# ---- design 1 ----
===== src/rtl/riscv_pkg.sv =====
// Shared RISC-V decode types used by the issue stage and its scoreboard.
package riscv_pkg;

    typedef logic [4:0] reg_idx_t;

    typedef struct packed {
        logic [6:0] funct7;
        reg_idx_t   rs2;
        reg_idx_t   rs1;
        logic [2:0] funct3;
        reg_idx_t   rd;
        logic [6:0] opcode;
    } instruction_t;

    localparam reg_idx_t REG_ZERO = 5'd0;

endpackage


===== src/rtl/pending_table.sv =====
// Pending-write scoreboard: one bit per register, set-over-clear, x0 never set.
// WB_BYPASS_EN: effective vector also hides a bit being retired this cycle.
module pending_table
    import riscv_pkg::*;
#(
    parameter  int NREGS = 32,
    localparam int IDX_W = $clog2(NREGS)
) (
    input  logic             clk,
    input  logic             rst,
    input  logic             set_en,
    input  logic [IDX_W-1:0] set_idx,
    input  logic             clr_en,
    input  logic [IDX_W-1:0] clr_idx,
    output logic [NREGS-1:0] pending,
    output logic [NREGS-1:0] eff
);

    logic [NREGS-1:0] set_mask;
    logic [NREGS-1:0] clr_mask;

    always_comb begin
        set_mask = '0;
        clr_mask = '0;
        if (set_en && set_idx != '0)
            set_mask = NREGS'(1) << set_idx;
        if (clr_en && clr_idx != '0)
            clr_mask = NREGS'(1) << clr_idx;
    end

    // A newer producer issuing into the register being retired must stay pending.
    always_ff @(posedge clk or posedge rst) begin
        if (rst)
            pending <= '0;
        else
            pending <= (pending & ~clr_mask) | set_mask;
    end

`ifdef WB_BYPASS_EN
    assign eff = pending & ~clr_mask;
`else
    assign eff = pending;
`endif

endmodule


===== src/rtl/issue_scoreboard.sv =====
// Single-entry issue stage that stalls on RAW/WAW hazards against pending writes.
// WB_BYPASS_EN: lets a stalled instruction issue in the cycle its writeback lands.
module issue_scoreboard
    import riscv_pkg::*;
#(
    parameter  int NREGS       = 32,
    parameter  int STALL_CNT_W = 32,
    localparam int IDX_W       = $clog2(NREGS)
) (
    input  logic                   clk,
    input  logic                   rst,
    input  logic                   in_valid,
    output logic                   in_ready,
    input  instruction_t           in_instr,
    input  logic                   in_uses_rs1,
    input  logic                   in_uses_rs2,
    input  logic                   in_writes_rd,
    output logic                   issue_valid,
    input  logic                   issue_ready,
    output instruction_t           issue_instr,
    input  logic                   wb_valid,
    input  logic [IDX_W-1:0]       wb_rd,
    input  logic                   flush,
    output logic [NREGS-1:0]       pending,
    output logic [STALL_CNT_W-1:0] stall_cycles
);

    localparam logic ST_EMPTY = 1'b0;
    localparam logic ST_HELD  = 1'b1;

    logic             state;
    instruction_t     held;
    logic             held_rs1;
    logic             held_rs2;
    logic             held_wr;
    logic [NREGS-1:0] p_eff;
    logic             hazard;
    logic             fire;
    logic             accept;

    assign hazard = (held_rs1 && held.rs1 != REG_ZERO && p_eff[held.rs1])
                 || (held_rs2 && held.rs2 != REG_ZERO && p_eff[held.rs2])
                 || (held_wr  && held.rd  != REG_ZERO && p_eff[held.rd]);

    assign issue_valid = (state == ST_HELD) && !hazard && !flush;
    assign fire        = issue_valid && issue_ready;
    assign in_ready    = !flush && (state == ST_EMPTY || fire);
    assign accept      = in_valid && in_ready;
    assign issue_instr = held;

    // Flush drops only the held slot; in-flight producers still own their pending bits.
    always_ff @(posedge clk or posedge rst) begin
        if (rst) begin
            state    <= ST_EMPTY;
            held     <= '0;
            held_rs1 <= 1'b0;
            held_rs2 <= 1'b0;
            held_wr  <= 1'b0;
        end else if (flush) begin
            state <= ST_EMPTY;
        end else if (accept) begin
            state    <= ST_HELD;
            held     <= in_instr;
            held_rs1 <= in_uses_rs1;
            held_rs2 <= in_uses_rs2;
            held_wr  <= in_writes_rd;
        end else if (fire) begin
            state <= ST_EMPTY;
        end
    end

    always_ff @(posedge clk or posedge rst) begin
        if (rst)
            stall_cycles <= '0;
        else if (state == ST_HELD && hazard && !flush && stall_cycles != '1)
            stall_cycles <= stall_cycles + STALL_CNT_W'(1);
    end

    pending_table #(.NREGS(NREGS)) u_pending (
        .clk     (clk),
        .rst     (rst),
        .set_en  (fire && held_wr),
        .set_idx (IDX_W'(held.rd)),
        .clr_en  (wb_valid),
        .clr_idx (wb_rd),
        .pending (pending),
        .eff     (p_eff)
    );

endmodule


===== config.mk =====
export PLATFORM = sky130hd
export DESIGN_NAME = issue_scoreboard
export DESIGN_NICKNAME = d
export VERILOG_FILES = /design/src/rtl/riscv_pkg.sv /design/src/rtl/pending_table.sv /design/src/rtl/issue_scoreboard.sv
export SDC_FILE = /design/constraint.sdc
export NUM_CORES = 1
export LEC_CHECK = 0
export CORE_ASPECT_RATIO = 0.7
export CORE_UTILIZATION = 55
export CTS_BUF_LIST = sky130_fd_sc_hd__clkbuf_4
export DETAILED_ROUTE_END_ITERATION = 10
export PLACE_DENSITY = 0.88
export SLEW_MARGIN = 30
export SYNTH_ARGS = -nofsm -noshare
export SYNTH_HDL_FRONTEND = slang
export SYNTH_HIERARCHICAL = 1
export SYNTH_SLANG_ARGS = --single-unit

===== constraint.sdc =====
create_clock -name clk -period 4.5 [get_ports clk]
set_input_delay 0.675 -clock clk [delete_from_list [all_inputs] [get_ports clk]]
set_output_delay 0.675 -clock clk [all_outputs]
set_load 0.005 [all_outputs]

**Design 1: sizing map**

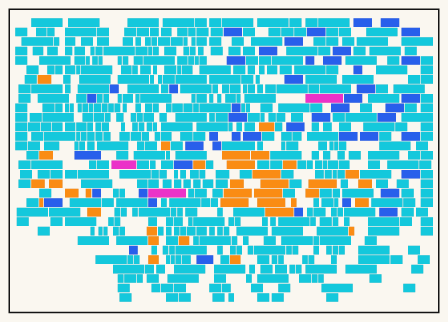
[cyan] _0 and _1 cells | cells: 532 | share: 86%
[magenta] _6 and larger | cells: 3 | share: 0.49%
[orange] _2 cells | cells: 35 | share: 5.7%
[blue] _3 and _4 cells | cells: 48 | share: 7.8%

==> flow_metrics.tcl <==
# flow metrics
set metrics [dict create \
    run_status "completed" \
    comb_area_um2 2700 \
    area_growth_pct 25.3 \
    post-cts-setup-buffers 0 \
    worstPathCellList "mux2_2 -> a221oi_1 -> nor4_1 -> nor4_1 -> o211ai_2 -> o22ai_1 -> clkdlybuf4s50_1" \
    synthAdderAreaFrac 0.00223 \
    min_period_ps 4200 \
    mappedNetlistArea_um2 5620 \
    fp.dieW_um 123 \
    aoi_share 0.0929 \
    grt_pass1_wl_mm 24.8 \
    ys_async_sr_fraction 1.00 \
    max-slew-margin-rel 0.409 \
    post-place-ws_ps 850 \
    timing.rr.start "issue_instr[21]" \
    worstPathMaxFanout 15 \
    logic_family "multiplexers" \
    combPwrFrac 0.432 \
    fillCellCount 671 \
    stdcell_count 746 \
    end_kind "output port" \
    p_seq_frac 0.428 \
    root_buffer "clkbuf_4" \
    intPower_mw 2.31 \
]
**Design 1: a small window of the routed layout**

Region (82, 55) to (102, 75) µm. Cells in grey, sequential cells in the stronger grey; small squares are vias.
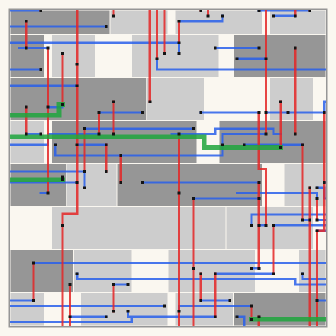
[green] metal 3
[blue] metal 1
[red] metal 2
sequential cells in the window: 7
most frequent: dfrtp_1 (7), clkdlybuf4s50_1 (6), mux2_4 (5)
netlist names of flops here include: issue_instr (5)
cells with their middle in the window: 22

-- worst max-delay path, delay by kind of cell (launching register included) --
kind                   cells  cell delay [ps]
muxes                      1              380
buffers and inverters      1              550
and+or+nand+nor            2              550
DFF                        1              620
AOI/OAI and AO/OA          3              970
-- layer usage --
metal / routed length, µm / vias to the layer above / GRT usage
met2: 6600 / 328 / 0.431
li1: - / 2032 / -
met4: 336 / 0 / 0.0865
met3: 2180 / 42 / 0.119
met5: 0 / - / 0
met1: 6580 / 2289 / 0.453

# ---- design 2 ----
**Design 2: ports around the boundary**

Scale bar: 20 µm. Pins as bars across the die edge, other pins in grey.
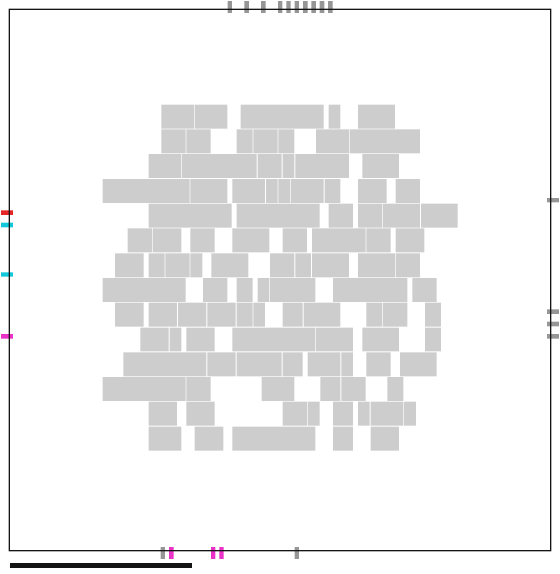
**Design 2: sizing map**

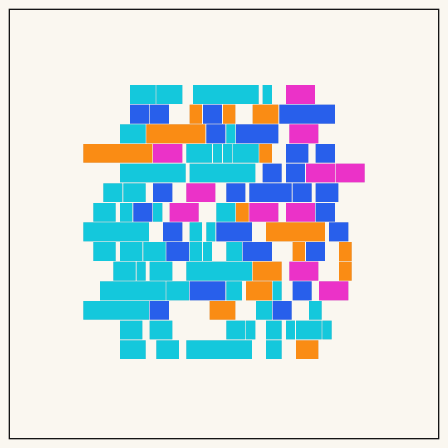
**Design 2: a small window of the routed layout**

Region (34, 34) to (54, 54) µm. Cells in grey, sequential cells in the stronger grey; small squares are vias.
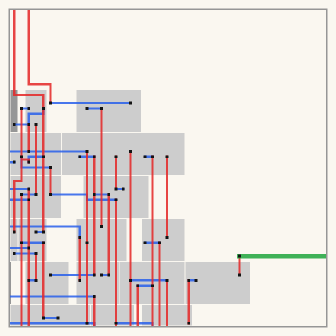
===== src/rtl/rr_arb4_pkg.sv =====
// rtl/rr_arb4_pkg.sv - shared types and constants for the round-robin arbiter
package rr_arb4_pkg;

    localparam int NUM_SRC = 4;

    typedef enum logic [0:0] {
        IDLE   = 1'b0,
        LOCKED = 1'b1
    } state_t;

endpackage


===== src/rtl/rr_pick4.sv =====
// rtl/rr_pick4.sv - first set request at or after ptr, wrapping mod 4
module rr_pick4
    import rr_arb4_pkg::*;
(
    input  logic [NUM_SRC-1:0] req,
    input  logic [1:0]         ptr,
    output logic               found,
    output logic [1:0]         idx
);

    // Scan highest offset first so the lowest offset from ptr wins.
    always_comb begin
        found = 1'b0;
        idx   = ptr;
        for (int k = NUM_SRC - 1; k >= 0; k--) begin
            if (req[ptr + 2'(k)]) begin
                found = 1'b1;
                idx   = ptr + 2'(k);
            end
        end
    end

endmodule


===== src/rtl/rr_arb4.sv =====
// rtl/rr_arb4.sv - 4-source round-robin arbiter holding the grant for a whole packet
module rr_arb4
    import rr_arb4_pkg::*;
#(
    parameter bit         PKT_MODE = 1'b1,
    parameter logic [1:0] RST_PTR  = 2'd0
) (
    input  logic               clk,
    input  logic               rst_n,
    input  logic [NUM_SRC-1:0] req,
    input  logic [NUM_SRC-1:0] last,
    input  logic               out_ready,
    output logic [1:0]         sel,
    output logic [NUM_SRC-1:0] gnt,
    output logic               out_valid,
    output logic               out_last,
    output logic [NUM_SRC-1:0] in_ready
);

    state_t     state;
    logic [1:0] ptr;
    logic       found;
    logic [1:0] idx;
    logic       locked;
    logic       done;

    rr_pick4 u_pick (
        .req   (req),
        .ptr   (ptr),
        .found (found),
        .idx   (idx)
    );

    assign locked    = (state == LOCKED);
    assign out_valid = locked & req[sel];
    assign out_last  = locked & (PKT_MODE ? last[sel] : 1'b1);
    // in_ready deliberately ignores req so producers never see a loop.
    assign in_ready  = locked ? ({3'b000, out_ready} << sel) : '0;
    assign done      = out_valid & out_ready & out_last;

    always_ff @(posedge clk or negedge rst_n) begin
        if (!rst_n) begin
            state <= IDLE;
            sel   <= 2'd0;
            gnt   <= '0;
            ptr   <= RST_PTR;
        end else begin
            case (state)
                IDLE: begin
                    if (found) begin
                        sel   <= idx;
                        gnt   <= 4'b0001 << idx;
                        state <= LOCKED;
                    end
                end
                LOCKED: begin
                    if (done) begin
                        state <= IDLE;
                        gnt   <= '0;
                        ptr   <= sel + 2'd1;
                    end
                end
            endcase
        end
    end

endmodule


===== config.mk =====
export PLATFORM = sky130hd
export DESIGN_NAME = rr_arb4
export DESIGN_NICKNAME = d
export VERILOG_FILES = /design/src/rtl/rr_arb4_pkg.sv /design/src/rtl/rr_pick4.sv /design/src/rtl/rr_arb4.sv
export SDC_FILE = /design/constraint.sdc
export NUM_CORES = 1
export LEC_CHECK = 0
export CORE_MARGIN = 10
export CORE_UTILIZATION = 37
export DETAILED_ROUTE_END_ITERATION = 16
export PLACE_DENSITY = 0.7
export SYNTH_ARGS = -nofsm -noshare
export SYNTH_HDL_FRONTEND = slang
export SYNTH_SLANG_ARGS = --single-unit
export TNS_END_PERCENT = 100

===== constraint.sdc =====
create_clock -name clk -period 1.4 [get_ports clk]
set_input_delay 0.28 -clock clk [delete_from_list [all_inputs] [get_ports clk]]
set_output_delay 0.28 -clock clk [all_outputs]
set_load 0.005 [all_outputs]

==> flow_metrics.tcl <==
# flow metrics
set metrics [dict create \
    startpoint "sel[0]" \
    ys_cells 55 \
    logic_gates 43 \
    fp_util 0.384 \
    vias 627 \
    grt_pass1_vias 679 \
    run_status "finished with violations" \
    drive_gt1_frac 0.515 \
    rows 14 \
    violations "setup timing" \
    setup_violations 14 \
    synth-main-ff-cell "dfrtp_1" \
    ys_area_um2 572 \
    rsz0062_at_grt "yes" \
    worst_slack_ps -363 \
]
About 'ports around the boundary' of design 2:
[red] clk | pins: 1 | direction: input | edge: west
[magenta] gnt | pins: 4 | direction: output | edge: 3 south, 1 west
[cyan] sel | pins: 2 | direction: output | edge: west
all pins by edge: 10 north, 5 south, 4 west, 4 east

About 'sizing map' of design 2:
[blue] _3 and _4 cells | cells: 27 | share: 26%
[magenta] _6 and larger | cells: 11 | share: 11%
[cyan] _0 and _1 cells | cells: 50 | share: 49%
[orange] _2 cells | cells: 15 | share: 15%

About 'a small window of the routed layout' of design 2:
[blue] metal 1
[green] metal 3
[red] metal 2
cells with their middle in the window: 16
most frequent: buf_6 (4), buf_4 (4)
sequential cells in the window: 0

-- flip-flops by register name (all words and copies together) (netlist names) --
| name | cells |
|---|---|
| locked | 1 |
| gnt | 4 |
| sel | 2 |
| ptr | 2 |
-- through the flow --
stage               cells  hold WS, ps  utilization  instance area, µm²
global placement      108          484        0.626                 932
detailed placement    108          488        0.626                 932
global route          119          332        0.698                1040
floorplan              55        -15.6            -                 581
CTS                   117          327        0.676                1010
finish                119          319        0.698                1040

# ---- design 3 ----
**Design 3: placement density heat map**

The die is cut into 11 by 11 equal tiles; white is low, dark blue is high, 0 to 100% covered.
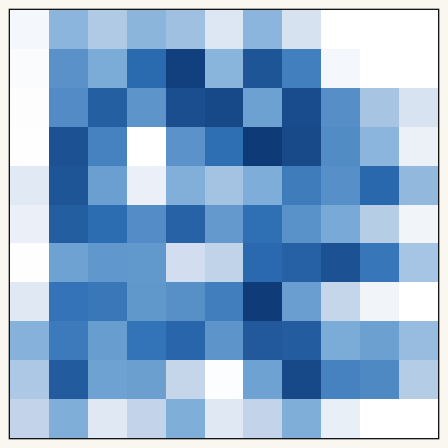
**Design 3: cell outlines without signal wires**

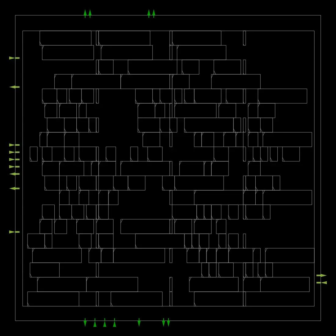
==> config.mk <==
export PLATFORM = sky130hd
export DESIGN_NAME = pixel_controller
export DESIGN_NICKNAME = d
export VERILOG_FILES = /design/src/rtl/disp_pkg.sv /design/src/rtl/pixel_clk.sv /design/src/rtl/pixel_controller.sv
export SDC_FILE = /design/constraint.sdc
export NUM_CORES = 1
export LEC_CHECK = 0
export CAP_MARGIN = 25
export CORE_UTILIZATION = 50
export DETAILED_ROUTE_END_ITERATION = 10
export DONT_BUFFER_PORTS = 1
export MAX_ROUTING_LAYER = met4
export PLACE_DENSITY = 0.61
export SYNTH_ARGS = -nofsm -noshare
export SYNTH_HDL_FRONTEND = slang
export SYNTH_SLANG_ARGS = --single-unit
==> constraint.sdc <==
create_clock -name clk -period 6.1 [get_ports clk]
set_input_delay 1.22 -clock clk [delete_from_list [all_inputs] [get_ports clk]]
set_output_delay 1.22 -clock clk [all_outputs]
set_load 0.05 [all_outputs]
==> src/rtl/disp_pkg.sv <==
// disp_pkg: shared constants, scan-state type and anode helper for the seven-segment scan.
package disp_pkg;
    localparam int NUM_DIGITS = 8;
    localparam logic [NUM_DIGITS-1:0] ANODE_OFF = 8'hFF;

    typedef enum logic [2:0] {S0, S1, S2, S3, S4, S5, S6, S7} scan_state_t;

    function automatic logic [NUM_DIGITS-1:0] anode_onehot_n(input logic [2:0] idx);
        return ~(8'b1 << idx);
    endfunction
endpackage

==> src/rtl/pixel_clk.sv <==
// pixel_clk: divides clk by DIV and emits a one-cycle tick on the last count.
module pixel_clk #(
    parameter int DIV = 4
) (
    input  logic clk,
    input  logic reset_n,
    output logic tick
);
    localparam int W = (DIV < 2) ? 1 : $clog2(DIV);
    localparam logic [W-1:0] LAST = W'(DIV - 1);

    if (DIV < 2) begin : g_bad_div
        $error("pixel_clk: DIV must be at least 2");
    end

    logic [W-1:0] cnt_q, cnt_d;

    always_comb cnt_d = (cnt_q == LAST) ? '0 : cnt_q + 1'b1;

    always_ff @(posedge clk or negedge reset_n) begin
        if (!reset_n) cnt_q <= '0;
        else          cnt_q <= cnt_d;
    end

    // Decoded from the counter register, so it is low in reset and never spans two cycles.
    assign tick = (cnt_q == LAST);
endmodule

==> src/rtl/pixel_controller.sv <==
// pixel_controller: steps an 8-digit scan on each refresh tick and drives the digit select
// and active-low anodes from registers loaded with the next state.
module pixel_controller
    import disp_pkg::*;
#(
    parameter int CLK_HZ     = 100_000_000,
    parameter int REFRESH_HZ = 480
) (
    input  logic                  clk,
    input  logic                  reset_n,
    input  logic [NUM_DIGITS-1:0] dig_en,
    output logic [NUM_DIGITS-1:0] anode,
    output logic [2:0]            seg_sel,
    output logic                  tick
);
    localparam int DIV = CLK_HZ / REFRESH_HZ;

    scan_state_t           state_q, state_d;
    logic [NUM_DIGITS-1:0] anode_q, anode_d;
    logic [2:0]            seg_sel_q;

    pixel_clk #(.DIV(DIV)) u_pixel_clk (
        .clk     (clk),
        .reset_n (reset_n),
        .tick    (tick)
    );

    // Outputs come from the next state so select and anode move together on the stepping edge.
    always_comb begin
        state_d = tick ? scan_state_t'(state_q + 3'd1) : state_q;
        anode_d = dig_en[state_d] ? anode_onehot_n(state_d) : ANODE_OFF;
    end

    always_ff @(posedge clk or negedge reset_n) begin
        if (!reset_n) begin
            state_q   <= S0;
            seg_sel_q <= 3'd0;
            anode_q   <= ANODE_OFF;
        end else begin
            state_q   <= state_d;
            seg_sel_q <= state_d;
            anode_q   <= anode_d;
        end
    end

    assign anode   = anode_q;
    assign seg_sel = seg_sel_q;
endmodule
==> flow_metrics.tcl <==
# flow metrics
set metrics [dict create \
    synthesis.nets 163 \
    io_pins 22 \
    run_status "completed" \
    slowest_stage "or4b_4" \
    ff_latch_area_um2 736 \
    power_uw 311 \
    tns_ps 0 \
    hold_class "register to register" \
    grt_pass1_wl_mm 5.06 \
    aoi_share 0.0940 \
    design_area_um2 1580 \
    dieHeight_um 57.3 \
    dp.cells 176 \
    drtIter0Drc 39 \
    drc 0 \
    maxCapViolCount 0 \
    top_area_frac 0.343 \
    post-place-ws_ps 2860 \
    r2r_slack_ps 3620 \
    mappedNetlistArea_um2 1530 \
    grt.met3_usage 0.0522 \
    hold-path-endpoint "u_pixel_clk.cnt_q[12]" \
    slowest_delay_ps 560 \
    p_seq_frac 0.625 \
    hold_viol 0 \
    rsz0062_at_grt "no" \
]
Notes on 'placement density heat map' of design 3 above:
densest ninth of the die: north
tiles over 75% full: 20%
nearly empty tiles: 11%

Notes on 'cell outlines without signal wires' of design 3 above:
Final Non-Filler Cells: 183
flop count: 29
Core Util, Final: 0.559

-- critical path, delay by kind of cell, from the launching register on --
| family | cells | cell delay [ps] |
|---|---|---|
| simple gates | 3 | 1600 |
| flops | 1 | 420 |
-- power by group through the flow --
stage,clock [mW],combinational (mW),sequential (mW)
floorplan,0,0.000896,0.198
global placement,0,0.00107,0.198
detailed placement,0,0.00107,0.198
CTS,0.119,0.00107,0.194
global route,0.125,0.00132,0.194
finish,0.116,0.00107,0.194
-- sequential cells by signal, summed over array words and instances, names as in the netlist --
| register | flops |
|---|---|
| u_pixel_clk.cnt_q | 18 |
| anode | 8 |
| state_q | 3 |

# ---- design 4 ----
**Design 4: ports around the boundary**

Scale bar: 20 µm. Pins as bars across the die edge, other pins in grey.
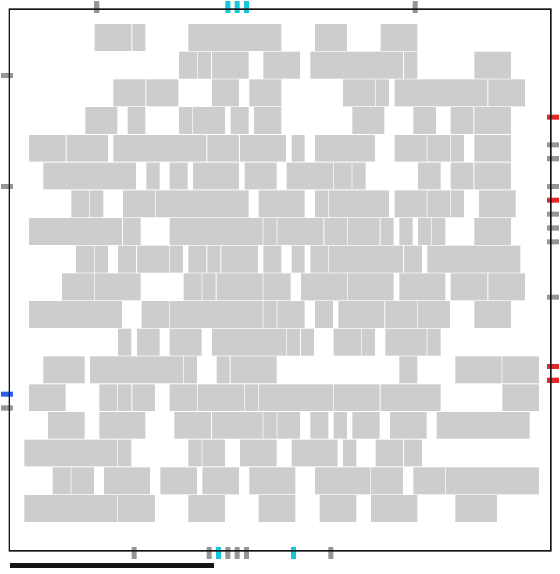
**Design 4: placement density heat map**

The die is cut into 11 by 11 equal tiles; white is low, dark blue is high, 0 to 100% covered.
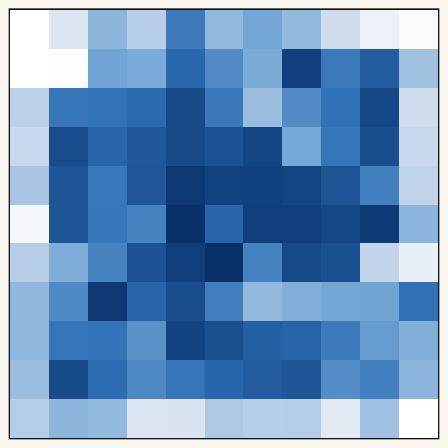
### src/rtl/ring_buff_pkg.sv
// Shared types and helpers for the speculative-write ring-buffer controller.
package ring_buff_pkg;

  typedef enum logic {ST_IDLE, ST_SPEC} rb_wr_state_t;

  localparam int unsigned PTR_CALC_W = 32;

  // Difference of two wrap-bit pointers, reduced mod 2^pw.
  function automatic logic [PTR_CALC_W-1:0] ptr_diff(
    input logic [PTR_CALC_W-1:0] a,
    input logic [PTR_CALC_W-1:0] b,
    input int unsigned           pw
  );
    logic [PTR_CALC_W-1:0] mask;
    mask = (PTR_CALC_W'(1) << pw) - PTR_CALC_W'(1);
    return (a - b) & mask;
  endfunction

endpackage

### src/rtl/ring_ptr.sv
// Wrap-bit pointer register with synchronous load (priority) and increment.
module ring_ptr #(
  parameter int unsigned PW = 5
) (
  input  logic          clock,
  input  logic          reset,
  input  logic          inc,
  input  logic          load,
  input  logic [PW-1:0] load_val,
  output logic [PW-1:0] ptr
);

  always_ff @(posedge clock or posedge reset) begin
    if (reset)     ptr <= '0;
    else if (load) ptr <= load_val;
    else if (inc)  ptr <= ptr + PW'(1);
  end

endmodule

### src/rtl/ring_buff_ctrl_wr.sv
// Write-side ring-buffer controller: speculative writes published by commit or dropped by rollback.
// Optional sticky error output O_Err is built when RING_BUFF_WR_ERR_EN is defined.
module ring_buff_ctrl_wr
  import ring_buff_pkg::*;
#(
  parameter int unsigned NUM_ENTRY = 16,
  parameter int unsigned AF_GAP    = 2,
  localparam int unsigned W        = $clog2(NUM_ENTRY),
  localparam int unsigned PW       = W + 1
) (
  input  logic          clock,
  input  logic          reset,
  input  logic          I_We,
  input  logic          I_Commit,
  input  logic          I_Rollback,
  input  logic          I_Re,
  output logic [W-1:0]  O_WAddr,
  output logic [W-1:0]  O_RAddr,
  output logic          O_Full,
  output logic          O_AlmostFull,
  output logic          O_Empty,
  output logic [W:0]    O_Num,
  output logic [W:0]    O_NumSpec,
  output logic          O_Pending
`ifdef RING_BUFF_WR_ERR_EN
  ,
  output logic          O_Err
`endif
);

  logic [PW-1:0] w_ptr, c_ptr, r_ptr;
  logic [PW-1:0] used, free_cnt, num, num_spec;
  logic          full, empty, wr_acc, rd_acc;
  rb_wr_state_t  state, state_nxt;
  logic          pending;

  // Occupancy derived from the registered pointers only.
  assign num      = PW'(ptr_diff(PTR_CALC_W'(c_ptr), PTR_CALC_W'(r_ptr), PW));
  assign num_spec = PW'(ptr_diff(PTR_CALC_W'(w_ptr), PTR_CALC_W'(c_ptr), PW));
  assign used     = PW'(ptr_diff(PTR_CALC_W'(w_ptr), PTR_CALC_W'(r_ptr), PW));
  assign free_cnt = PW'(NUM_ENTRY) - used;
  assign full     = (used == PW'(NUM_ENTRY));
  assign empty    = (num == '0);

  assign wr_acc = I_We & ~full;
  assign rd_acc = I_Re & ~empty;

  ring_ptr #(.PW(PW)) u_wptr (
    .clock    (clock),
    .reset    (reset),
    .inc      (wr_acc),
    .load     (I_Rollback),
    .load_val (c_ptr),
    .ptr      (w_ptr)
  );

  // Commit publishes up to and including a write accepted on the same edge.
  ring_ptr #(.PW(PW)) u_cptr (
    .clock    (clock),
    .reset    (reset),
    .inc      (1'b0),
    .load     (I_Commit & ~I_Rollback),
    .load_val (w_ptr + PW'(wr_acc)),
    .ptr      (c_ptr)
  );

  ring_ptr #(.PW(PW)) u_rptr (
    .clock    (clock),
    .reset    (reset),
    .inc      (rd_acc),
    .load     (1'b0),
    .load_val ('0),
    .ptr      (r_ptr)
  );

  always_ff @(posedge clock or posedge reset) begin
    if (reset) state <= ST_IDLE;
    else       state <= state_nxt;
  end

  always_comb begin
    state_nxt = state;
    pending   = 1'b0;
    case (state)
      ST_IDLE: begin
        if (wr_acc && !I_Commit && !I_Rollback) state_nxt = ST_SPEC;
      end
      ST_SPEC: begin
        pending = 1'b1;
        if (I_Commit || I_Rollback) state_nxt = ST_IDLE;
      end
      default: state_nxt = ST_IDLE;
    endcase
  end

  assign O_WAddr      = w_ptr[W-1:0];
  assign O_RAddr      = r_ptr[W-1:0];
  assign O_Full       = full;
  assign O_AlmostFull = (free_cnt <= PW'(AF_GAP));
  assign O_Empty      = empty;
  assign O_Num        = num;
  assign O_NumSpec    = num_spec;
  assign O_Pending    = pending;

`ifdef RING_BUFF_WR_ERR_EN
  // Sticky record of any illegal request; cleared only by reset.
  always_ff @(posedge clock or posedge reset) begin
    if (reset)
      O_Err <= 1'b0;
    else if ((I_We && full) || (I_Re && empty) || (I_Commit && I_Rollback))
      O_Err <= 1'b1;
  end
`endif

endmodule
### config.mk
export PLATFORM = sky130hd
export DESIGN_NAME = ring_buff_ctrl_wr
export DESIGN_NICKNAME = d
export VERILOG_FILES = /design/src/rtl/ring_buff_pkg.sv /design/src/rtl/ring_ptr.sv /design/src/rtl/ring_buff_ctrl_wr.sv
export SDC_FILE = /design/constraint.sdc
export NUM_CORES = 1
export LEC_CHECK = 0
export ABC_AREA = 0
export CAP_MARGIN = 15
export CORE_UTILIZATION = 56
export CTS_CLUSTER_DIAMETER = 80
export CTS_CLUSTER_SIZE = 10
export DETAILED_ROUTE_END_ITERATION = 7
export PLACE_DENSITY_LB_ADDON = 0.25
export SLEW_MARGIN = 20
export SYNTH_ARGS = -nofsm -noshare
export SYNTH_HDL_FRONTEND = slang
export SYNTH_SLANG_ARGS = --single-unit
### constraint.sdc
create_clock -name clock -period 7.1 [get_ports clock]
set_input_delay 2.13 -clock clock [delete_from_list [all_inputs] [get_ports clock]]
set_output_delay 2.13 -clock clock [all_outputs]
set_load 0.01 [all_outputs]
==> flow_metrics.tcl <==
# flow metrics
set metrics [dict create \
    rows 18 \
    dp.cells 202 \
    drc 0 \
    logic_gates 106 \
    crit_cells 9 \
    clk_path_buf_depth 2 \
    synthesis.nets 185 \
    final_cell_mix "clkdlybuf4s50_1 (27), inv_1 (23), ha_1 (19)" \
    seq_area_frac 0.232 \
    fin_skew_ps 11.1 \
    stdcell_count 206 \
    dieArea_um2 2810 \
    synthAdderAreaFrac 0.204 \
    worstPathMaxFanout 7 \
    postLayoutCoreUtil 0.697 \
    area_growth_pct 18.5 \
    setup_violations 0 \
    run_status "completed" \
    ys_sh_mux 0.0232 \
    root_buffer "clkbuf_4" \
    ctsResizeCount 0 \
    worst_slack_ps 1690 \
    post-place-ws_ps 2060 \
    yosysMostFrequentCell "inv_1" \
    ys_ff 16 \
]
About 'ports around the boundary' of design 4:
[red] O_RAddr | pins: 4 | direction: output | edge: east
[cyan] O_NumSpec | pins: 5 | direction: output | edge: 3 north, 2 south
[blue] I_Rollback | pins: 1 | direction: input | edge: west
all pins by edge: 11 east, 8 south, 5 north, 4 west

About 'placement density heat map' of design 4:
emptiest ninth of the die: north-west
fullest tile: 100%
nearly empty tiles: 3.3%
tiles over 75% full: 36%
mean over tiles: 60%
densest ninth of the die: centre

[sequential cells by signal, indices dropped and copies added, names as in the netlist]
name        flops
u_cptr.ptr      5
u_rptr.ptr      5
u_wptr.ptr      5
state           1
[routing by layer]
layer / vias up / routed length [µm] / track usage
met5: - / 0 / 0
met4: 0 / 54 / 0.105
met3: 6 / 110 / 0.0489
met2: 25 / 1690 / 0.502
met1: 541 / 1270 / 0.272
li1: 553 / - / -

# ---- design 5 ----
## src/rtl/tcp_vlg_rtx_ctl_if.sv

```systemverilog
// Retransmit request handshake between the
// retransmission controller and the TX engine.
interface tcp_vlg_rtx_ctl_if;
    logic        rtx_req;
    logic [31:0] rtx_seq;
    logic        rtx_fast;
    logic        rtx_ack;

    modport master (
        output rtx_req,
        output rtx_seq,
        output rtx_fast,
        input  rtx_ack
    );

    modport slave (
        input  rtx_req,
        input  rtx_seq,
        input  rtx_fast,
        output rtx_ack
    );
endinterface

```

## src/rtl/tcp_vlg_rtx_ctl.sv

```systemverilog
// TCP retransmission controller: RTO timer with
// exponential backoff, fast-retransmit sequencing, abort.
module tcp_vlg_rtx_ctl #(
    parameter int unsigned RTO_TICKS   = 1000000,
    parameter int unsigned MAX_BACKOFF = 6,
    parameter int unsigned MAX_RETRIES = 8
) (
    input  logic                      clk,
    input  logic                      rst,
    input  logic                      connected,
    input  logic [31:0]               loc_seq,
    input  logic [31:0]               rem_ack,
    input  logic                      dup_det,
    input  logic [31:0]               dup_ack,
    tcp_vlg_rtx_ctl_if.master         rtx,
    output logic [3:0]                backoff,
    output logic                      abort
);

    localparam int RW = $clog2(MAX_RETRIES + 1);

    typedef enum logic [1:0] {
        IDLE,
        ARMED,
        REQ,
        DEAD
    } state_t;

    state_t        state_q, state_d;
    logic [31:0]   timer_q, timer_d;
    logic [31:0]   seq_q, seq_d;
    logic          fast_q, fast_d;
    logic          lock_q, lock_d;
    logic [3:0]    backoff_q, backoff_d;
    logic [RW-1:0] retries_q, retries_d;
    logic          abort_q, abort_d;
    logic [31:0]   rem_ack_q;
    logic          dup_q;

    logic          outstanding;
    logic          ack_adv;
    logic          dup_rise;
    logic [63:0]   thr_wide;
    logic [31:0]   thr;
    logic          timeout;
    logic [3:0]    backoff_inc;

    assign outstanding = (loc_seq != rem_ack);
    assign ack_adv     = (rem_ack != rem_ack_q);
    assign dup_rise    = dup_det & ~dup_q;

    // Scaled timeout, saturated to 32 bits.
    assign thr_wide = 64'(RTO_TICKS) << backoff_q;
    assign thr      = (|thr_wide[63:32]) ? '1 : thr_wide[31:0];
    assign timeout  = (timer_q == thr - 32'd1);

    assign backoff_inc = (backoff_q >= 4'(MAX_BACKOFF)) ?
                         4'(MAX_BACKOFF) : backoff_q + 4'd1;

    // State and datapath registers.
    always_ff @(posedge clk) begin
        if (rst) begin
            state_q   <= IDLE;
            timer_q   <= '0;
            seq_q     <= '0;
            fast_q    <= 1'b0;
            lock_q    <= 1'b0;
            backoff_q <= '0;
            retries_q <= '0;
            abort_q   <= 1'b0;
            rem_ack_q <= '0;
            dup_q     <= 1'b0;
        end else begin
            state_q   <= state_d;
            timer_q   <= timer_d;
            seq_q     <= seq_d;
            fast_q    <= fast_d;
            lock_q    <= lock_d;
            backoff_q <= backoff_d;
            retries_q <= retries_d;
            abort_q   <= abort_d;
            rem_ack_q <= rem_ack;
            dup_q     <= dup_det;
        end
    end

    // Next-state: timer, backoff, request sequencing.
    always_comb begin
        state_d   = state_q;
        timer_d   = timer_q;
        seq_d     = seq_q;
        fast_d    = fast_q;
        lock_d    = lock_q;
        backoff_d = backoff_q;
        retries_d = retries_q;
        abort_d   = 1'b0;

        if (!connected) begin
            state_d   = IDLE;
            timer_d   = '0;
            backoff_d = '0;
            retries_d = '0;
            lock_d    = 1'b0;
        end else begin
            unique case (state_q)
                IDLE: begin
                    if (outstanding) begin
                        state_d = ARMED;
                        timer_d = '0;
                    end
                end
                ARMED: begin
                    if (ack_adv) begin
                        timer_d   = '0;
                        backoff_d = '0;
                        retries_d = '0;
                        lock_d    = 1'b0;
                        if (!outstanding)
                            state_d = IDLE;
                    end else if (!outstanding) begin
                        state_d = IDLE;
                    end else if (timeout) begin
                        if (dup_rise)
                            lock_d = 1'b1;
                        if (retries_q == RW'(MAX_RETRIES)) begin
                            state_d = DEAD;
                            abort_d = 1'b1;
                        end else begin
                            state_d   = REQ;
                            seq_d     = rem_ack;
                            fast_d    = 1'b0;
                            backoff_d = backoff_inc;
                            retries_d = retries_q + RW'(1);
                        end
                    end else if (dup_rise && !lock_q) begin
                        state_d = REQ;
                        seq_d   = dup_ack;
                        fast_d  = 1'b1;
                        lock_d  = 1'b1;
                    end else begin
                        timer_d = timer_q + 32'd1;
                    end
                end
                REQ: begin
                    // Progress resets the backoff but the
                    // pending request is still delivered.
                    if (ack_adv) begin
                        timer_d   = '0;
                        backoff_d = '0;
                        retries_d = '0;
                        lock_d    = 1'b0;
                    end
                    if (rtx.rtx_ack) begin
                        timer_d = '0;
                        state_d = outstanding ? ARMED : IDLE;
                    end
                end
                DEAD: begin
                end
                default: state_d = IDLE;
            endcase
        end
    end

    assign rtx.rtx_req  = (state_q == REQ);
    assign rtx.rtx_seq  = (state_q == REQ) ? seq_q : '0;
    assign rtx.rtx_fast = (state_q == REQ) & fast_q;
    assign backoff      = backoff_q;
    assign abort        = abort_q;

endmodule

```

## src/flat_wrapper.sv

```systemverilog
// flat-port wrapper written by rule: the top's interface ports become plain ports
module tcp_vlg_rtx_ctl_flat 
#(
    parameter int unsigned RTO_TICKS   = 1000000,
    parameter int unsigned MAX_BACKOFF = 6,
    parameter int unsigned MAX_RETRIES = 8
)
  (clk, rst, connected, loc_seq, rem_ack, dup_det, dup_ack, backoff, abort, rtx_rtx_req, rtx_rtx_seq, rtx_rtx_fast, rtx_rtx_ack);
  tcp_vlg_rtx_ctl_if rtx_i ();
  input  logic clk;
  input  logic rst;
  input  logic connected;
  input  logic [31:0] loc_seq;
  input  logic [31:0] rem_ack;
  input  logic dup_det;
  input  logic [31:0] dup_ack;
  output logic [3:0] backoff;
  output logic abort;
  output wire logic [$bits(rtx_i.rtx_req)-1:0] rtx_rtx_req;
  output wire logic [$bits(rtx_i.rtx_seq)-1:0] rtx_rtx_seq;
  output wire logic [$bits(rtx_i.rtx_fast)-1:0] rtx_rtx_fast;
  input wire logic [$bits(rtx_i.rtx_ack)-1:0] rtx_rtx_ack;
  assign rtx_rtx_req = rtx_i.rtx_req;
  assign rtx_rtx_seq = rtx_i.rtx_seq;
  assign rtx_rtx_fast = rtx_i.rtx_fast;
  assign rtx_i.rtx_ack = rtx_rtx_ack;
  tcp_vlg_rtx_ctl #(.RTO_TICKS(RTO_TICKS), .MAX_BACKOFF(MAX_BACKOFF), .MAX_RETRIES(MAX_RETRIES)) u_core (.clk(clk), .rst(rst), .connected(connected), .loc_seq(loc_seq), .rem_ack(rem_ack), .dup_det(dup_det), .dup_ack(dup_ack), .rtx(rtx_i), .backoff(backoff), .abort(abort));
endmodule
```

## config.mk

```make
export PLATFORM = sky130hd
export DESIGN_NAME = tcp_vlg_rtx_ctl_flat
export DESIGN_NICKNAME = d
export VERILOG_FILES = /design/src/rtl/tcp_vlg_rtx_ctl_if.sv /design/src/rtl/tcp_vlg_rtx_ctl.sv /design/src/flat_wrapper.sv
export SDC_FILE = /design/constraint.sdc
export NUM_CORES = 1
export LEC_CHECK = 0
export CAP_MARGIN = 20
export CELL_PAD_IN_SITES_DETAIL_PLACEMENT = 0
export CELL_PAD_IN_SITES_GLOBAL_PLACEMENT = 1
export CORE_UTILIZATION = 30
export DETAILED_ROUTE_END_ITERATION = 7
export PLACE_DENSITY = 0.66
export SLEW_MARGIN = 10
export SYNTH_ARGS = -nofsm -noshare
export SYNTH_HDL_FRONTEND = slang
export SYNTH_SLANG_ARGS = --single-unit
```

## constraint.sdc

```tcl
create_clock -name clk -period 4.83 [get_ports clk]
set_clock_uncertainty 0.15 [all_clocks]
set_input_delay 0.7245 -clock clk [delete_from_list [all_inputs] [get_ports clk]]
set_output_delay 0.7245 -clock clk [all_outputs]
set_load 0.05 [all_outputs]
```

**Design 5: where the registers sit**

Scale bar: 50 µm. Other sequential cells in the stronger grey, the rest of the logic in the fainter grey.
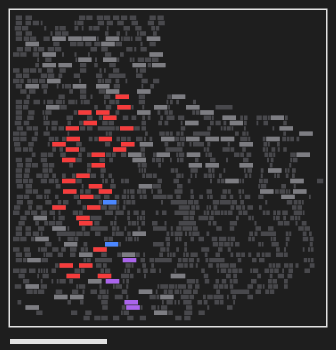
[blue] u_core.state_q | sequential cells: 2
[purple] u_core.retries_q | sequential cells: 4
[red] u_core.rem_ack_q | sequential cells: 32
not coloured: 72

==> flow_metrics.tcl <==
# flow metrics
set metrics [dict create \
    worstPathRequired_ps 4990 \
    ys_sh_mux 0.0606 \
    flops 110 \
    timing.rr.start "u_core.backoff[0]" \
    drtIter0Drc 330 \
    holdWs_ps 333 \
    min_period_over_period 0.943 \
    p_seq_uw 930 \
    sh_comb_area 0.523 \
    power_mw 1.98 \
    rows 58 \
    synthesis.nets 1079 \
    postLayoutCoreUtil 0.392 \
    slowest_delay_ps 530 \
    crit_path_start_kind "register" \
    synth_area_per_cell_um2 8.08 \
    ff_latch_area_um2 2200 \
    holdPathStages 2 \
    post-place-ws_ps 67.6 \
    fp_util 0.307 \
    dp.cells 1409 \
    met2_length_mm 12.0 \
    edf_count 0 \
    run_status "completed" \
    fp.dieW_um 163 \
    p_seq_frac 0.470 \
    drive_gt1_frac 0.0839 \
    core_area_um2 25300 \
]
**Design 5: sizing map**

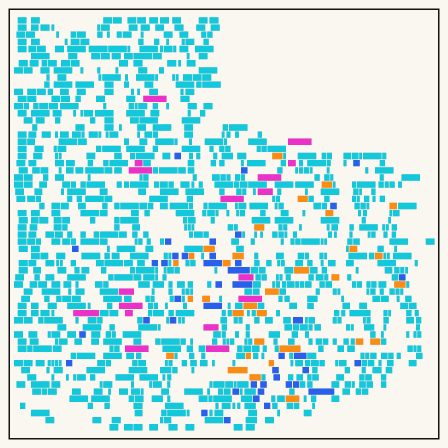
[blue] _3 and _4 cells | cells: 43 | share: 3.9%
[cyan] _0 and _1 cells | cells: 1004 | share: 92%
[magenta] _6 and larger | cells: 17 | share: 1.6%
[orange] _2 cells | cells: 32 | share: 2.9%

## repair_timing
action | in CTS | in global routing
hold buffers | 0 | 0
setup endpoints to repair | 0 | 41
gates resized | 0 | 5
## layer usage
metal	up-vias	global-route usage
li1	3691	-
met1	3491	0.262
met2	194	0.326
met3	21	0.0432
met4	0	0.0472
met5	-	0
## sequential cells by signal (all words and copies together), names as in the netlist
register,cells
u_core.dup_q,1
u_core.timer_q,32
u_core.abort,1
u_core.fast_q,1
u_core.seq_q,32
u_core.retries_q,4
u_core.rem_ack_q,32
u_core.backoff,4
u_core.lock_q,1
u_core.state_q,2

# ---- design 6 ----
**Design 6: placement density heat map**

The die is cut into 9 by 9 equal tiles; white is low, dark blue is high, 0 to 100% covered.
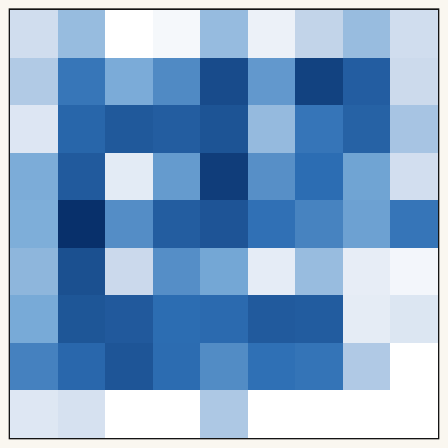
**Design 6: cell outlines without signal wires**

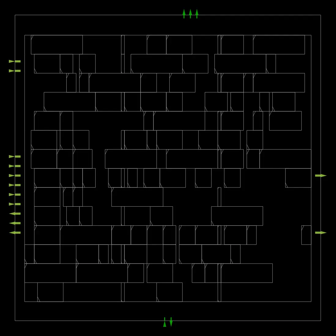
$ cat src/rtl/fd_pkg.sv
// Shared types and constants for the fractional-free programmable clock divider
// and its ratio-change controller.
package fd_pkg;

  localparam int FD_RATIO_W = 5;
  localparam int RATIO_MIN  = 2;
  localparam int RATIO_MAX  = 30;

  typedef enum logic [1:0] {
    ST_IDLE,
    ST_WAIT_EDGE,
    ST_SETTLE
  } fd_state_e;

  // Legal ratios are even and inside [RATIO_MIN, RATIO_MAX].
  function automatic logic ratio_ok(input int r);
    return (r[0] == 1'b0) && (r >= RATIO_MIN) && (r <= RATIO_MAX);
  endfunction

endpackage

$ cat src/rtl/fd_prog.sv
// Programmable even divider: toggles div_out every `half` enabled clocks.
// A load restarts the low phase so a new half-period starts without a runt.
module fd_prog #(
  parameter int HALF_W = 4
) (
  input  logic              clk,
  input  logic              rst,
  input  logic              div_en,
  input  logic [HALF_W-1:0] half,
  input  logic              load,
  output logic              div_out,
  output logic [HALF_W-1:0] cnt
);

  logic              r_div_out;
  logic [HALF_W-1:0] r_cnt;

  // NOTE: sequential state uses non-blocking assignments only, so every
  // register samples pre-edge values regardless of statement order.
  always_ff @(posedge clk) begin
    if (rst || !div_en) begin
      r_cnt     <= '0;
      r_div_out <= 1'b0;
    end else if (load) begin
      r_cnt     <= HALF_W'(1);
      r_div_out <= 1'b0;
    end else if (r_cnt == half) begin
      r_cnt     <= HALF_W'(1);
      r_div_out <= ~r_div_out;
    end else begin
      r_cnt     <= r_cnt + HALF_W'(1);
    end
  end

  assign div_out = r_div_out;
  assign cnt     = r_cnt;

endmodule

$ cat src/rtl/fd_ratio_ctrl.sv
// Ratio-change controller: accepts a new divide ratio and applies it on the
// next high-to-low toggle of div_out, then waits a few falling edges.
module fd_ratio_ctrl
  import fd_pkg::*;
#(
  parameter int RATIO_W       = FD_RATIO_W,
  parameter int DEFAULT_RATIO = 4,
  parameter int SETTLE_EDGES  = 2
) (
  input  logic               clk,
  input  logic               rst,
  input  logic               div_en,
  input  logic               req_valid,
  input  logic [RATIO_W-1:0] req_ratio,
  output logic               req_ready,
  output logic               div_out,
  output logic [RATIO_W-1:0] cur_ratio,
  output logic               busy,
  output logic               err
);

  localparam int HALF_W = RATIO_W - 1;
  localparam int SET_W  = (SETTLE_EDGES < 2) ? 1 : $clog2(SETTLE_EDGES);

  fd_state_e          r_state, w_next;
  logic [HALF_W-1:0]  r_half;
  logic [RATIO_W-1:0] r_pend;
  logic [SET_W-1:0]   r_settle;
  logic               r_err;

  logic               w_accept, w_load, w_fall, w_div_out;
  logic [HALF_W-1:0]  w_cnt, w_pend_half;

  fd_prog #(.HALF_W(HALF_W)) u_prog (
    .clk     (clk),
    .rst     (rst),
    .div_en  (div_en),
    .half    (r_half),
    .load    (w_load),
    .div_out (w_div_out),
    .cnt     (w_cnt)
  );

  // The divider is about to drive div_out from high to low on this edge.
  assign w_fall      = div_en && (w_cnt == r_half) && w_div_out;
  assign w_pend_half = HALF_W'(r_pend >> 1);

  always_ff @(posedge clk) begin
    if (rst) r_state <= ST_IDLE;
    else     r_state <= w_next;
  end

  // NOTE: every signal written here gets a default first, so no path can
  // leave one unassigned and infer a latch.
  always_comb begin
    w_next   = r_state;
    w_accept = 1'b0;
    w_load   = 1'b0;
    unique case (r_state)
      ST_IDLE: begin
        if (req_valid) begin
          w_accept = 1'b1;
          if (ratio_ok(int'(req_ratio))) w_next = ST_WAIT_EDGE;
        end
      end
      ST_WAIT_EDGE: begin
        if (!div_en || w_fall) begin
          w_load = 1'b1;
          w_next = ST_SETTLE;
        end
      end
      ST_SETTLE: begin
        if (!div_en)
          w_next = ST_IDLE;
        else if (w_fall && (r_settle == SET_W'(SETTLE_EDGES - 1)))
          w_next = ST_IDLE;
      end
      default: w_next = ST_IDLE;
    endcase
  end

  always_ff @(posedge clk) begin
    if (rst) begin
      r_half   <= HALF_W'(DEFAULT_RATIO / 2);
      r_pend   <= RATIO_W'(DEFAULT_RATIO);
      r_settle <= '0;
      r_err    <= 1'b0;
    end else begin
      r_err <= w_accept && !ratio_ok(int'(req_ratio));
      if (w_accept) r_pend <= req_ratio;
      if (w_load)   r_half <= w_pend_half;
      if (w_next != ST_SETTLE)
        r_settle <= '0;
      else if ((r_state == ST_SETTLE) && w_fall)
        r_settle <= r_settle + SET_W'(1);
    end
  end

  assign req_ready = (r_state == ST_IDLE);
  assign busy      = (r_state != ST_IDLE);
  assign err       = r_err;
  assign div_out   = w_div_out;
  assign cur_ratio = {r_half, 1'b0};

endmodule
$ cat config.mk
export PLATFORM = sky130hd
export DESIGN_NAME = fd_ratio_ctrl
export DESIGN_NICKNAME = d
export VERILOG_FILES = /design/src/rtl/fd_pkg.sv /design/src/rtl/fd_prog.sv /design/src/rtl/fd_ratio_ctrl.sv
export SDC_FILE = /design/constraint.sdc
export NUM_CORES = 1
export LEC_CHECK = 0
export ABC_CLOCK_PERIOD_IN_PS = 3500
export CORE_UTILIZATION = 45
export DETAILED_ROUTE_END_ITERATION = 6
export MAX_ROUTING_LAYER = met4
export PLACE_DENSITY = 0.72
export REMOVE_ABC_BUFFERS = 1
export SETUP_SLACK_MARGIN = 0.15
export SLEW_MARGIN = 40
export SYNTH_ARGS = -nofsm -noshare
export SYNTH_HDL_FRONTEND = slang
export SYNTH_SLANG_ARGS = --single-unit
$ cat constraint.sdc
create_clock -name clk -period 3.5 [get_ports clk]
set_input_delay 0.875 -clock clk [delete_from_list [all_inputs] [get_ports clk]]
set_output_delay 0.875 -clock clk [all_outputs]
set_load 0.05 [all_outputs]
==> flow_metrics.tcl <==
# flow metrics
set metrics [dict create \
    synth_area_per_cell_um2 8.99 \
    edf_count 0 \
    vias_per_cell 5.25 \
    synth-main-ff-cell "dfxtp_1" \
    combPwrFrac 0.156 \
    yosysTopAreaCell "dfxtp_1" \
    max-slew-margin-rel 0.641 \
    wl_met3_um 67 \
    worst_slack_ps 743 \
    run_status "completed" \
    grt_pass1_vias 560 \
    rr_endpoint "r_half[3]" \
    ys_area_um2 782 \
    top_cells_by_count "dfxtp_1 (17), nand2b_1 (8), nor2_1 (8)" \
    rsz0062_at_grt "no" \
    slowest_stage "clkdlybuf4s50_1" \
    grt_pass1_wl_mm 2.26 \
    htreeDepth 1 \
    n_all_inverters 3 \
    holdPathStages 2 \
    clk_path_buf_depth 2 \
    cp_top_family "buffers and inverters" \
    worst_ir_drop_vdd_mv 0.250 \
    fmax_mhz 363 \
    top_layer_used "met4" \
    clkTransAtPathRegs_ps 90 \
    ctsResizeCount 0 \
]
## Picture notes: 'placement density heat map' of design 6
tiles over 75% full: 30%
nearly empty tiles: 9.9%
mean over tiles: 49%
fullest tile: 100%
densest ninth of the die: centre
emptiest ninth of the die: south-east

## Picture notes: 'cell outlines without signal wires' of design 6
Core Area: 1560 µm²
num rows: 14
flop count: 17
# Taps: 16

logic make-up (layout without fill, tap and decap cells):
family / Yosys count / after routing / synth area share
other cells: 1 / 1 / 0.00480
compound gates: 13 / 13 / 0.120
simple gates: 37 / 37 / 0.246
buf+inv: 7 / 23 / 0.0480
fa+ha+maj: 1 / 1 / 0.0160
flops: 17 / 17 / 0.435
mux: 4 / 4 / 0.0512
xor+xnor: 7 / 7 / 0.0784
worst min-delay path: stages, from the launching register on:
cell,delay (ps)
dfxtp_1,320
nand2_1,50
a21oi_1,50

# ---- design 7 ----
[config.mk]
export PLATFORM = sky130hd
export DESIGN_NAME = count_enable_gen
export DESIGN_NICKNAME = d
export VERILOG_FILES = /design/src/rtl/count_ctrl_pkg.sv /design/src/rtl/btn_debounce.sv /design/src/rtl/count_enable_gen.sv
export SDC_FILE = /design/constraint.sdc
export NUM_CORES = 1
export LEC_CHECK = 0
export CAP_MARGIN = 20
export CORE_ASPECT_RATIO = 1.25
export CORE_UTILIZATION = 40
export CTS_CLUSTER_DIAMETER = 200
export DETAILED_ROUTE_END_ITERATION = 7
export GPL_ROUTABILITY_DRIVEN = 0
export GPL_TIMING_DRIVEN = 0
export SYNTH_ARGS = -nofsm -noshare
export SYNTH_HDL_FRONTEND = slang
export SYNTH_SLANG_ARGS = --single-unit
[constraint.sdc]
create_clock -name clk -period 2.85 [get_ports clk]
set_input_delay 0.855 -clock clk [delete_from_list [all_inputs] [get_ports clk]]
set_output_delay 0.855 -clock clk [all_outputs]
set_load 0.02 [all_outputs]
[src/rtl/count_ctrl_pkg.sv]
// count_ctrl_pkg: shared run state type and default timing constants for the counter control stage
package count_ctrl_pkg;
  typedef enum logic {STOPPED, RUNNING} run_state_t;
  localparam int DEF_CLK_DIV = 4;
  localparam int DEF_DEBOUNCE = 8;
endpackage

[src/rtl/btn_debounce.sv]
// btn_debounce: synchronizes, debounces and rising-edge detects one raw push button
module btn_debounce
  import count_ctrl_pkg::*;
#(
  parameter int DEBOUNCE = DEF_DEBOUNCE
) (
  input  logic clk,
  input  logic rst_n,
  input  logic btn_raw,
  output logic level,
  output logic press
);
  localparam int CW = DEBOUNCE > 1 ? $clog2(DEBOUNCE) : 1;
  logic [1:0] sync;
  logic [CW-1:0] cnt;
  logic differ, settle;
  assign differ = sync[1] != level;
  assign settle = differ && cnt == CW'(DEBOUNCE - 1);
  // two-flop synchronizer, stability count, level flip once stable long enough, press on a new high level
  always_ff @(posedge clk or negedge rst_n)
    if (!rst_n) begin
      sync <= '0;
      cnt <= '0;
      level <= 1'b0;
      press <= 1'b0;
    end else begin
      sync <= {sync[0], btn_raw};
      cnt <= (!differ || settle) ? '0 : cnt + CW'(1);
      level <= level ^ settle;
      press <= settle && !level;
    end
endmodule

[src/rtl/count_enable_gen.sv]
// count_enable_gen: turns bouncy run/step buttons into the downstream counter's enable strobe
module count_enable_gen
  import count_ctrl_pkg::*;
#(
  parameter int CLK_DIV = DEF_CLK_DIV,
  parameter int DEBOUNCE = DEF_DEBOUNCE
) (
  input  logic clk,
  input  logic rst_n,
  input  logic btn_run,
  input  logic btn_step,
  output logic enable,
  output logic running
);
  localparam int PW = CLK_DIV > 1 ? $clog2(CLK_DIV) : 1;
  run_state_t state, state_nxt;
  logic [PW-1:0] pre, pre_nxt;
  logic enable_nxt, run_press, step_press, wrap;
  logic [1:0] lvl_unused;
  btn_debounce #(.DEBOUNCE(DEBOUNCE)) u_run (
    .clk(clk), .rst_n(rst_n), .btn_raw(btn_run), .level(lvl_unused[0]), .press(run_press)
  );
  btn_debounce #(.DEBOUNCE(DEBOUNCE)) u_step (
    .clk(clk), .rst_n(rst_n), .btn_raw(btn_step), .level(lvl_unused[1]), .press(step_press)
  );
  assign wrap = pre == PW'(CLK_DIV - 1);
  assign running = state == RUNNING;
  // run press toggles state and restarts the prescaler; a step only counts while stopped and run wins ties
  always_comb begin
    state_nxt = run_press ? (running ? STOPPED : RUNNING) : state;
    pre_nxt = (!running || run_press || wrap) ? '0 : pre + PW'(1);
    enable_nxt = running ? (!run_press && wrap) : (step_press && !run_press);
  end
  // state, prescaler and registered enable strobe
  always_ff @(posedge clk or negedge rst_n)
    if (!rst_n) begin
      state <= STOPPED;
      pre <= '0;
      enable <= 1'b0;
    end else begin
      state <= state_nxt;
      pre <= pre_nxt;
      enable <= enable_nxt;
    end
endmodule

**Design 7: a small window of the routed layout**

Region (18, 25) to (38, 45) µm. Cells in grey, sequential cells in the stronger grey; small squares are vias.
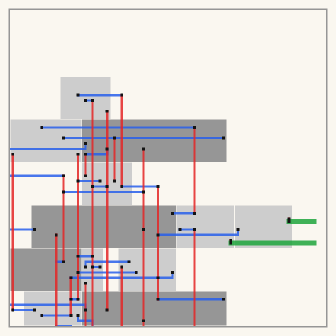
[red] metal 2
[blue] metal 1
[green] metal 3
most frequent: dfrtp_1 (3), clkdlybuf4s50_1 (2)
cells with their middle in the window: 11
sequential cells in the window: 3
netlist names of flops here include: pre (2), running (1)

==> flow_metrics.tcl <==
# flow metrics
set metrics [dict create \
    run_status "completed" \
    crit_cells 1 \
    rsz0062_at_grt "no" \
    htreeDepth 1 \
    port_buffers 5 \
    slowest_stage "clkdlybuf4s50_1" \
    rows 15 \
    area_growth_pct 14.5 \
    buffer_area_frac 0.0675 \
    ys_sh_mux 0.0328 \
    worst_slack_ps 641 \
    power_clock_uw 119 \
    hold_viol 0 \
    holdPathStages 0 \
    ys_sh_simple 0.122 \
    crit_path_start_kind "register" \
    post-place-ws_ps 945 \
    seq_area_frac 0.607 \
    p_per_area_nw_per_um2 809 \
    r2r_cells 3 \
    cp_top_family "buffers and inverters" \
    routed_wl_um 809 \
    fillCellCount 121 \
    drt_first_pass_iters 2 \
    cts_hold_buf 0 \
    netlist_instances 42 \
    ys_top_cells_by_area "dfrtp_1 (69%), ha_1 (9.7%), nor3b_1 (4.6%)" \
    worstPathMaxFanout 5 \
    clk_latency_ps 280 \
    grt_pass1_vias 378 \
]
placed cells by master (no fill, tap or decap):
cell type / count
nor2_1: 2
mux2i_1: 1
mux2_2: 1
clkbuf_4: 3
xor2_1: 1
xnor2_1: 2
and3b_1: 1
nor4bb_1: 1
inv_1: 1
nor4b_1: 1
dfrtp_1: 18
nor3_1: 2
nor3b_1: 4
nand2_1: 1
o21ai_0: 1
ha_1: 5
clkdlybuf4s50_1: 5
routing by layer:
metal / GRT usage / wire length (µm)
met5: 0 / 0
met4: 0.0857 / 18
met3: 0.0284 / 31
met2: 0.217 / 448
met1: 0.137 / 310

# ---- design 8 ----
**Design 8: a small window of the routed layout**

Region (34, 34) to (54, 54) µm. Cells in grey, sequential cells in the stronger grey; small squares are vias.
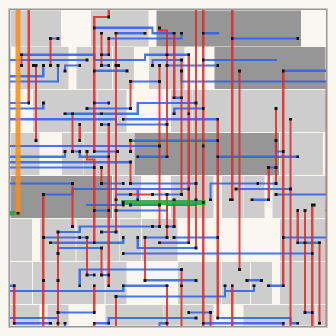
`config.mk`:
```
export PLATFORM = sky130hd
export DESIGN_NAME = timer_scheduler
export DESIGN_NICKNAME = d
export VERILOG_FILES = /design/src/rtl/timer_scheduler.sv
export SDC_FILE = /design/constraint.sdc
export NUM_CORES = 1
export LEC_CHECK = 0
export CAP_MARGIN = 30
export CORE_UTILIZATION = 43
export DETAILED_ROUTE_END_ITERATION = 10
export PLACE_DENSITY = 0.79
export SLEW_MARGIN = 20
export SYNTH_ARGS = -nofsm -noshare
export SYNTH_HDL_FRONTEND = slang
export SYNTH_SLANG_ARGS = --single-unit
```
`constraint.sdc`:
```
create_clock -name clk -period 2 [get_ports clk]
set_input_delay 0.5 -clock clk [delete_from_list [all_inputs] [get_ports clk]]
set_output_delay 0.5 -clock clk [all_outputs]
set_load 0.01 [all_outputs]
```
`src/rtl/timer_scheduler.sv`:
```
// Round-robin scheduler that lends one shared 100 ms tick timer to NREQ requesters.
// Each owner gets a countdown of its requested ticks, ending in a one-cycle done pulse.
module timer_scheduler #(
  parameter int unsigned NREQ = 4,
  parameter int unsigned DW   = 4
) (
  input  logic               clk,
  input  logic               rst,
  input  logic [NREQ-1:0]    req,
  input  logic [NREQ*DW-1:0] dly,
  input  logic [NREQ-1:0]    abort,
  output logic               timer_enable,
  output logic               timer_clr_n,
  input  logic               timer_timeout,
  output logic [NREQ-1:0]    grant,
  output logic [NREQ-1:0]    done,
  output logic               busy
);

  localparam int unsigned PW = (NREQ > 1) ? $clog2(NREQ) : 1;
  localparam int unsigned CW = PW + 1;

  typedef enum logic [1:0] {
    IDLE = 2'd0,
    LOAD = 2'd1,
    RUN  = 2'd2,
    DONE = 2'd3
  } state_t;

  state_t          state_q;
  logic [PW-1:0]   ptr_q;
  logic [PW-1:0]   owner_q;
  logic [DW-1:0]   rem_q;
  logic [NREQ-1:0] grant_q;
  logic [NREQ-1:0] done_q;
  logic            busy_q;
  logic            en_q;
  logic            clr_n_q;

  logic [PW-1:0]   ptr_d;
  logic [PW-1:0]   win_idx;
  logic            win_vld;
  logic [DW-1:0]   win_dly;
  logic [CW-1:0]   cand;
  logic            abort_hit;
  logic [DW-1:0]   dly_a [NREQ];

  // Unpack the flat delay bus into one entry per requester.
  always_comb begin
    for (int i = 0; i < int'(NREQ); i++) begin
      dly_a[i] = dly[i*DW +: DW];
    end
  end

  // Round-robin search from ptr_q; walking the offsets downward leaves the closest hit.
  always_comb begin
    win_vld = 1'b0;
    win_idx = '0;
    cand    = '0;
    for (int k = int'(NREQ) - 1; k >= 0; k--) begin
      cand = CW'(ptr_q) + CW'(k);
      if (cand >= CW'(NREQ)) begin
        cand = cand - CW'(NREQ);
      end
      if (req[PW'(cand)]) begin
        win_vld = 1'b1;
        win_idx = PW'(cand);
      end
    end
  end

  assign win_dly   = dly_a[win_idx];
  assign abort_hit = |(abort & grant_q);
  assign ptr_d     = (owner_q == PW'(NREQ - 1)) ? '0 : owner_q + PW'(1);

  always_ff @(posedge clk or posedge rst) begin
    if (rst) begin
      state_q <= IDLE;
      ptr_q   <= '0;
      owner_q <= '0;
      rem_q   <= '0;
      grant_q <= '0;
      done_q  <= '0;
      busy_q  <= 1'b0;
      en_q    <= 1'b0;
      clr_n_q <= 1'b1;
    end else begin
      done_q <= '0;
      case (state_q)
        IDLE: begin
          if (win_vld) begin
            state_q <= LOAD;
            owner_q <= win_idx;
            grant_q <= NREQ'(1) << win_idx;
            rem_q   <= win_dly;
            busy_q  <= 1'b1;
            en_q    <= 1'b0;
            clr_n_q <= 1'b0;
          end
        end
        LOAD: begin
          if (abort_hit) begin
            state_q <= IDLE;
            grant_q <= '0;
            ptr_q   <= ptr_d;
            busy_q  <= 1'b0;
            en_q    <= 1'b0;
            clr_n_q <= 1'b1;
          end else if (rem_q == '0) begin
            state_q <= DONE;
            done_q  <= grant_q;
            en_q    <= 1'b0;
            clr_n_q <= 1'b1;
          end else begin
            state_q <= RUN;
            en_q    <= 1'b1;
            clr_n_q <= 1'b1;
          end
        end
        RUN: begin
          // Abort outranks a coincident final tick: no done pulse.
          if (abort_hit) begin
            state_q <= IDLE;
            grant_q <= '0;
            ptr_q   <= ptr_d;
            busy_q  <= 1'b0;
            en_q    <= 1'b0;
          end else if (timer_timeout && (rem_q != '0)) begin
            rem_q <= rem_q - DW'(1);
            if (rem_q == DW'(1)) begin
              state_q <= DONE;
              done_q  <= grant_q;
              en_q    <= 1'b0;
            end
          end
        end
        DONE: begin
          state_q <= IDLE;
          grant_q <= '0;
          ptr_q   <= ptr_d;
          busy_q  <= 1'b0;
          en_q    <= 1'b0;
          clr_n_q <= 1'b1;
        end
        default: begin
          state_q <= IDLE;
          grant_q <= '0;
          busy_q  <= 1'b0;
          en_q    <= 1'b0;
          clr_n_q <= 1'b1;
        end
      endcase
    end
  end

  assign grant        = grant_q;
  assign done         = done_q;
  assign busy         = busy_q;
  assign timer_enable = en_q;
  assign timer_clr_n  = clr_n_q;

endmodule

```
==> flow_metrics.tcl <==
# flow metrics
set metrics [dict create \
    top_cells_by_count "dfrtp_1 (20), nor2_1 (16), nand2_1 (14)" \
    io_pins 38 \
    post-cts-setup-buffers 1 \
    htreeDepth 1 \
    dpl_cell_area_um2 2020 \
    synthesis.nets 180 \
    ant_nets 0 \
    end_kind "register" \
    grt-ovfl-total 0 \
    cts_hold_buf 0 \
    holdWs_ps 403 \
    ys_warn_count 0 \
    arrival_ps 2140 \
    slowest_stage "clkdlybuf4s50_1" \
    max-slew-margin-rel 0.684 \
    dieArea_um2 3520 \
    vias 1385 \
    power_clock_uw 223 \
    gp_congestion 0.839 \
    synth_area_per_cell_um2 9.68 \
    fin_nets 247 \
    run_status "completed" \
]
About 'a small window of the routed layout' of design 8:
[orange] metal 4
[green] metal 3
[blue] metal 1
[red] metal 2
netlist names of flops here include: rem_q (3), timer_enable (1)
cells with their middle in the window: 40
sequential cells in the window: 4
most frequent: buf_4 (4), dfrtp_1 (4)

how the worst max path moves through the flow:
stage,cells past startpoint,from,to,slack [ps]
2_1_floorplan,5,abort[1],rem_q[3],20
3_3_place_gp,6,abort[1],rem_q[3],-330
3_5_place_dp,6,req[2],rem_q[0],-430
4_1_cts,6,req[0],rem_q[0],5
5_1_grt,5,grant[0],rem_q[3],4
6_report,6,abort[2],rem_q[3],80
worst reg2reg max path, stage by stage (launching register included):
cell and delay (ps):
dfrtp_1 450, a22o_4 280, a2111oi_4 320, a31oi_2 140
or3_1 330, a222oi_1 280

# ---- design 9 ----
<file path="config.mk">
export PLATFORM = sky130hd
export DESIGN_NAME = wen_align
export DESIGN_NICKNAME = d
export VERILOG_FILES = /design/src/rtl/wen_align.sv
export SDC_FILE = /design/constraint.sdc
export NUM_CORES = 1
export LEC_CHECK = 0
export ABC_AREA = 1
export CORE_MARGIN = 2
export CORE_UTILIZATION = 21
export CTS_CLUSTER_DIAMETER = 40
export DETAILED_ROUTE_END_ITERATION = 6
export GPL_ROUTABILITY_DRIVEN = 0
export PLACE_DENSITY = 0.87
export SYNTH_ARGS = -nofsm -noshare
export SYNTH_HDL_FRONTEND = slang
export SYNTH_SLANG_ARGS = --single-unit
export TNS_END_PERCENT = 30
</file>
<file path="constraint.sdc">
create_clock -name clk -period 1.1 [get_ports clk]
set_input_delay 0.165 -clock clk [delete_from_list [all_inputs] [get_ports clk]]
set_output_delay 0.165 -clock clk [all_outputs]
set_load 0.05 [all_outputs]
</file>
<file path="src/rtl/wen_align.sv">
// Store-path byte-lane aligner: shifts the byte write-enable mask and store data up to address[1:0].
// Optional macro WEN_ALIGN_REG_EN registers the aligned outputs (1-cycle latency).
module wen_align (
    input  logic        clk,
    input  logic        rst,
    input  logic [3:0]  MEMWen_in,
    input  logic [31:0] address,
    input  logic [31:0] wdata_in,
    output logic [3:0]  MEMWen_out,
    output logic [31:0] wdata_out,
    output logic        misaligned,
    output logic        misalign_sticky
);

    logic [1:0]  off;
    logic [3:0]  wen_c;
    logic [31:0] wdata_c;
    logic        bad_c;
    logic        unused_addr;

    assign off         = address[1:0];
    assign unused_addr = ^address[31:2];
    assign wdata_c     = wdata_in << {off, 3'b000};

    always_comb begin
        wen_c = 4'h0;
        bad_c = 1'b0;
        case (MEMWen_in)
            4'h0: begin
                wen_c = 4'h0;
                bad_c = 1'b0;
            end
            4'h1: wen_c = 4'h1 << off;
            4'h3: begin
                // Halfwords may only start on an even byte.
                if (off[0]) bad_c = 1'b1;
                else        wen_c = 4'h3 << off;
            end
            4'hF: begin
                if (off != 2'd0) bad_c = 1'b1;
                else             wen_c = 4'hF;
            end
            default: bad_c = 1'b1;
        endcase
    end

`ifdef WEN_ALIGN_REG_EN
    always_ff @(posedge clk) begin
        if (rst) begin
            MEMWen_out <= 4'h0;
            wdata_out  <= 32'h0;
            misaligned <= 1'b0;
        end else begin
            MEMWen_out <= wen_c;
            wdata_out  <= wdata_c;
            misaligned <= bad_c;
        end
    end
`else
    assign MEMWen_out = wen_c;
    assign wdata_out  = wdata_c;
    assign misaligned = bad_c;
`endif

    // Sticky samples whatever misaligned drives, so it trails the registered flag when enabled.
    always_ff @(posedge clk) begin
        if (rst) misalign_sticky <= 1'b0;
        else     misalign_sticky <= misalign_sticky | misaligned;
    end

endmodule

</file>
**Design 9: placement density heat map**

The die is cut into 12 by 12 equal tiles; white is low, dark blue is high, 0 to 100% covered.
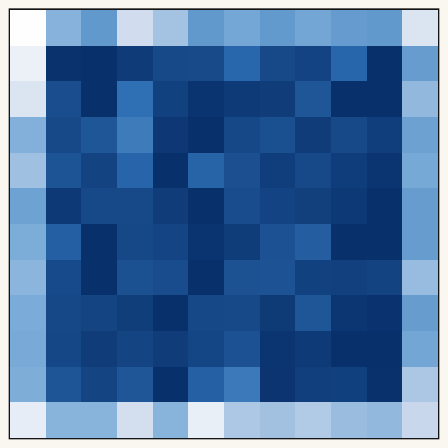
mean over tiles: 76%
tiles over 75% full: 67%
fullest tile: 100%
nearly empty tiles: 0.70%

==> flow_metrics.tcl <==
# flow metrics
set metrics [dict create \
    run_status "finished with violations" \
    violations "setup timing" \
    vias 1502 \
    routedWlPerCell_um 21.7 \
    yosysMostFrequentCell "inv_1" \
    worst_slack_ps -166 \
    clk_latency_ps 0 \
    final_cell_mix "buf_12 (41), buf_4 (29), inv_2 (26), dlygate4sd2_1 (26), nor2_4 (16)" \
    dieArea_um2 3510 \
    mappedNetlistArea_um2 641 \
    ys_sh_mux 0 \
    setup_violations 36 \
    p_seq_frac 0.026 \
    yosysTopAreaCell "inv_1" \
    swShare 0.533 \
    dpl_cell_area_um2 2400 \
    design_area_um2 2720 \
]
**Design 9: cell outlines without signal wires**

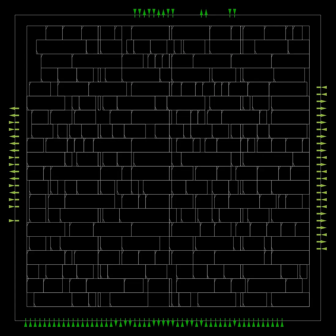
Core Area: 2980 µm²
flop count: 1
Final Non-Filler Cells: 278

==> worst min-delay path, delay by kind of cell (launching register included) <==
kind	cells	cell delay [ps]
buf+inv	2	110
flops	1	320
simple gates	2	130
==> final timing paths <==
path / startpoint / to / slack [ps] / cells after the start
max: address[1] / wdata_out[16] / -170 / 6
min: misalign_sticky / misalign_sticky / 600 / 4
max reg2reg: misalign_sticky / misalign_sticky / 440 / 4
min reg2reg: misalign_sticky / misalign_sticky / 600 / 4
==> cell families after synthesis <==
logic type / count (synthesis)
AND-OR/OR-AND: 38
buffers and inverters: 41
flip-flops: 1
AND/OR/NAND/NOR: 52

# ---- design 10 ----
**Design 10: ports around the boundary**

Scale bar: 50 µm. Pins as bars across the die edge, other pins in grey.
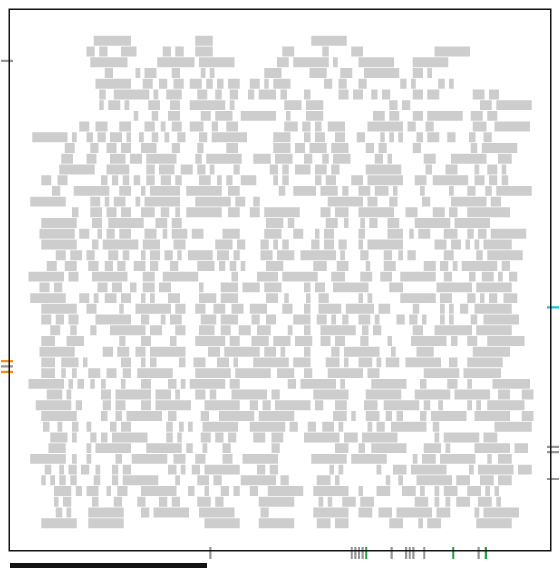
**Design 10: a small window of the routed layout**

Region (93, 93) to (113, 113) µm. Cells in grey, sequential cells in the stronger grey; small squares are vias.
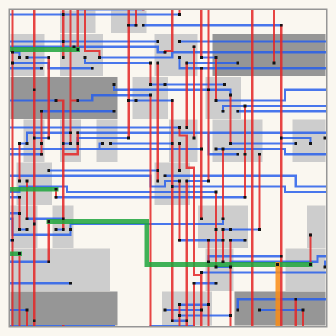
**config.mk**
```make
export PLATFORM = sky130hd
export DESIGN_NAME = obstacle_scheduler
export DESIGN_NICKNAME = d
export VERILOG_FILES = /design/src/rtl/obstacle_scheduler.sv
export SDC_FILE = /design/constraint.sdc
export NUM_CORES = 1
export LEC_CHECK = 0
export CAP_MARGIN = 15
export CELL_PAD_IN_SITES_DETAIL_PLACEMENT = 1
export CELL_PAD_IN_SITES_GLOBAL_PLACEMENT = 1
export CORE_MARGIN = 4
export CORE_UTILIZATION = 45
export CTS_CLUSTER_DIAMETER = 40
export CTS_CLUSTER_SIZE = 16
export DETAILED_ROUTE_END_ITERATION = 8
export PLACE_DENSITY_LB_ADDON = 0.1
export SLEW_MARGIN = 10
export SYNTH_ARGS = -nofsm -noshare
export SYNTH_HDL_FRONTEND = slang
export SYNTH_SLANG_ARGS = --single-unit
```
**constraint.sdc**
```tcl
create_clock -name fast_hz -period 4.85 [get_ports fast_hz]
set_clock_uncertainty 0.1 [all_clocks]
set_input_delay 0.7275 -clock fast_hz [delete_from_list [all_inputs] [get_ports fast_hz]]
set_output_delay 0.7275 -clock fast_hz [all_outputs]
set_load 0.05 [all_outputs]
```
**src/rtl/obstacle_scheduler.sv**
```systemverilog
// Three-lane obstacle field generator: LFSR-driven row spawning, a row shifter whose
// step interval shrinks over time, and the IDLE/RUN/FROZEN game phase sequencer.
`timescale 1ns/1ps
module obstacle_scheduler #(
  parameter int unsigned START_TICKS_PER_STEP = 100,
  parameter int unsigned END_TICKS_PER_STEP   = 20,
  parameter int unsigned TICKS_TO_SPEEDUP     = 750,
  parameter logic [15:0] LFSR_SEED            = 16'hACE1
) (
  input  logic       fast_hz,
  input  logic       rst,
  input  logic       start,
  input  logic       game_over,
  output logic [2:0] obstacle0,
  output logic [2:0] obstacle1,
  output logic [2:0] obstacle2,
  output logic [2:0] obstacle3,
  output logic [2:0] obstacle4,
  output logic       step,
  output logic [1:0] state
);

  typedef enum logic [1:0] {
    ST_IDLE   = 2'b00,
    ST_RUN    = 2'b01,
    ST_FROZEN = 2'b10
  } state_t;

  localparam logic [31:0] C_START_TPS   = 32'(START_TICKS_PER_STEP);
  localparam logic [31:0] C_END_TPS     = 32'(END_TICKS_PER_STEP);
  localparam logic [31:0] C_SPEEDUP_MAX = 32'(TICKS_TO_SPEEDUP - 1);

  state_t      r_state;
  logic [15:0] r_lfsr;
  logic [31:0] r_step_cnt;
  logic [31:0] r_speed_cnt;
  logic [31:0] r_ticks_per_step;
  logic [2:0]  r_row [5];
  logic        r_step;

  logic        w_lfsr_fb;
  logic [2:0]  w_cand;
  logic [2:0]  w_new_row;
  logic        w_step_due;
  logic        w_speed_due;

  assign w_lfsr_fb   = r_lfsr[15] ^ r_lfsr[13] ^ r_lfsr[12] ^ r_lfsr[10];
  assign w_cand      = r_lfsr[2:0];
  // >= rather than == so a speedup landing mid-interval still terminates the step.
  assign w_step_due  = (r_step_cnt >= (r_ticks_per_step - 32'd1));
  assign w_speed_due = (r_speed_cnt >= C_SPEEDUP_MAX);

  // A fully blocked row is never emitted, and any obstacle row is followed by a gap row.
  always_comb begin
    w_new_row = w_cand;
    if (r_row[0] != 3'b000) begin
      w_new_row = 3'b000;
    end else if (w_cand == 3'b111) begin
      case (r_lfsr[4:3])
        2'd1:    w_new_row = 3'b101;
        2'd2:    w_new_row = 3'b011;
        default: w_new_row = 3'b110;
      endcase
    end
  end

  always_ff @(posedge fast_hz or posedge rst) begin
    if (rst) begin
      r_state          <= ST_IDLE;
      r_lfsr           <= LFSR_SEED;
      r_step_cnt       <= 32'd0;
      r_speed_cnt      <= 32'd0;
      r_ticks_per_step <= C_START_TPS;
      r_step           <= 1'b0;
      for (int i = 0; i < 5; i++) begin
        r_row[i] <= 3'b000;
      end
    end else begin
      r_lfsr <= {r_lfsr[14:0], w_lfsr_fb};
      r_step <= 1'b0;
      case (r_state)
        ST_IDLE: begin
          r_step_cnt       <= 32'd0;
          r_speed_cnt      <= 32'd0;
          r_ticks_per_step <= C_START_TPS;
          for (int i = 0; i < 5; i++) begin
            r_row[i] <= 3'b000;
          end
          if (start) begin
            r_state <= ST_RUN;
          end
        end

        ST_RUN: begin
          if (game_over) begin
            r_state <= ST_FROZEN;
          end else begin
            if (w_step_due) begin
              r_step_cnt <= 32'd0;
              r_step     <= 1'b1;
              r_row[0]   <= w_new_row;
              for (int i = 1; i < 5; i++) begin
                r_row[i] <= r_row[i-1];
              end
            end else begin
              r_step_cnt <= r_step_cnt + 32'd1;
            end

            if (w_speed_due) begin
              r_speed_cnt <= 32'd0;
              if (r_ticks_per_step > C_END_TPS) begin
                r_ticks_per_step <= r_ticks_per_step - 32'd1;
              end
            end else begin
              r_speed_cnt <= r_speed_cnt + 32'd1;
            end
          end
        end

        ST_FROZEN: begin
          r_state <= ST_FROZEN;
        end

        default: begin
          r_state <= ST_IDLE;
        end
      endcase
    end
  end

  assign obstacle0 = r_row[0];
  assign obstacle1 = r_row[1];
  assign obstacle2 = r_row[2];
  assign obstacle3 = r_row[3];
  assign obstacle4 = r_row[4];
  assign step      = r_step;
  assign state     = r_state;

endmodule

```
==> flow_metrics.tcl <==
# flow metrics
set metrics [dict create \
    mappedNetlistArea_um2 7490 \
    fp.dieW_um 137 \
    startpoint "r_ticks_per_step[0]" \
    wl_met3_um 709 \
    crit_top_cell "ha_1" \
    dp.cells 984 \
    ys_warn_count 0 \
    top_area_frac 0.398 \
    hold_class "register to register" \
    grt_pass1_wl_mm 35.7 \
    clkCellAreaFrac 0.0650 \
    arrival_ps 4790 \
    comb_area_um2 3940 \
    drtIter0Drc 453 \
    gp_congestion 0.874 \
    stdcell_count 1018 \
    fp_util 0.465 \
    grt-ovfl-total 0 \
    flops 130 \
    cts_buffers 17 \
    p_leak_nw 3.86 \
    setup_violations 0 \
    cts_hold_buf 0 \
    clock-sinks 130 \
    dominant_cells "combinational gates" \
    postLayoutCoreUtil 0.535 \
    final_cell_mix "dfrtp_1 (119), nand2_1 (65), ha_1 (42)" \
    routed_wl_mm 21.5 \
    run_status "completed" \
    warnings 31 \
]
## Picture notes: 'ports around the boundary' of design 10
[green] obstacle4 | pins: 3 | direction: output | edge: south
[orange] state | pins: 2 | direction: output | edge: west
[cyan] rst | pins: 1 | direction: input | edge: east
all pins by edge: 14 south, 4 west, 4 east

## Picture notes: 'a small window of the routed layout' of design 10
[red] metal 2
[blue] metal 1
[green] metal 3
[orange] metal 4
cells with their middle in the window: 26
netlist names of flops here include: r_step_cnt (4)
most frequent: dfrtp_1 (4), and4_1 (3), and2_1 (3)
sequential cells in the window: 4

[report_power, final]
part	switching (mW)	internal (mW)	leakage (nW)
clock network	0.517	0.709	0.263
registers	0.0439	1.12	1.77
logic	0.643	0.276	1.83
[sequential cells by signal, summed over array words and instances (netlist names)]
signal and count:
obstacle1 3, r_step_cnt 32, r_lfsr 16, r_ticks_per_step 32
obstacle4 3, state 2, step 1, obstacle0 3
obstacle3 3, r_speed_cnt 32, obstacle2 3
[what timing repair did]
item                                    in CTS  in global routing
buffers inserted                             0                  2
endpoints found under the setup margin       5                 36
gates resized                                1                  6
pin swaps                                    0                  1

# ---- design 11 ----
**Design 11: placement density heat map**

The die is cut into 11 by 11 equal tiles; white is low, dark blue is high, 0 to 100% covered.
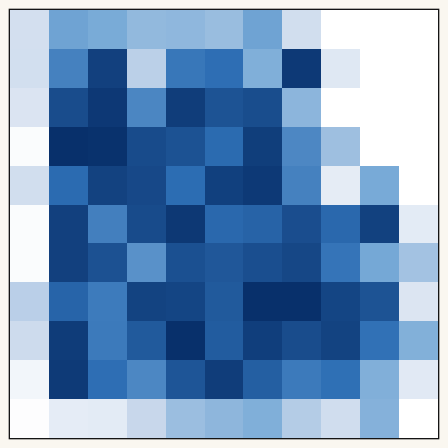
<file path="src/rtl/mod_op_scheduler.sv">
// Round-robin front end for the shared modular add/sub datapath. One operation is
// in flight at a time. Operands outside the modulus range are answered locally.
module mod_op_scheduler #(
  parameter logic [3:0] M   = 4'b0000,
  parameter int         LAT = 2
) (
  input  logic       clk,
  input  logic       rst,
  input  logic       req0_valid,
  output logic       req0_ready,
  input  logic [3:0] req0_x,
  input  logic [3:0] req0_y,
  input  logic       req0_sub,
  input  logic       req1_valid,
  output logic       req1_ready,
  input  logic [3:0] req1_x,
  input  logic [3:0] req1_y,
  input  logic       req1_sub,
  output logic       rsp_valid,
  input  logic       rsp_ready,
  output logic       rsp_id,
  output logic [3:0] rsp_data,
  output logic       rsp_err,
  output logic       dp_issue,
  output logic [3:0] dp_x,
  output logic [3:0] dp_y,
  output logic       dp_s,
  input  logic [3:0] dp_result
);
  localparam logic [4:0] N     = 5'd16 - {1'b0, M};
  localparam logic [2:0] LAT_C = 3'(LAT);

  typedef enum logic [1:0] {S_IDLE, S_ISSUE, S_WAIT, S_RESP} state_t;

  state_t     r_state;
  state_t     w_state_next;
  logic [2:0] r_cnt;
  logic [2:0] w_cnt_next;
  logic       r_last;
  logic       r_id;
  logic       r_err;
  logic [3:0] r_data;
  logic [3:0] r_dp_x;
  logic [3:0] r_dp_y;
  logic       r_dp_s;

  logic [1:0] w_valid;
  logic [1:0] w_grant;
  logic [1:0] w_ready;
  logic       w_accept;
  logic       w_sel;
  logic [3:0] w_acc_x;
  logic [3:0] w_acc_y;
  logic       w_acc_sub;
  logic       w_err;
  logic       w_capture;
  logic       w_handshake;

  assign w_valid = {req1_valid, req0_valid};

  // On a tie the channel that was not served last wins.
  always_comb begin
    w_grant = 2'b00;
    if (r_state == S_IDLE) begin
      case (w_valid)
        2'b01:   w_grant = 2'b01;
        2'b10:   w_grant = 2'b10;
        2'b11:   w_grant = r_last ? 2'b01 : 2'b10;
        default: w_grant = 2'b00;
      endcase
    end
  end

  generate
    for (genvar gi = 0; gi < 2; gi++) begin : g_ready
      assign w_ready[gi] = w_grant[gi] & ~rst;
    end
  endgenerate

  assign req0_ready = w_ready[0];
  assign req1_ready = w_ready[1];

  assign w_accept  = |(w_ready & w_valid);
  assign w_sel     = w_grant[1];
  assign w_acc_x   = w_sel ? req1_x   : req0_x;
  assign w_acc_y   = w_sel ? req1_y   : req0_y;
  assign w_acc_sub = w_sel ? req1_sub : req0_sub;
  assign w_err     = ({1'b0, w_acc_x} >= N) | ({1'b0, w_acc_y} >= N);

  assign w_capture   = (r_state == S_WAIT) && (r_cnt == 3'd1);
  assign w_handshake = (r_state == S_RESP) && rsp_ready;

  always_comb begin
    w_state_next = r_state;
    w_cnt_next   = r_cnt;
    case (r_state)
      S_IDLE: begin
        if (w_accept) begin
          w_state_next = w_err ? S_RESP : S_ISSUE;
        end
      end
      S_ISSUE: begin
        w_cnt_next   = LAT_C;
        w_state_next = S_WAIT;
      end
      S_WAIT: begin
        w_cnt_next = r_cnt - 3'd1;
        if (r_cnt == 3'd1) begin
          w_state_next = S_RESP;
        end
      end
      S_RESP: begin
        if (rsp_ready) begin
          w_state_next = S_IDLE;
        end
      end
      default: w_state_next = S_IDLE;
    endcase
  end

  always_ff @(posedge clk) begin
    if (rst) begin
      r_state <= S_IDLE;
      r_cnt   <= 3'd0;
    end else begin
      r_state <= w_state_next;
      r_cnt   <= w_cnt_next;
    end
  end

  // Operands stay frozen from acceptance so the datapath sees them throughout.
  always_ff @(posedge clk) begin
    if (rst) begin
      r_dp_x <= 4'd0;
      r_dp_y <= 4'd0;
      r_dp_s <= 1'b0;
      r_id   <= 1'b0;
      r_err  <= 1'b0;
      r_data <= 4'd0;
    end else if (w_accept) begin
      r_dp_x <= w_acc_x;
      r_dp_y <= w_acc_y;
      r_dp_s <= w_acc_sub;
      r_id   <= w_sel;
      r_err  <= w_err;
      r_data <= 4'd0;
    end else if (w_capture) begin
      r_data <= dp_result;
      r_err  <= 1'b0;
    end
  end

  always_ff @(posedge clk) begin
    if (rst) begin
      r_last <= 1'b1;
    end else if (w_handshake) begin
      r_last <= r_id;
    end
  end

  assign dp_issue  = (r_state == S_ISSUE) & ~rst;
  assign rsp_valid = (r_state == S_RESP) & ~rst;
  assign rsp_id    = r_id;
  assign rsp_data  = r_data;
  assign rsp_err   = r_err;
  assign dp_x      = r_dp_x;
  assign dp_y      = r_dp_y;
  assign dp_s      = r_dp_s;
endmodule

</file>
<file path="config.mk">
export PLATFORM = sky130hd
export DESIGN_NAME = mod_op_scheduler
export DESIGN_NICKNAME = d
export VERILOG_FILES = /design/src/rtl/mod_op_scheduler.sv
export SDC_FILE = /design/constraint.sdc
export NUM_CORES = 1
export LEC_CHECK = 0
export CAP_MARGIN = 5
export CORE_MARGIN = 2
export CORE_UTILIZATION = 36
export DETAILED_ROUTE_END_ITERATION = 16
export MAX_ROUTING_LAYER = met4
export PLACE_DENSITY_LB_ADDON = 0.3
export SLEW_MARGIN = 40
export SYNTH_ARGS = -nofsm -noshare
export SYNTH_HDL_FRONTEND = slang
export SYNTH_SLANG_ARGS = --single-unit
</file>
<file path="constraint.sdc">
create_clock -name clk -period 1.5 [get_ports clk]
set_clock_uncertainty 0.1 [all_clocks]
set_input_delay 0.15 -clock clk [delete_from_list [all_inputs] [get_ports clk]]
set_output_delay 0.15 -clock clk [all_outputs]
set_load 0.005 [all_outputs]
</file>
==> flow_metrics.tcl <==
# flow metrics
set metrics [dict create \
    run_status "finished with violations" \
    violations "setup timing" \
    design_area_um2 1890 \
    dpl_cell_area_um2 1620 \
    dp.cells 200 \
    min_period_ps 1610 \
    worst_slack_ps -112 \
    path_class "register to register" \
    cp_top_family "flip-flops" \
    htreeDepth 1 \
    track_usage 0.177 \
    tns_ps -1160 \
    setup_violations 15 \
    netlist_instances 113 \
    hp-start "dp_result[1]" \
    yosysMostFrequentCell "dfxtp_1" \
    fp_util 0.371 \
    logic_gates 80 \
    buffer_area_frac 0.353 \
    ys_warn_count 0 \
    power_mw 2.54 \
    fin_nets 213 \
    warnings 33 \
    rows 19 \
]
About 'placement density heat map' of design 11:
nearly empty tiles: 11%
mean over tiles: 57%
emptiest ninth of the die: north-east
densest ninth of the die: centre
fullest tile: 100%

-- kinds of logic (layout without fill, tap and decap cells) --
group,Yosys count,count (layout)
AND-OR/OR-AND,21,21
adder cells (fa/ha/maj),7,7
flip-flops,20,20
other,1,1
buffers and inverters,13,78
multiplexers,13,13
AND/OR/NAND/NOR,38,38
-- power breakdown --
group          switching, mW  total (mW)  internal (mW)
Sequential            0.0731       0.716          0.643
Combinational          0.580        1.38          0.803
Clock                  0.174       0.444          0.270

# ---- design 12 ----
**Design 12: sizing map**

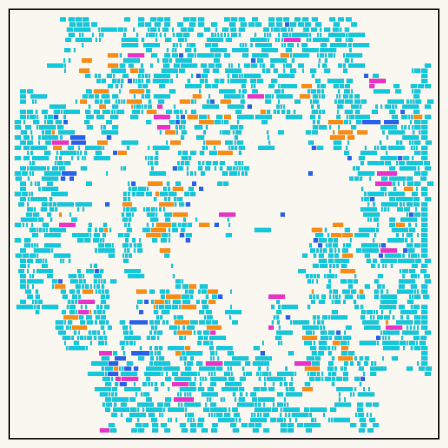
**Design 12: placement density heat map**

The die is cut into 23 by 23 equal tiles; white is low, dark blue is high, 0 to 100% covered.
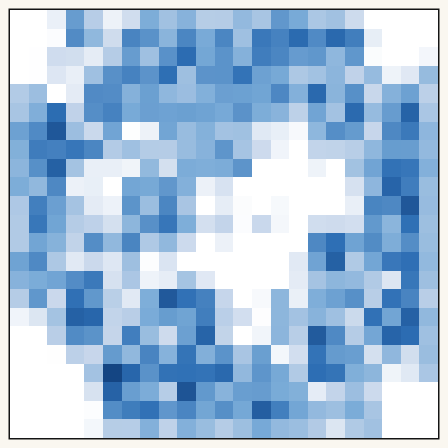
--- config.mk ---
export PLATFORM = sky130hd
export DESIGN_NAME = des_core
export DESIGN_NICKNAME = d
export VERILOG_FILES = /design/src/rtl/des_core.sv
export SDC_FILE = /design/constraint.sdc
export NUM_CORES = 1
export LEC_CHECK = 0
export CORE_MARGIN = 2
export CORE_UTILIZATION = 30
export CTS_BUF_LIST = sky130_fd_sc_hd__clkbuf_4 sky130_fd_sc_hd__clkbuf_8 sky130_fd_sc_hd__clkbuf_16
export DETAILED_ROUTE_END_ITERATION = 6
export SLEW_MARGIN = 20
export SYNTH_ARGS = -nofsm -noshare
export SYNTH_HDL_FRONTEND = slang
export SYNTH_SLANG_ARGS = --single-unit
--- constraint.sdc ---
create_clock -name clock -period 6.2 [get_ports clock]
set_clock_uncertainty 0.15 [all_clocks]
set_input_delay 1.24 -clock clock [delete_from_list [all_inputs] [get_ports clock]]
set_output_delay 1.24 -clock clock [all_outputs]
set_load 0.02 [all_outputs]
--- src/rtl/des_core.sv ---
// Iterative DES encryption core, one Feistel round per clock, 17 clocks per block.
// Optional DES_DONE_EN adds a one-cycle 'done' pulse while round_index is 0 after a block completes.
//
// round_index | meaning
// 0           | load IP(DIN) and PC1(key); DOUT holds
// 1..15       | Feistel round r; key schedule advances
// 16          | final round; DOUT <= FP(R16||L16), counter wraps to 0
module des_core (
   input  logic        clock,
   input  logic        reset_n,
   input  logic [0:63] DIN,
   input  logic [0:63] key,
   output logic [0:63] DOUT,
   output logic [0:63] round_in,
   output logic [0:55] curr_key,
   output logic [0:55] next_key,
   output logic [0:47] round_key,
   output logic        shift_out,
`ifdef DES_DONE_EN
   output logic        done,
`endif
   output logic [4:0]  round_index_out
);

   localparam int IP_T [64] = '{
      58, 50, 42, 34, 26, 18, 10,  2,
      60, 52, 44, 36, 28, 20, 12,  4,
      62, 54, 46, 38, 30, 22, 14,  6,
      64, 56, 48, 40, 32, 24, 16,  8,
      57, 49, 41, 33, 25, 17,  9,  1,
      59, 51, 43, 35, 27, 19, 11,  3,
      61, 53, 45, 37, 29, 21, 13,  5,
      63, 55, 47, 39, 31, 23, 15,  7
   };

   localparam int FP_T [64] = '{
      40,  8, 48, 16, 56, 24, 64, 32,
      39,  7, 47, 15, 55, 23, 63, 31,
      38,  6, 46, 14, 54, 22, 62, 30,
      37,  5, 45, 13, 53, 21, 61, 29,
      36,  4, 44, 12, 52, 20, 60, 28,
      35,  3, 43, 11, 51, 19, 59, 27,
      34,  2, 42, 10, 50, 18, 58, 26,
      33,  1, 41,  9, 49, 17, 57, 25
   };

   localparam int E_T [48] = '{
      32,  1,  2,  3,  4,  5,
       4,  5,  6,  7,  8,  9,
       8,  9, 10, 11, 12, 13,
      12, 13, 14, 15, 16, 17,
      16, 17, 18, 19, 20, 21,
      20, 21, 22, 23, 24, 25,
      24, 25, 26, 27, 28, 29,
      28, 29, 30, 31, 32,  1
   };

   localparam int P_T [32] = '{
      16,  7, 20, 21, 29, 12, 28, 17,
       1, 15, 23, 26,  5, 18, 31, 10,
       2,  8, 24, 14, 32, 27,  3,  9,
      19, 13, 30,  6, 22, 11,  4, 25
   };

   localparam int PC1_T [56] = '{
      57, 49, 41, 33, 25, 17,  9,
       1, 58, 50, 42, 34, 26, 18,
      10,  2, 59, 51, 43, 35, 27,
      19, 11,  3, 60, 52, 44, 36,
      63, 55, 47, 39, 31, 23, 15,
       7, 62, 54, 46, 38, 30, 22,
      14,  6, 61, 53, 45, 37, 29,
      21, 13,  5, 28, 20, 12,  4
   };

   localparam int PC2_T [48] = '{
      14, 17, 11, 24,  1,  5,
       3, 28, 15,  6, 21, 10,
      23, 19, 12,  4, 26,  8,
      16,  7, 27, 20, 13,  2,
      41, 52, 31, 37, 47, 55,
      30, 40, 51, 45, 33, 48,
      44, 49, 39, 56, 34, 53,
      46, 42, 50, 36, 29, 32
   };

   // Each S-box is stored row-major: entry = S[row*16 + col], row = b1b6, col = b2..b5.
   localparam int SBOX [8][64] = '{
      '{14,  4, 13,  1,  2, 15, 11,  8,  3, 10,  6, 12,  5,  9,  0,  7,
         0, 15,  7,  4, 14,  2, 13,  1, 10,  6, 12, 11,  9,  5,  3,  8,
         4,  1, 14,  8, 13,  6,  2, 11, 15, 12,  9,  7,  3, 10,  5,  0,
        15, 12,  8,  2,  4,  9,  1,  7,  5, 11,  3, 14, 10,  0,  6, 13},
      '{15,  1,  8, 14,  6, 11,  3,  4,  9,  7,  2, 13, 12,  0,  5, 10,
         3, 13,  4,  7, 15,  2,  8, 14, 12,  0,  1, 10,  6,  9, 11,  5,
         0, 14,  7, 11, 10,  4, 13,  1,  5,  8, 12,  6,  9,  3,  2, 15,
        13,  8, 10,  1,  3, 15,  4,  2, 11,  6,  7, 12,  0,  5, 14,  9},
      '{10,  0,  9, 14,  6,  3, 15,  5,  1, 13, 12,  7, 11,  4,  2,  8,
        13,  7,  0,  9,  3,  4,  6, 10,  2,  8,  5, 14, 12, 11, 15,  1,
        13,  6,  4,  9,  8, 15,  3,  0, 11,  1,  2, 12,  5, 10, 14,  7,
         1, 10, 13,  0,  6,  9,  8,  7,  4, 15, 14,  3, 11,  5,  2, 12},
      '{ 7, 13, 14,  3,  0,  6,  9, 10,  1,  2,  8,  5, 11, 12,  4, 15,
        13,  8, 11,  5,  6, 15,  0,  3,  4,  7,  2, 12,  1, 10, 14,  9,
        10,  6,  9,  0, 12, 11,  7, 13, 15,  1,  3, 14,  5,  2,  8,  4,
         3, 15,  0,  6, 10,  1, 13,  8,  9,  4,  5, 11, 12,  7,  2, 14},
      '{ 2, 12,  4,  1,  7, 10, 11,  6,  8,  5,  3, 15, 13,  0, 14,  9,
        14, 11,  2, 12,  4,  7, 13,  1,  5,  0, 15, 10,  3,  9,  8,  6,
         4,  2,  1, 11, 10, 13,  7,  8, 15,  9, 12,  5,  6,  3,  0, 14,
        11,  8, 12,  7,  1, 14,  2, 13,  6, 15,  0,  9, 10,  4,  5,  3},
      '{12,  1, 10, 15,  9,  2,  6,  8,  0, 13,  3,  4, 14,  7,  5, 11,
        10, 15,  4,  2,  7, 12,  9,  5,  6,  1, 13, 14,  0, 11,  3,  8,
         9, 14, 15,  5,  2,  8, 12,  3,  7,  0,  4, 10,  1, 13, 11,  6,
         4,  3,  2, 12,  9,  5, 15, 10, 11, 14,  1,  7,  6,  0,  8, 13},
      '{ 4, 11,  2, 14, 15,  0,  8, 13,  3, 12,  9,  7,  5, 10,  6,  1,
        13,  0, 11,  7,  4,  9,  1, 10, 14,  3,  5, 12,  2, 15,  8,  6,
         1,  4, 11, 13, 12,  3,  7, 14, 10, 15,  6,  8,  0,  5,  9,  2,
         6, 11, 13,  8,  1,  4, 10,  7,  9,  5,  0, 15, 14,  2,  3, 12},
      '{13,  2,  8,  4,  6, 15, 11,  1, 10,  9,  3, 14,  5,  0, 12,  7,
         1, 15, 13,  8, 10,  3,  7,  4, 12,  5,  6, 11,  0, 14,  9,  2,
         7, 11,  4,  1,  9, 12, 14,  2,  0,  6, 10, 13, 15,  3,  5,  8,
         2,  1, 14,  7,  4, 10,  8, 13, 15, 12,  9,  0,  3,  5,  6, 11}
   };

   logic [4:0]  round_idx_q;
   logic [0:63] state_q;
   logic [0:55] key_q;
   logic [0:63] dout_q;

   logic [0:63] ip_w;
   logic [0:55] pc1_w;
   logic [0:55] next_key_w;
   logic [0:47] round_key_w;
   logic [0:47] e_w;
   logic [0:47] sin_w;
   logic [0:31] s_w;
   logic [0:31] p_w;
   logic [0:63] round_d;
   logic [0:63] swap_w;
   logic [0:63] fp_w;
   logic        shift_w;

   // Parity bits of the key are discarded by PC1.
   logic unused_parity;
   assign unused_parity = ^{key[7], key[15], key[23], key[31],
                            key[39], key[47], key[55], key[63]};

   for (genvar g = 0; g < 64; g++) begin : g_ip
      assign ip_w[g] = DIN[IP_T[g]-1];
   end

   for (genvar g = 0; g < 56; g++) begin : g_pc1
      assign pc1_w[g] = key[PC1_T[g]-1];
   end

   assign shift_w = (round_idx_q == 5'd1) || (round_idx_q == 5'd2) ||
                    (round_idx_q == 5'd9) || (round_idx_q == 5'd16);

   always_comb begin
      next_key_w = '0;
      if (shift_w) begin
         next_key_w[0:27]  = {key_q[1:27],  key_q[0]};
         next_key_w[28:55] = {key_q[29:55], key_q[28]};
      end else begin
         next_key_w[0:27]  = {key_q[2:27],  key_q[0:1]};
         next_key_w[28:55] = {key_q[30:55], key_q[28:29]};
      end
   end

   for (genvar g = 0; g < 48; g++) begin : g_pc2
      assign round_key_w[g] = next_key_w[PC2_T[g]-1];
   end

   for (genvar g = 0; g < 48; g++) begin : g_e
      assign e_w[g] = state_q[32 + E_T[g] - 1];
   end

   assign sin_w = e_w ^ round_key_w;

   for (genvar g = 0; g < 8; g++) begin : g_sbox
      logic [5:0] sel;
      assign sel = {sin_w[6*g], sin_w[6*g+5], sin_w[6*g+1 +: 4]};
      assign s_w[4*g +: 4] = 4'(SBOX[g][sel]);
   end

   for (genvar g = 0; g < 32; g++) begin : g_p
      assign p_w[g] = s_w[P_T[g]-1];
   end

   assign round_d = {state_q[32:63], state_q[0:31] ^ p_w};
   assign swap_w  = {round_d[32:63], round_d[0:31]};

   for (genvar g = 0; g < 64; g++) begin : g_fp
      assign fp_w[g] = swap_w[FP_T[g]-1];
   end

`ifdef DES_DONE_EN
   logic done_q;
`endif

   always_ff @(posedge clock or negedge reset_n) begin
      if (!reset_n) begin
         round_idx_q <= '0;
         state_q     <= '0;
         key_q       <= '0;
         dout_q      <= '0;
`ifdef DES_DONE_EN
         done_q      <= 1'b0;
`endif
      end else begin
`ifdef DES_DONE_EN
         done_q <= (round_idx_q == 5'd16);
`endif
         if (round_idx_q == 5'd0) begin
            state_q     <= ip_w;
            key_q       <= pc1_w;
            round_idx_q <= 5'd1;
         end else begin
            state_q <= round_d;
            key_q   <= next_key_w;
            if (round_idx_q == 5'd16) begin
               dout_q      <= fp_w;
               round_idx_q <= 5'd0;
            end else begin
               round_idx_q <= round_idx_q + 5'd1;
            end
         end
      end
   end

   assign DOUT            = dout_q;
   assign round_in        = state_q;
   assign curr_key        = key_q;
   assign next_key        = next_key_w;
   assign round_key       = round_key_w;
   assign shift_out       = shift_w;
   assign round_index_out = round_idx_q;
`ifdef DES_DONE_EN
   assign done            = done_q;
`endif

endmodule

==> flow_metrics.tcl <==
# flow metrics
set metrics [dict create \
    final_cell_mix "clkdlybuf4s50_1 (414), nand2_1 (307), dfrtp_1 (189)" \
    vias_per_cell 5.17 \
    antenna_found_initial 2 \
    grt_pass1_vias 13300 \
    grt_max_degree 100 \
    violations "DRC" \
    top_layer_used "met5" \
    top_cells_by_count "nand2_1 (307), dfrtp_1 (189), nor2_1 (142)" \
    worstPathRequired_ps 4810 \
    design_area_um2 19800 \
    drc 4 \
    root_buffer "clkbuf_16" \
    top_area_frac 0.318 \
    ys_warn_count 0 \
    min_period_over_period 0.842 \
    buffer_area_frac 0.229 \
    worst_slack_ps 981 \
    run_status "finished with violations" \
    sh_comb_area 0.442 \
]
About 'sizing map' of design 12:
[orange] _2 cells | cells: 87 | share: 4.3%
[magenta] _6 and larger | cells: 28 | share: 1.4%
[cyan] _0 and _1 cells | cells: 1865 | share: 91%
[blue] _3 and _4 cells | cells: 61 | share: 3.0%

About 'placement density heat map' of design 12:
tiles over 75% full: 4.9%
emptiest ninth of the die: centre
nearly empty tiles: 17%

worst paths after layout:
kind,end,slack (ps),startpoint,cells after the start
min in group asynchronous,round_index_out[3],590,reset_n,1
setup reg to reg,DOUT[17],1090,round_index_out[0],14
max in group asynchronous,round_in[37],4260,reset_n,2
hold reg to reg,DOUT[62],330,DOUT[62],2
setup / recovery,next_key[20],980,round_index_out[0],8
hold / removal,DOUT[62],330,DOUT[62],2
where the power goes:
part	internal (mW)	switching (mW)	leakage, nW
Combinational	3.25	4.17	6.27
Sequential	1.70	0.654	2.19
Clock	0.604	0.572	0.284

# ---- design 13 ----
**Design 13: ports around the boundary**

Scale bar: 20 µm. Pins as bars across the die edge, other pins in grey.
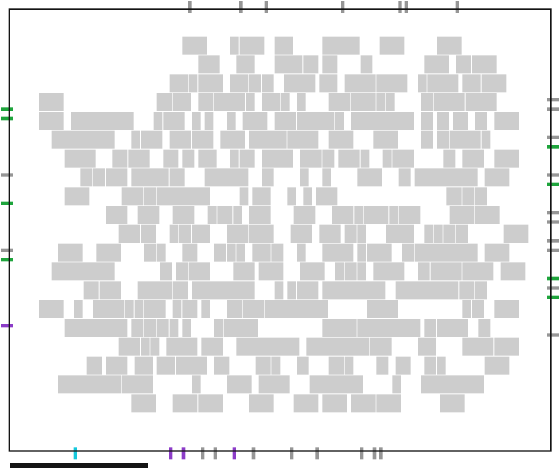
**Design 13: a small window of the routed layout**

Region (49, 38) to (69, 58) µm. Cells in grey, sequential cells in the stronger grey; small squares are vias.
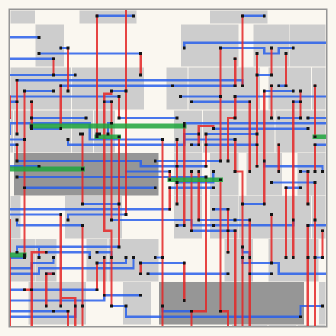
### src/rtl/counter_pkg.sv
// Shared definitions for the parametrised up/down counter.
//   MODE_WRAP / MODE_SAT : encodings of the mode_sat input
//   DEF_WIDTH / DEF_PRESCALE_W : default counter and prescaler-select widths
package counter_pkg;

  localparam logic MODE_WRAP = 1'b0;
  localparam logic MODE_SAT  = 1'b1;

  localparam int DEF_WIDTH      = 8;
  localparam int DEF_PRESCALE_W = 4;

endpackage

### src/rtl/updown_counter_mod_if.sv
// Control/status bundle for updown_counter_mod.
//   master : the controller side; drives the controls and reads the status
//   slave  : the counter side; reads the controls and drives the status
// Controls: en, up, load, load_val, limit, mode_sat, prescale, clr_flags
// Status  : q, tc, ovf, unf, at_max, at_zero
interface updown_counter_mod_if
  import counter_pkg::*;
#(
  parameter int WIDTH      = DEF_WIDTH,
  parameter int PRESCALE_W = DEF_PRESCALE_W
);
  logic                  en;
  logic                  up;
  logic                  load;
  logic [WIDTH-1:0]      load_val;
  logic [WIDTH-1:0]      limit;
  logic                  mode_sat;
  logic [PRESCALE_W-1:0] prescale;
  logic                  clr_flags;
  logic [WIDTH-1:0]      q;
  logic                  tc;
  logic                  ovf;
  logic                  unf;
  logic                  at_max;
  logic                  at_zero;

  modport master (
    output en, up, load, load_val, limit, mode_sat, prescale, clr_flags,
    input  q, tc, ovf, unf, at_max, at_zero
  );

  modport slave (
    input  en, up, load, load_val, limit, mode_sat, prescale, clr_flags,
    output q, tc, ovf, unf, at_max, at_zero
  );
endinterface

### src/rtl/count_prescaler.sv
// Clock-enable prescaler: produces one tick every (prescale+1) enabled cycles.
//   clk, rst : clock, asynchronous active-high reset
//   en       : advances the divider; no tick while low
//   clr      : restarts the divider from zero (takes priority over counting)
//   prescale : divide-minus-one
//   tick     : combinational, high on the enabled cycle that completes a period
module count_prescaler #(
  parameter int PRESCALE_W = 4
) (
  input  logic                  clk,
  input  logic                  rst,
  input  logic                  en,
  input  logic                  clr,
  input  logic [PRESCALE_W-1:0] prescale,
  output logic                  tick
);

  logic [PRESCALE_W-1:0] pcnt;

  // >= rather than == so that lowering prescale below the running count
  // ticks on the next enabled cycle instead of waiting for a wrap.
  assign tick = en & (pcnt >= prescale);

  always_ff @(posedge clk or posedge rst) begin
    if (rst)       pcnt <= '0;
    else if (clr)  pcnt <= '0;
    else if (tick) pcnt <= '0;
    else if (en)   pcnt <= pcnt + 1'b1;
  end

endmodule

### src/rtl/updown_counter_mod.sv
// Parametrised up/down counter with modulo limit, wrap/saturate mode,
// parallel load, prescaled count enable, terminal-count pulse and sticky
// overflow/underflow flags.
//   clk, rst : clock, asynchronous active-high reset
//   bus      : slave side of updown_counter_mod_if (controls in, status out)
module updown_counter_mod
  import counter_pkg::*;
#(
  parameter int WIDTH      = DEF_WIDTH,
  parameter int PRESCALE_W = DEF_PRESCALE_W
) (
  input  logic              clk,
  input  logic              rst,
  updown_counter_mod_if.slave bus
);

  logic [WIDTH-1:0] q_r, q_nxt;
  logic             tc_r, tc_nxt;
  logic             ovf_r, unf_r;
  logic             ovf_set, unf_set;
  logic             tick, step;

  count_prescaler #(.PRESCALE_W(PRESCALE_W)) u_presc (
    .clk      (clk),
    .rst      (rst),
    .en       (bus.en),
    .clr      (bus.load),
    .prescale (bus.prescale),
    .tick     (tick)
  );

  assign step = tick & ~bus.load;

  always_comb begin
    q_nxt   = q_r;
    tc_nxt  = 1'b0;
    ovf_set = 1'b0;
    unf_set = 1'b0;
    if (bus.load) begin
      q_nxt = (bus.load_val > bus.limit) ? bus.limit : bus.load_val;
    end else if (step) begin
      if (bus.up) begin
        if (q_r < bus.limit) begin
          q_nxt = q_r + 1'b1;
        end else begin
          q_nxt   = (bus.mode_sat == MODE_SAT) ? bus.limit : '0;
          tc_nxt  = 1'b1;
          ovf_set = 1'b1;
        end
      end else begin
        if (q_r == '0) begin
          q_nxt   = (bus.mode_sat == MODE_SAT) ? '0 : bus.limit;
          tc_nxt  = 1'b1;
          unf_set = 1'b1;
        end else if (q_r > bus.limit) begin
          // limit was lowered under a running count: pull back into range
          q_nxt = bus.limit;
        end else begin
          q_nxt = q_r - 1'b1;
        end
      end
    end
  end

  always_ff @(posedge clk or posedge rst) begin
    if (rst) begin
      q_r   <= '0;
      tc_r  <= 1'b0;
      ovf_r <= 1'b0;
      unf_r <= 1'b0;
    end else begin
      q_r   <= q_nxt;
      tc_r  <= tc_nxt;
      // a coincident boundary event beats clr_flags
      ovf_r <= ovf_set | (ovf_r & ~bus.clr_flags);
      unf_r <= unf_set | (unf_r & ~bus.clr_flags);
    end
  end

  assign bus.q       = q_r;
  assign bus.tc      = tc_r;
  assign bus.ovf     = ovf_r;
  assign bus.unf     = unf_r;
  assign bus.at_max  = (q_r == bus.limit);
  assign bus.at_zero = (q_r == '0);

endmodule

### src/flat_wrapper.sv
// flat-port wrapper written by rule: the top's interface ports become plain ports
module updown_counter_mod_flat import counter_pkg::*;
#(
  parameter int WIDTH      = DEF_WIDTH,
  parameter int PRESCALE_W = DEF_PRESCALE_W
)
  (clk, rst, bus_en, bus_up, bus_load, bus_load_val, bus_limit, bus_mode_sat, bus_prescale, bus_clr_flags, bus_q, bus_tc, bus_ovf, bus_unf, bus_at_max, bus_at_zero);
  updown_counter_mod_if #(.WIDTH(WIDTH), .PRESCALE_W(PRESCALE_W)) bus_i ();
  input  logic clk;
  input  logic rst;
  input wire logic [$bits(bus_i.en)-1:0] bus_en;
  input wire logic [$bits(bus_i.up)-1:0] bus_up;
  input wire logic [$bits(bus_i.load)-1:0] bus_load;
  input wire logic [$bits(bus_i.load_val)-1:0] bus_load_val;
  input wire logic [$bits(bus_i.limit)-1:0] bus_limit;
  input wire logic [$bits(bus_i.mode_sat)-1:0] bus_mode_sat;
  input wire logic [$bits(bus_i.prescale)-1:0] bus_prescale;
  input wire logic [$bits(bus_i.clr_flags)-1:0] bus_clr_flags;
  output wire logic [$bits(bus_i.q)-1:0] bus_q;
  output wire logic [$bits(bus_i.tc)-1:0] bus_tc;
  output wire logic [$bits(bus_i.ovf)-1:0] bus_ovf;
  output wire logic [$bits(bus_i.unf)-1:0] bus_unf;
  output wire logic [$bits(bus_i.at_max)-1:0] bus_at_max;
  output wire logic [$bits(bus_i.at_zero)-1:0] bus_at_zero;
  assign bus_i.en = bus_en;
  assign bus_i.up = bus_up;
  assign bus_i.load = bus_load;
  assign bus_i.load_val = bus_load_val;
  assign bus_i.limit = bus_limit;
  assign bus_i.mode_sat = bus_mode_sat;
  assign bus_i.prescale = bus_prescale;
  assign bus_i.clr_flags = bus_clr_flags;
  assign bus_q = bus_i.q;
  assign bus_tc = bus_i.tc;
  assign bus_ovf = bus_i.ovf;
  assign bus_unf = bus_i.unf;
  assign bus_at_max = bus_i.at_max;
  assign bus_at_zero = bus_i.at_zero;
  updown_counter_mod #(.WIDTH(WIDTH), .PRESCALE_W(PRESCALE_W)) u_core (.clk(clk), .rst(rst), .bus(bus_i));
endmodule
### config.mk
export PLATFORM = sky130hd
export DESIGN_NAME = updown_counter_mod_flat
export DESIGN_NICKNAME = d
export VERILOG_FILES = /design/src/rtl/counter_pkg.sv /design/src/rtl/updown_counter_mod_if.sv /design/src/rtl/count_prescaler.sv /design/src/rtl/updown_counter_mod.sv /design/src/flat_wrapper.sv
export SDC_FILE = /design/constraint.sdc
export NUM_CORES = 1
export LEC_CHECK = 0
export CAP_MARGIN = 30
export CORE_ASPECT_RATIO = 0.8
export CORE_MARGIN = 3
export CORE_UTILIZATION = 45
export CTS_CLUSTER_SIZE = 8
export DETAILED_ROUTE_END_ITERATION = 8
export GPL_TIMING_DRIVEN = 0
export PLACE_DENSITY = 0.72
export SETUP_SLACK_MARGIN = 0.4
export SKIP_CTS_REPAIR_TIMING = 1
export SYNTH_ARGS = -nofsm -noshare
export SYNTH_HDL_FRONTEND = slang
export SYNTH_SLANG_ARGS = --single-unit
### constraint.sdc
create_clock -name clk -period 5 [get_ports clk]
set_input_delay 1.5 -clock clk [delete_from_list [all_inputs] [get_ports clk]]
set_output_delay 1.5 -clock clk [all_outputs]
set_load 0.1 [all_outputs]
==> flow_metrics.tcl <==
# flow metrics
set metrics [dict create \
    ys_top_cells_by_area "dfrtp_1 (20%), ha_1 (16%), a21oi_1 (5.6%)" \
    stdcell_count 324 \
    top_usage_layer "met1" \
    holdWs_ps 537 \
    crit_buf_inv 3 \
    clk_latency_ps 250 \
    swShare 0.501 \
    worst_slack_ps 460 \
    grt.met3_usage 0.0371 \
    min_period_ps 4540 \
    top_area_frac 0.201 \
    yosysMostFrequentCell "nand2_1" \
    grt_pass1_vias 1798 \
    synth-main-ff-cell "dfrtp_1" \
    worstSetupEndpoint "bus_at_max" \
    max-slew-margin-rel 0.345 \
    rr_endpoint "u_core.bus.q[7]" \
    use_met1 0.357 \
    dpl_cell_area_um2 2310 \
    dieArea_um2 4960 \
    clock-sinks 15 \
    run_status "completed" \
    ys_async_sr_fraction 1.00 \
    routed_wl_mm 5.67 \
    met2_length_mm 2.46 \
    postLayoutCoreUtil 0.613 \
    edf_count 0 \
    worst_ir_drop_vdd_mv 0.175 \
    ys_ff 15 \
]
About 'ports around the boundary' of design 13:
[cyan] clk | pins: 1 | direction: input | edge: south
[green] bus_q | pins: 8 | direction: output | edge: 4 west, 4 east
[purple] bus_prescale | pins: 4 | direction: input | edge: 3 south, 1 west

About 'a small window of the routed layout' of design 13:
[red] metal 2
[blue] metal 1
[green] metal 3
netlist names of flops here include: u_core.bus.q (2)
sequential cells in the window: 2
cells with their middle in the window: 33
most frequent: a21oi_1 (8), ha_1 (6)

area by class of cell:
| class | instances | share of cell area |
|---|---|---|
| Clock inverter | 1 | 0.00209 |
| Timing Repair Buffer | 39 | 0.163 |
| Buffer | 11 | 0.0235 |
| Clock buffer | 3 | 0.0172 |
| Tap cell | 55 | 0.0287 |
| Inverter | 23 | 0.0381 |
| Sequential cell | 15 | 0.157 |
| Multi-Input combinational cell | 177 | 0.571 |
worst min-delay path, cell delays in order (launching register included):
cell and delay [ps]:
dfrtp_1 380, inv_1 50, o22ai_1 60

# ---- design 14 ----
**Design 14: ports around the boundary**

Scale bar: 20 µm. Pins as bars across the die edge, other pins in grey.
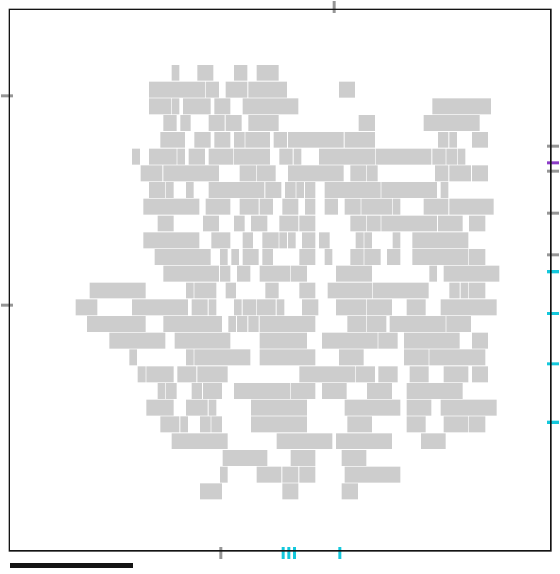
**Design 14: sizing map**

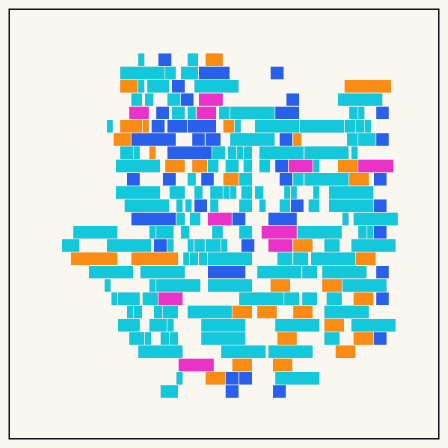
**Design 14: cell outlines without signal wires**

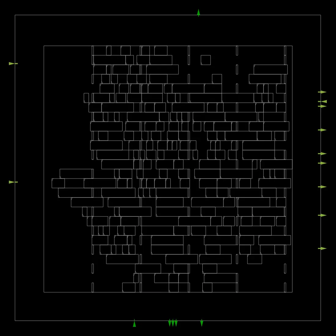
[src/rtl/uart_pkg.sv]
// Shared UART definitions: receiver state encoding, parity modes and the
// oversample divider calculation.
package uart_pkg;

    localparam logic [2:0] ST_IDLE   = 3'd0;
    localparam logic [2:0] ST_START  = 3'd1;
    localparam logic [2:0] ST_DATA   = 3'd2;
    localparam logic [2:0] ST_PARITY = 3'd3;
    localparam logic [2:0] ST_STOP   = 3'd4;

    localparam int unsigned PARITY_NONE = 0;
    localparam int unsigned PARITY_EVEN = 1;
    localparam int unsigned PARITY_ODD  = 2;

    // Clocks per oversample tick, truncated.
    function automatic int unsigned div_calc(input int unsigned clk_freq,
                                             input int unsigned baud,
                                             input int unsigned ovs);
        return clk_freq / (baud * ovs);
    endfunction

endpackage

[src/rtl/uart_baud_tick.sv]
// Free-running oversample tick: one-clock pulse every DIV clocks.
module uart_baud_tick
    import uart_pkg::*;
#(
    parameter int unsigned CLK_FREQ = 50_000_000,
    parameter int unsigned BAUD     = 115_200,
    parameter int unsigned OVS      = 16
) (
    input  logic clk,
    input  logic reset,
    output logic tick
);

    localparam int unsigned DIV   = div_calc(CLK_FREQ, BAUD, OVS);
    localparam int unsigned CNT_W = (DIV > 1) ? $clog2(DIV) : 1;

    if (DIV < 1) begin : g_div_chk
        $error("uart_baud_tick: CLK_FREQ too low for BAUD*OVS");
    end

    logic [CNT_W-1:0] cnt_q;
    logic             wrap;

    assign wrap = (cnt_q == CNT_W'(DIV - 1));

    always_ff @(posedge clk or posedge reset) begin
        if (reset) begin
            cnt_q <= '0;
            tick  <= 1'b0;
        end else begin
            tick  <= wrap;
            cnt_q <= wrap ? '0 : cnt_q + CNT_W'(1);
        end
    end

endmodule

[src/rtl/uart_rx_ovs.sv]
// Oversampling UART receiver with registered payload/status and a
// valid/ready hold stage that flags overrun when a frame is dropped.
module uart_rx_ovs
    import uart_pkg::*;
#(
    parameter int unsigned CLK_FREQ    = 50_000_000,
    parameter int unsigned BAUD        = 115_200,
    parameter int unsigned OVS         = 16,
    parameter int unsigned DATA_BITS   = 8,
    parameter int unsigned PARITY_MODE = 2,
    parameter int unsigned STOP_BITS   = 1
) (
    input  logic                 clk,
    input  logic                 reset,
    input  logic                 rx_data,
    output logic [DATA_BITS-1:0] rx_byte,
    output logic                 rx_valid,
    input  logic                 rx_ready,
    output logic                 parity_error,
    output logic                 frame_error,
    output logic                 overrun_error,
    output logic                 rx_busy
);

    localparam int unsigned TICK_W = $clog2(OVS);
    localparam int unsigned BIT_W  = 4;

    logic [1:0]           sync_q;
    logic                 rx_s;
    logic                 tick;
    logic [2:0]           state_q, state_nxt;
    logic [TICK_W-1:0]    tick_cnt_q, tick_cnt_nxt;
    logic [BIT_W-1:0]     bit_cnt_q, bit_cnt_nxt;
    logic [DATA_BITS-1:0] shift_q, shift_nxt;
    logic                 parity_err_int, parity_err_nxt;
    logic                 frame_err_int, frame_err_nxt;
    logic                 frame_done, done_nxt;
    logic                 par_exp;
    logic                 sample_mid, sample_full;

    uart_baud_tick #(
        .CLK_FREQ (CLK_FREQ),
        .BAUD     (BAUD),
        .OVS      (OVS)
    ) u_tick (
        .clk   (clk),
        .reset (reset),
        .tick  (tick)
    );

    // Two-flop synchronizer, idles high so reset cannot fake a start edge.
    always_ff @(posedge clk or posedge reset) begin
        if (reset) sync_q <= 2'b11;
        else       sync_q <= {sync_q[0], rx_data};
    end
    assign rx_s = sync_q[1];

    assign par_exp     = (PARITY_MODE == PARITY_EVEN) ? ^shift_q : ~^shift_q;
    assign sample_mid  = tick && (tick_cnt_q == TICK_W'(OVS / 2 - 1));
    assign sample_full = tick && (tick_cnt_q == TICK_W'(OVS - 1));

    always_ff @(posedge clk or posedge reset) begin
        if (reset) begin
            state_q        <= ST_IDLE;
            tick_cnt_q     <= '0;
            bit_cnt_q      <= '0;
            shift_q        <= '0;
            parity_err_int <= 1'b0;
            frame_err_int  <= 1'b0;
            frame_done     <= 1'b0;
            rx_busy        <= 1'b0;
        end else begin
            state_q        <= state_nxt;
            tick_cnt_q     <= tick_cnt_nxt;
            bit_cnt_q      <= bit_cnt_nxt;
            shift_q        <= shift_nxt;
            parity_err_int <= parity_err_nxt;
            frame_err_int  <= frame_err_nxt;
            frame_done     <= done_nxt;
            rx_busy        <= (state_nxt != ST_IDLE);
        end
    end

    always_comb begin
        state_nxt      = state_q;
        tick_cnt_nxt   = tick_cnt_q;
        bit_cnt_nxt    = bit_cnt_q;
        shift_nxt      = shift_q;
        parity_err_nxt = parity_err_int;
        frame_err_nxt  = frame_err_int;
        done_nxt       = 1'b0;
        if (tick && state_q != ST_IDLE) tick_cnt_nxt = tick_cnt_q + TICK_W'(1);
        case (state_q)
            ST_IDLE: begin
                if (!rx_s) begin
                    state_nxt      = ST_START;
                    tick_cnt_nxt   = '0;
                    bit_cnt_nxt    = '0;
                    parity_err_nxt = 1'b0;
                    frame_err_nxt  = 1'b0;
                end
            end
            ST_START: begin
                if (sample_mid) begin
                    tick_cnt_nxt = '0;
                    state_nxt    = rx_s ? ST_IDLE : ST_DATA;
                end
            end
            ST_DATA: begin
                if (sample_full) begin
                    tick_cnt_nxt = '0;
                    shift_nxt    = {rx_s, shift_q[DATA_BITS-1:1]};
                    if (bit_cnt_q == BIT_W'(DATA_BITS - 1)) begin
                        bit_cnt_nxt = '0;
                        state_nxt   = (PARITY_MODE != PARITY_NONE) ? ST_PARITY : ST_STOP;
                    end else begin
                        bit_cnt_nxt = bit_cnt_q + BIT_W'(1);
                    end
                end
            end
            ST_PARITY: begin
                if (sample_full) begin
                    tick_cnt_nxt = '0;
                    if (rx_s != par_exp) parity_err_nxt = 1'b1;
                    state_nxt = ST_STOP;
                end
            end
            ST_STOP: begin
                if (sample_full) begin
                    tick_cnt_nxt = '0;
                    if (!rx_s) frame_err_nxt = 1'b1;
                    // Return to IDLE on the last sample so a back-to-back start is seen.
                    if (bit_cnt_q == BIT_W'(STOP_BITS - 1)) begin
                        bit_cnt_nxt = '0;
                        state_nxt   = ST_IDLE;
                        done_nxt    = 1'b1;
                    end else begin
                        bit_cnt_nxt = bit_cnt_q + BIT_W'(1);
                    end
                end
            end
            default: state_nxt = ST_IDLE;
        endcase
    end

    // Output hold stage: a completed frame is dropped if the previous one is unaccepted.
    always_ff @(posedge clk or posedge reset) begin
        if (reset) begin
            rx_byte       <= '0;
            rx_valid      <= 1'b0;
            parity_error  <= 1'b0;
            frame_error   <= 1'b0;
            overrun_error <= 1'b0;
        end else if (frame_done) begin
            if (!rx_valid || rx_ready) begin
                rx_byte      <= shift_q;
                parity_error <= parity_err_int;
                frame_error  <= frame_err_int;
                rx_valid     <= 1'b1;
            end else begin
                overrun_error <= 1'b1;
            end
        end else if (rx_valid && rx_ready) begin
            rx_valid      <= 1'b0;
            overrun_error <= 1'b0;
        end
    end

endmodule

[config.mk]
export PLATFORM = sky130hd
export DESIGN_NAME = uart_rx_ovs
export DESIGN_NICKNAME = d
export VERILOG_FILES = /design/src/rtl/uart_pkg.sv /design/src/rtl/uart_baud_tick.sv /design/src/rtl/uart_rx_ovs.sv
export SDC_FILE = /design/constraint.sdc
export NUM_CORES = 1
export LEC_CHECK = 0
export CAP_MARGIN = 0
export CORE_MARGIN = 8
export CORE_UTILIZATION = 40
export CTS_CLUSTER_SIZE = 30
export DETAILED_ROUTE_END_ITERATION = 10
export PLACE_DENSITY = 0.69
export SYNTH_ARGS = -nofsm -noshare
export SYNTH_HDL_FRONTEND = slang
export SYNTH_SLANG_ARGS = --single-unit
[constraint.sdc]
create_clock -name clk -period 1.8 [get_ports clk]
set_clock_uncertainty 0.2 [all_clocks]
set_input_delay 0.18 -clock clk [delete_from_list [all_inputs] [get_ports clk]]
set_output_delay 0.18 -clock clk [all_outputs]
set_load 0.05 [all_outputs]
==> flow_metrics.tcl <==
# flow metrics
set metrics [dict create \
    run_status "finished with violations" \
    violations "setup timing" \
    synthesis.nets 191 \
    dieHeight_um 87.7 \
    cts_tree "built" \
    worst_slack_ps -212 \
    ys_sh_mux 0.0979 \
    fp_util 0.408 \
    globalRouteMet2Util 0.172 \
    combPwrFrac 0.021 \
    cts_buffers 5 \
    dp.cells 281 \
    drtIter0Drc 72 \
    crit_cells 7 \
    r2r_cells 7 \
    edf_count 0 \
    power_mw 1.60 \
    setup_violations 4 \
    path_class "register to register" \
    mostFrequentLayoutCell "dfrtp_1" \
    min_period_over_period 1.12 \
    rr_endpoint "rx_busy" \
    p_seq_frac 0.608 \
]
About 'ports around the boundary' of design 14:
[cyan] rx_byte | pins: 8 | direction: output | edge: 4 east, 4 south
[purple] rx_ready | pins: 1 | direction: input | edge: east
all pins by edge: 9 east, 5 south, 2 west, 1 north

About 'sizing map' of design 14:
[blue] _3 and _4 cells | cells: 41 | share: 19%
[orange] _2 cells | cells: 31 | share: 14%
[cyan] _0 and _1 cells | cells: 138 | share: 63%
[magenta] _6 and larger | cells: 10 | share: 4.5%

About 'cell outlines without signal wires' of design 14:
Seq/total area: 0.414
Final Non-Filler Cells: 290

[cell type report]
type | count | area (µm²) | share of cell area
Clock buffer | 6 | 72.6 | 0.0278
Sequential cell | 43 | 1080 | 0.414
Timing Repair Buffer | 38 | 338 | 0.130
Inverter | 9 | 33.8 | 0.0130
Clock inverter | 2 | 12.5 | 0.00480
Tap cell | 70 | 87.6 | 0.0336
Multi-Input combinational cell | 122 | 982 | 0.377
[layer usage]
layer,vias to the layer above,wire length (µm)
li1,704,-
met1,713,1670
met2,18,1810
met3,7,160
met4,0,63
met5,-,0


==> notes/layouts.md <==
Pictures saved along the way, in no particular order.

Sizing map.
picture 1
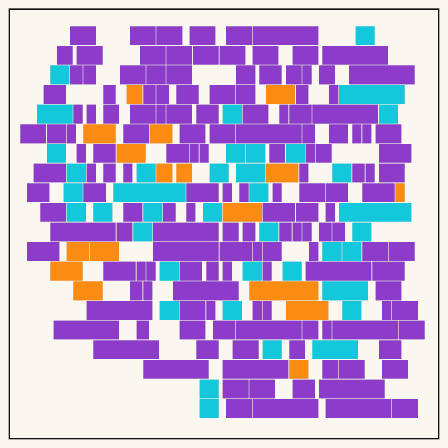
picture 2
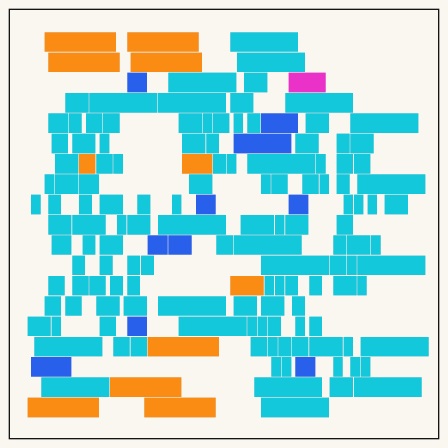
picture 3
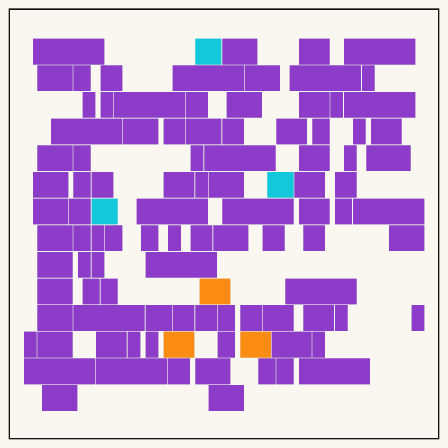
picture 4
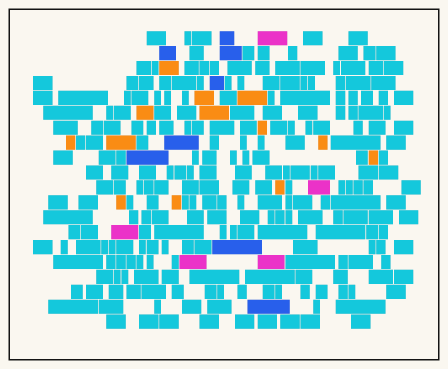
picture 5
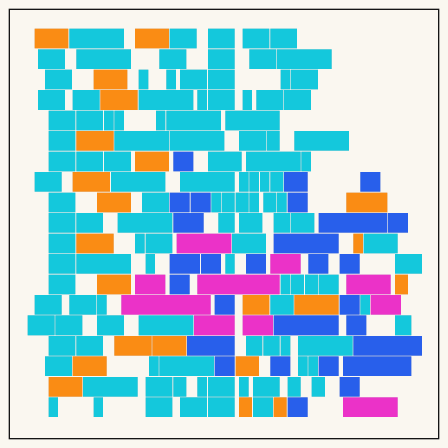
picture 6
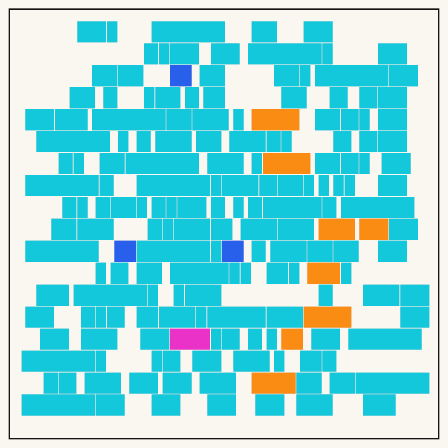
- fewest cells: picture 3
design 4 -> picture 6
design 11 -> picture 5
design 3 -> picture 2
design 8 -> picture 1
design 13 -> picture 4
design 6 -> picture 3


==> notes/layouts.md <==
Pictures saved along the way, in no particular order.

A small window of the routed layout.
Plate I
Region (33, 33) to (53, 53) µm. Cells in grey, sequential cells in the stronger grey; small squares are vias.
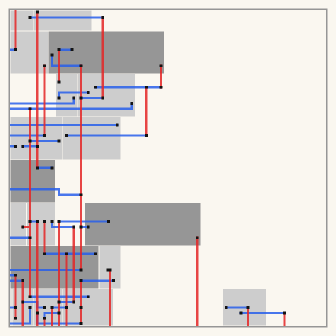
Plate II
Region (160, 160) to (180, 180) µm. Cells in grey, sequential cells in the stronger grey; small squares are vias.
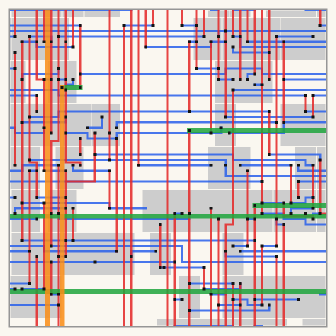
Plate III
Region (34, 34) to (54, 54) µm. Cells in grey, sequential cells in the stronger grey; small squares are vias.
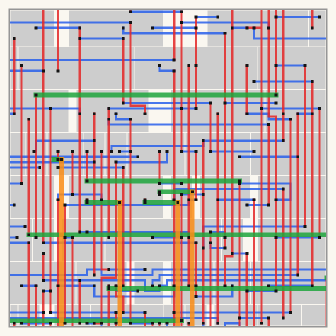
Plate IV
Region (23, 23) to (43, 43) µm. Cells in grey, sequential cells in the stronger grey; small squares are vias.
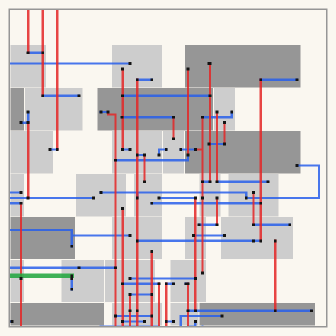
Plate V
Region (56, 56) to (76, 76) µm. Cells in grey, sequential cells in the stronger grey; small squares are vias.
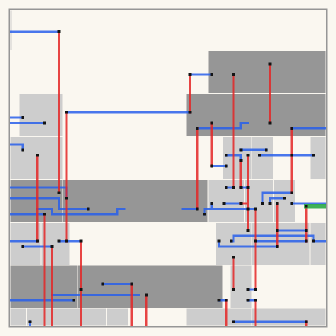
Plate VI
Region (30, 30) to (50, 50) µm. Cells in grey, sequential cells in the stronger grey; small squares are vias.
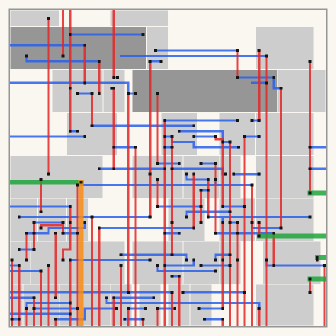
- Plate II = design 12
- Plate III = design 9
- Plate VI = design 4
- Plate IV = design 6
- Plate V = design 14
- Plate I = design 11

Power and IR drop assume default switching activity.
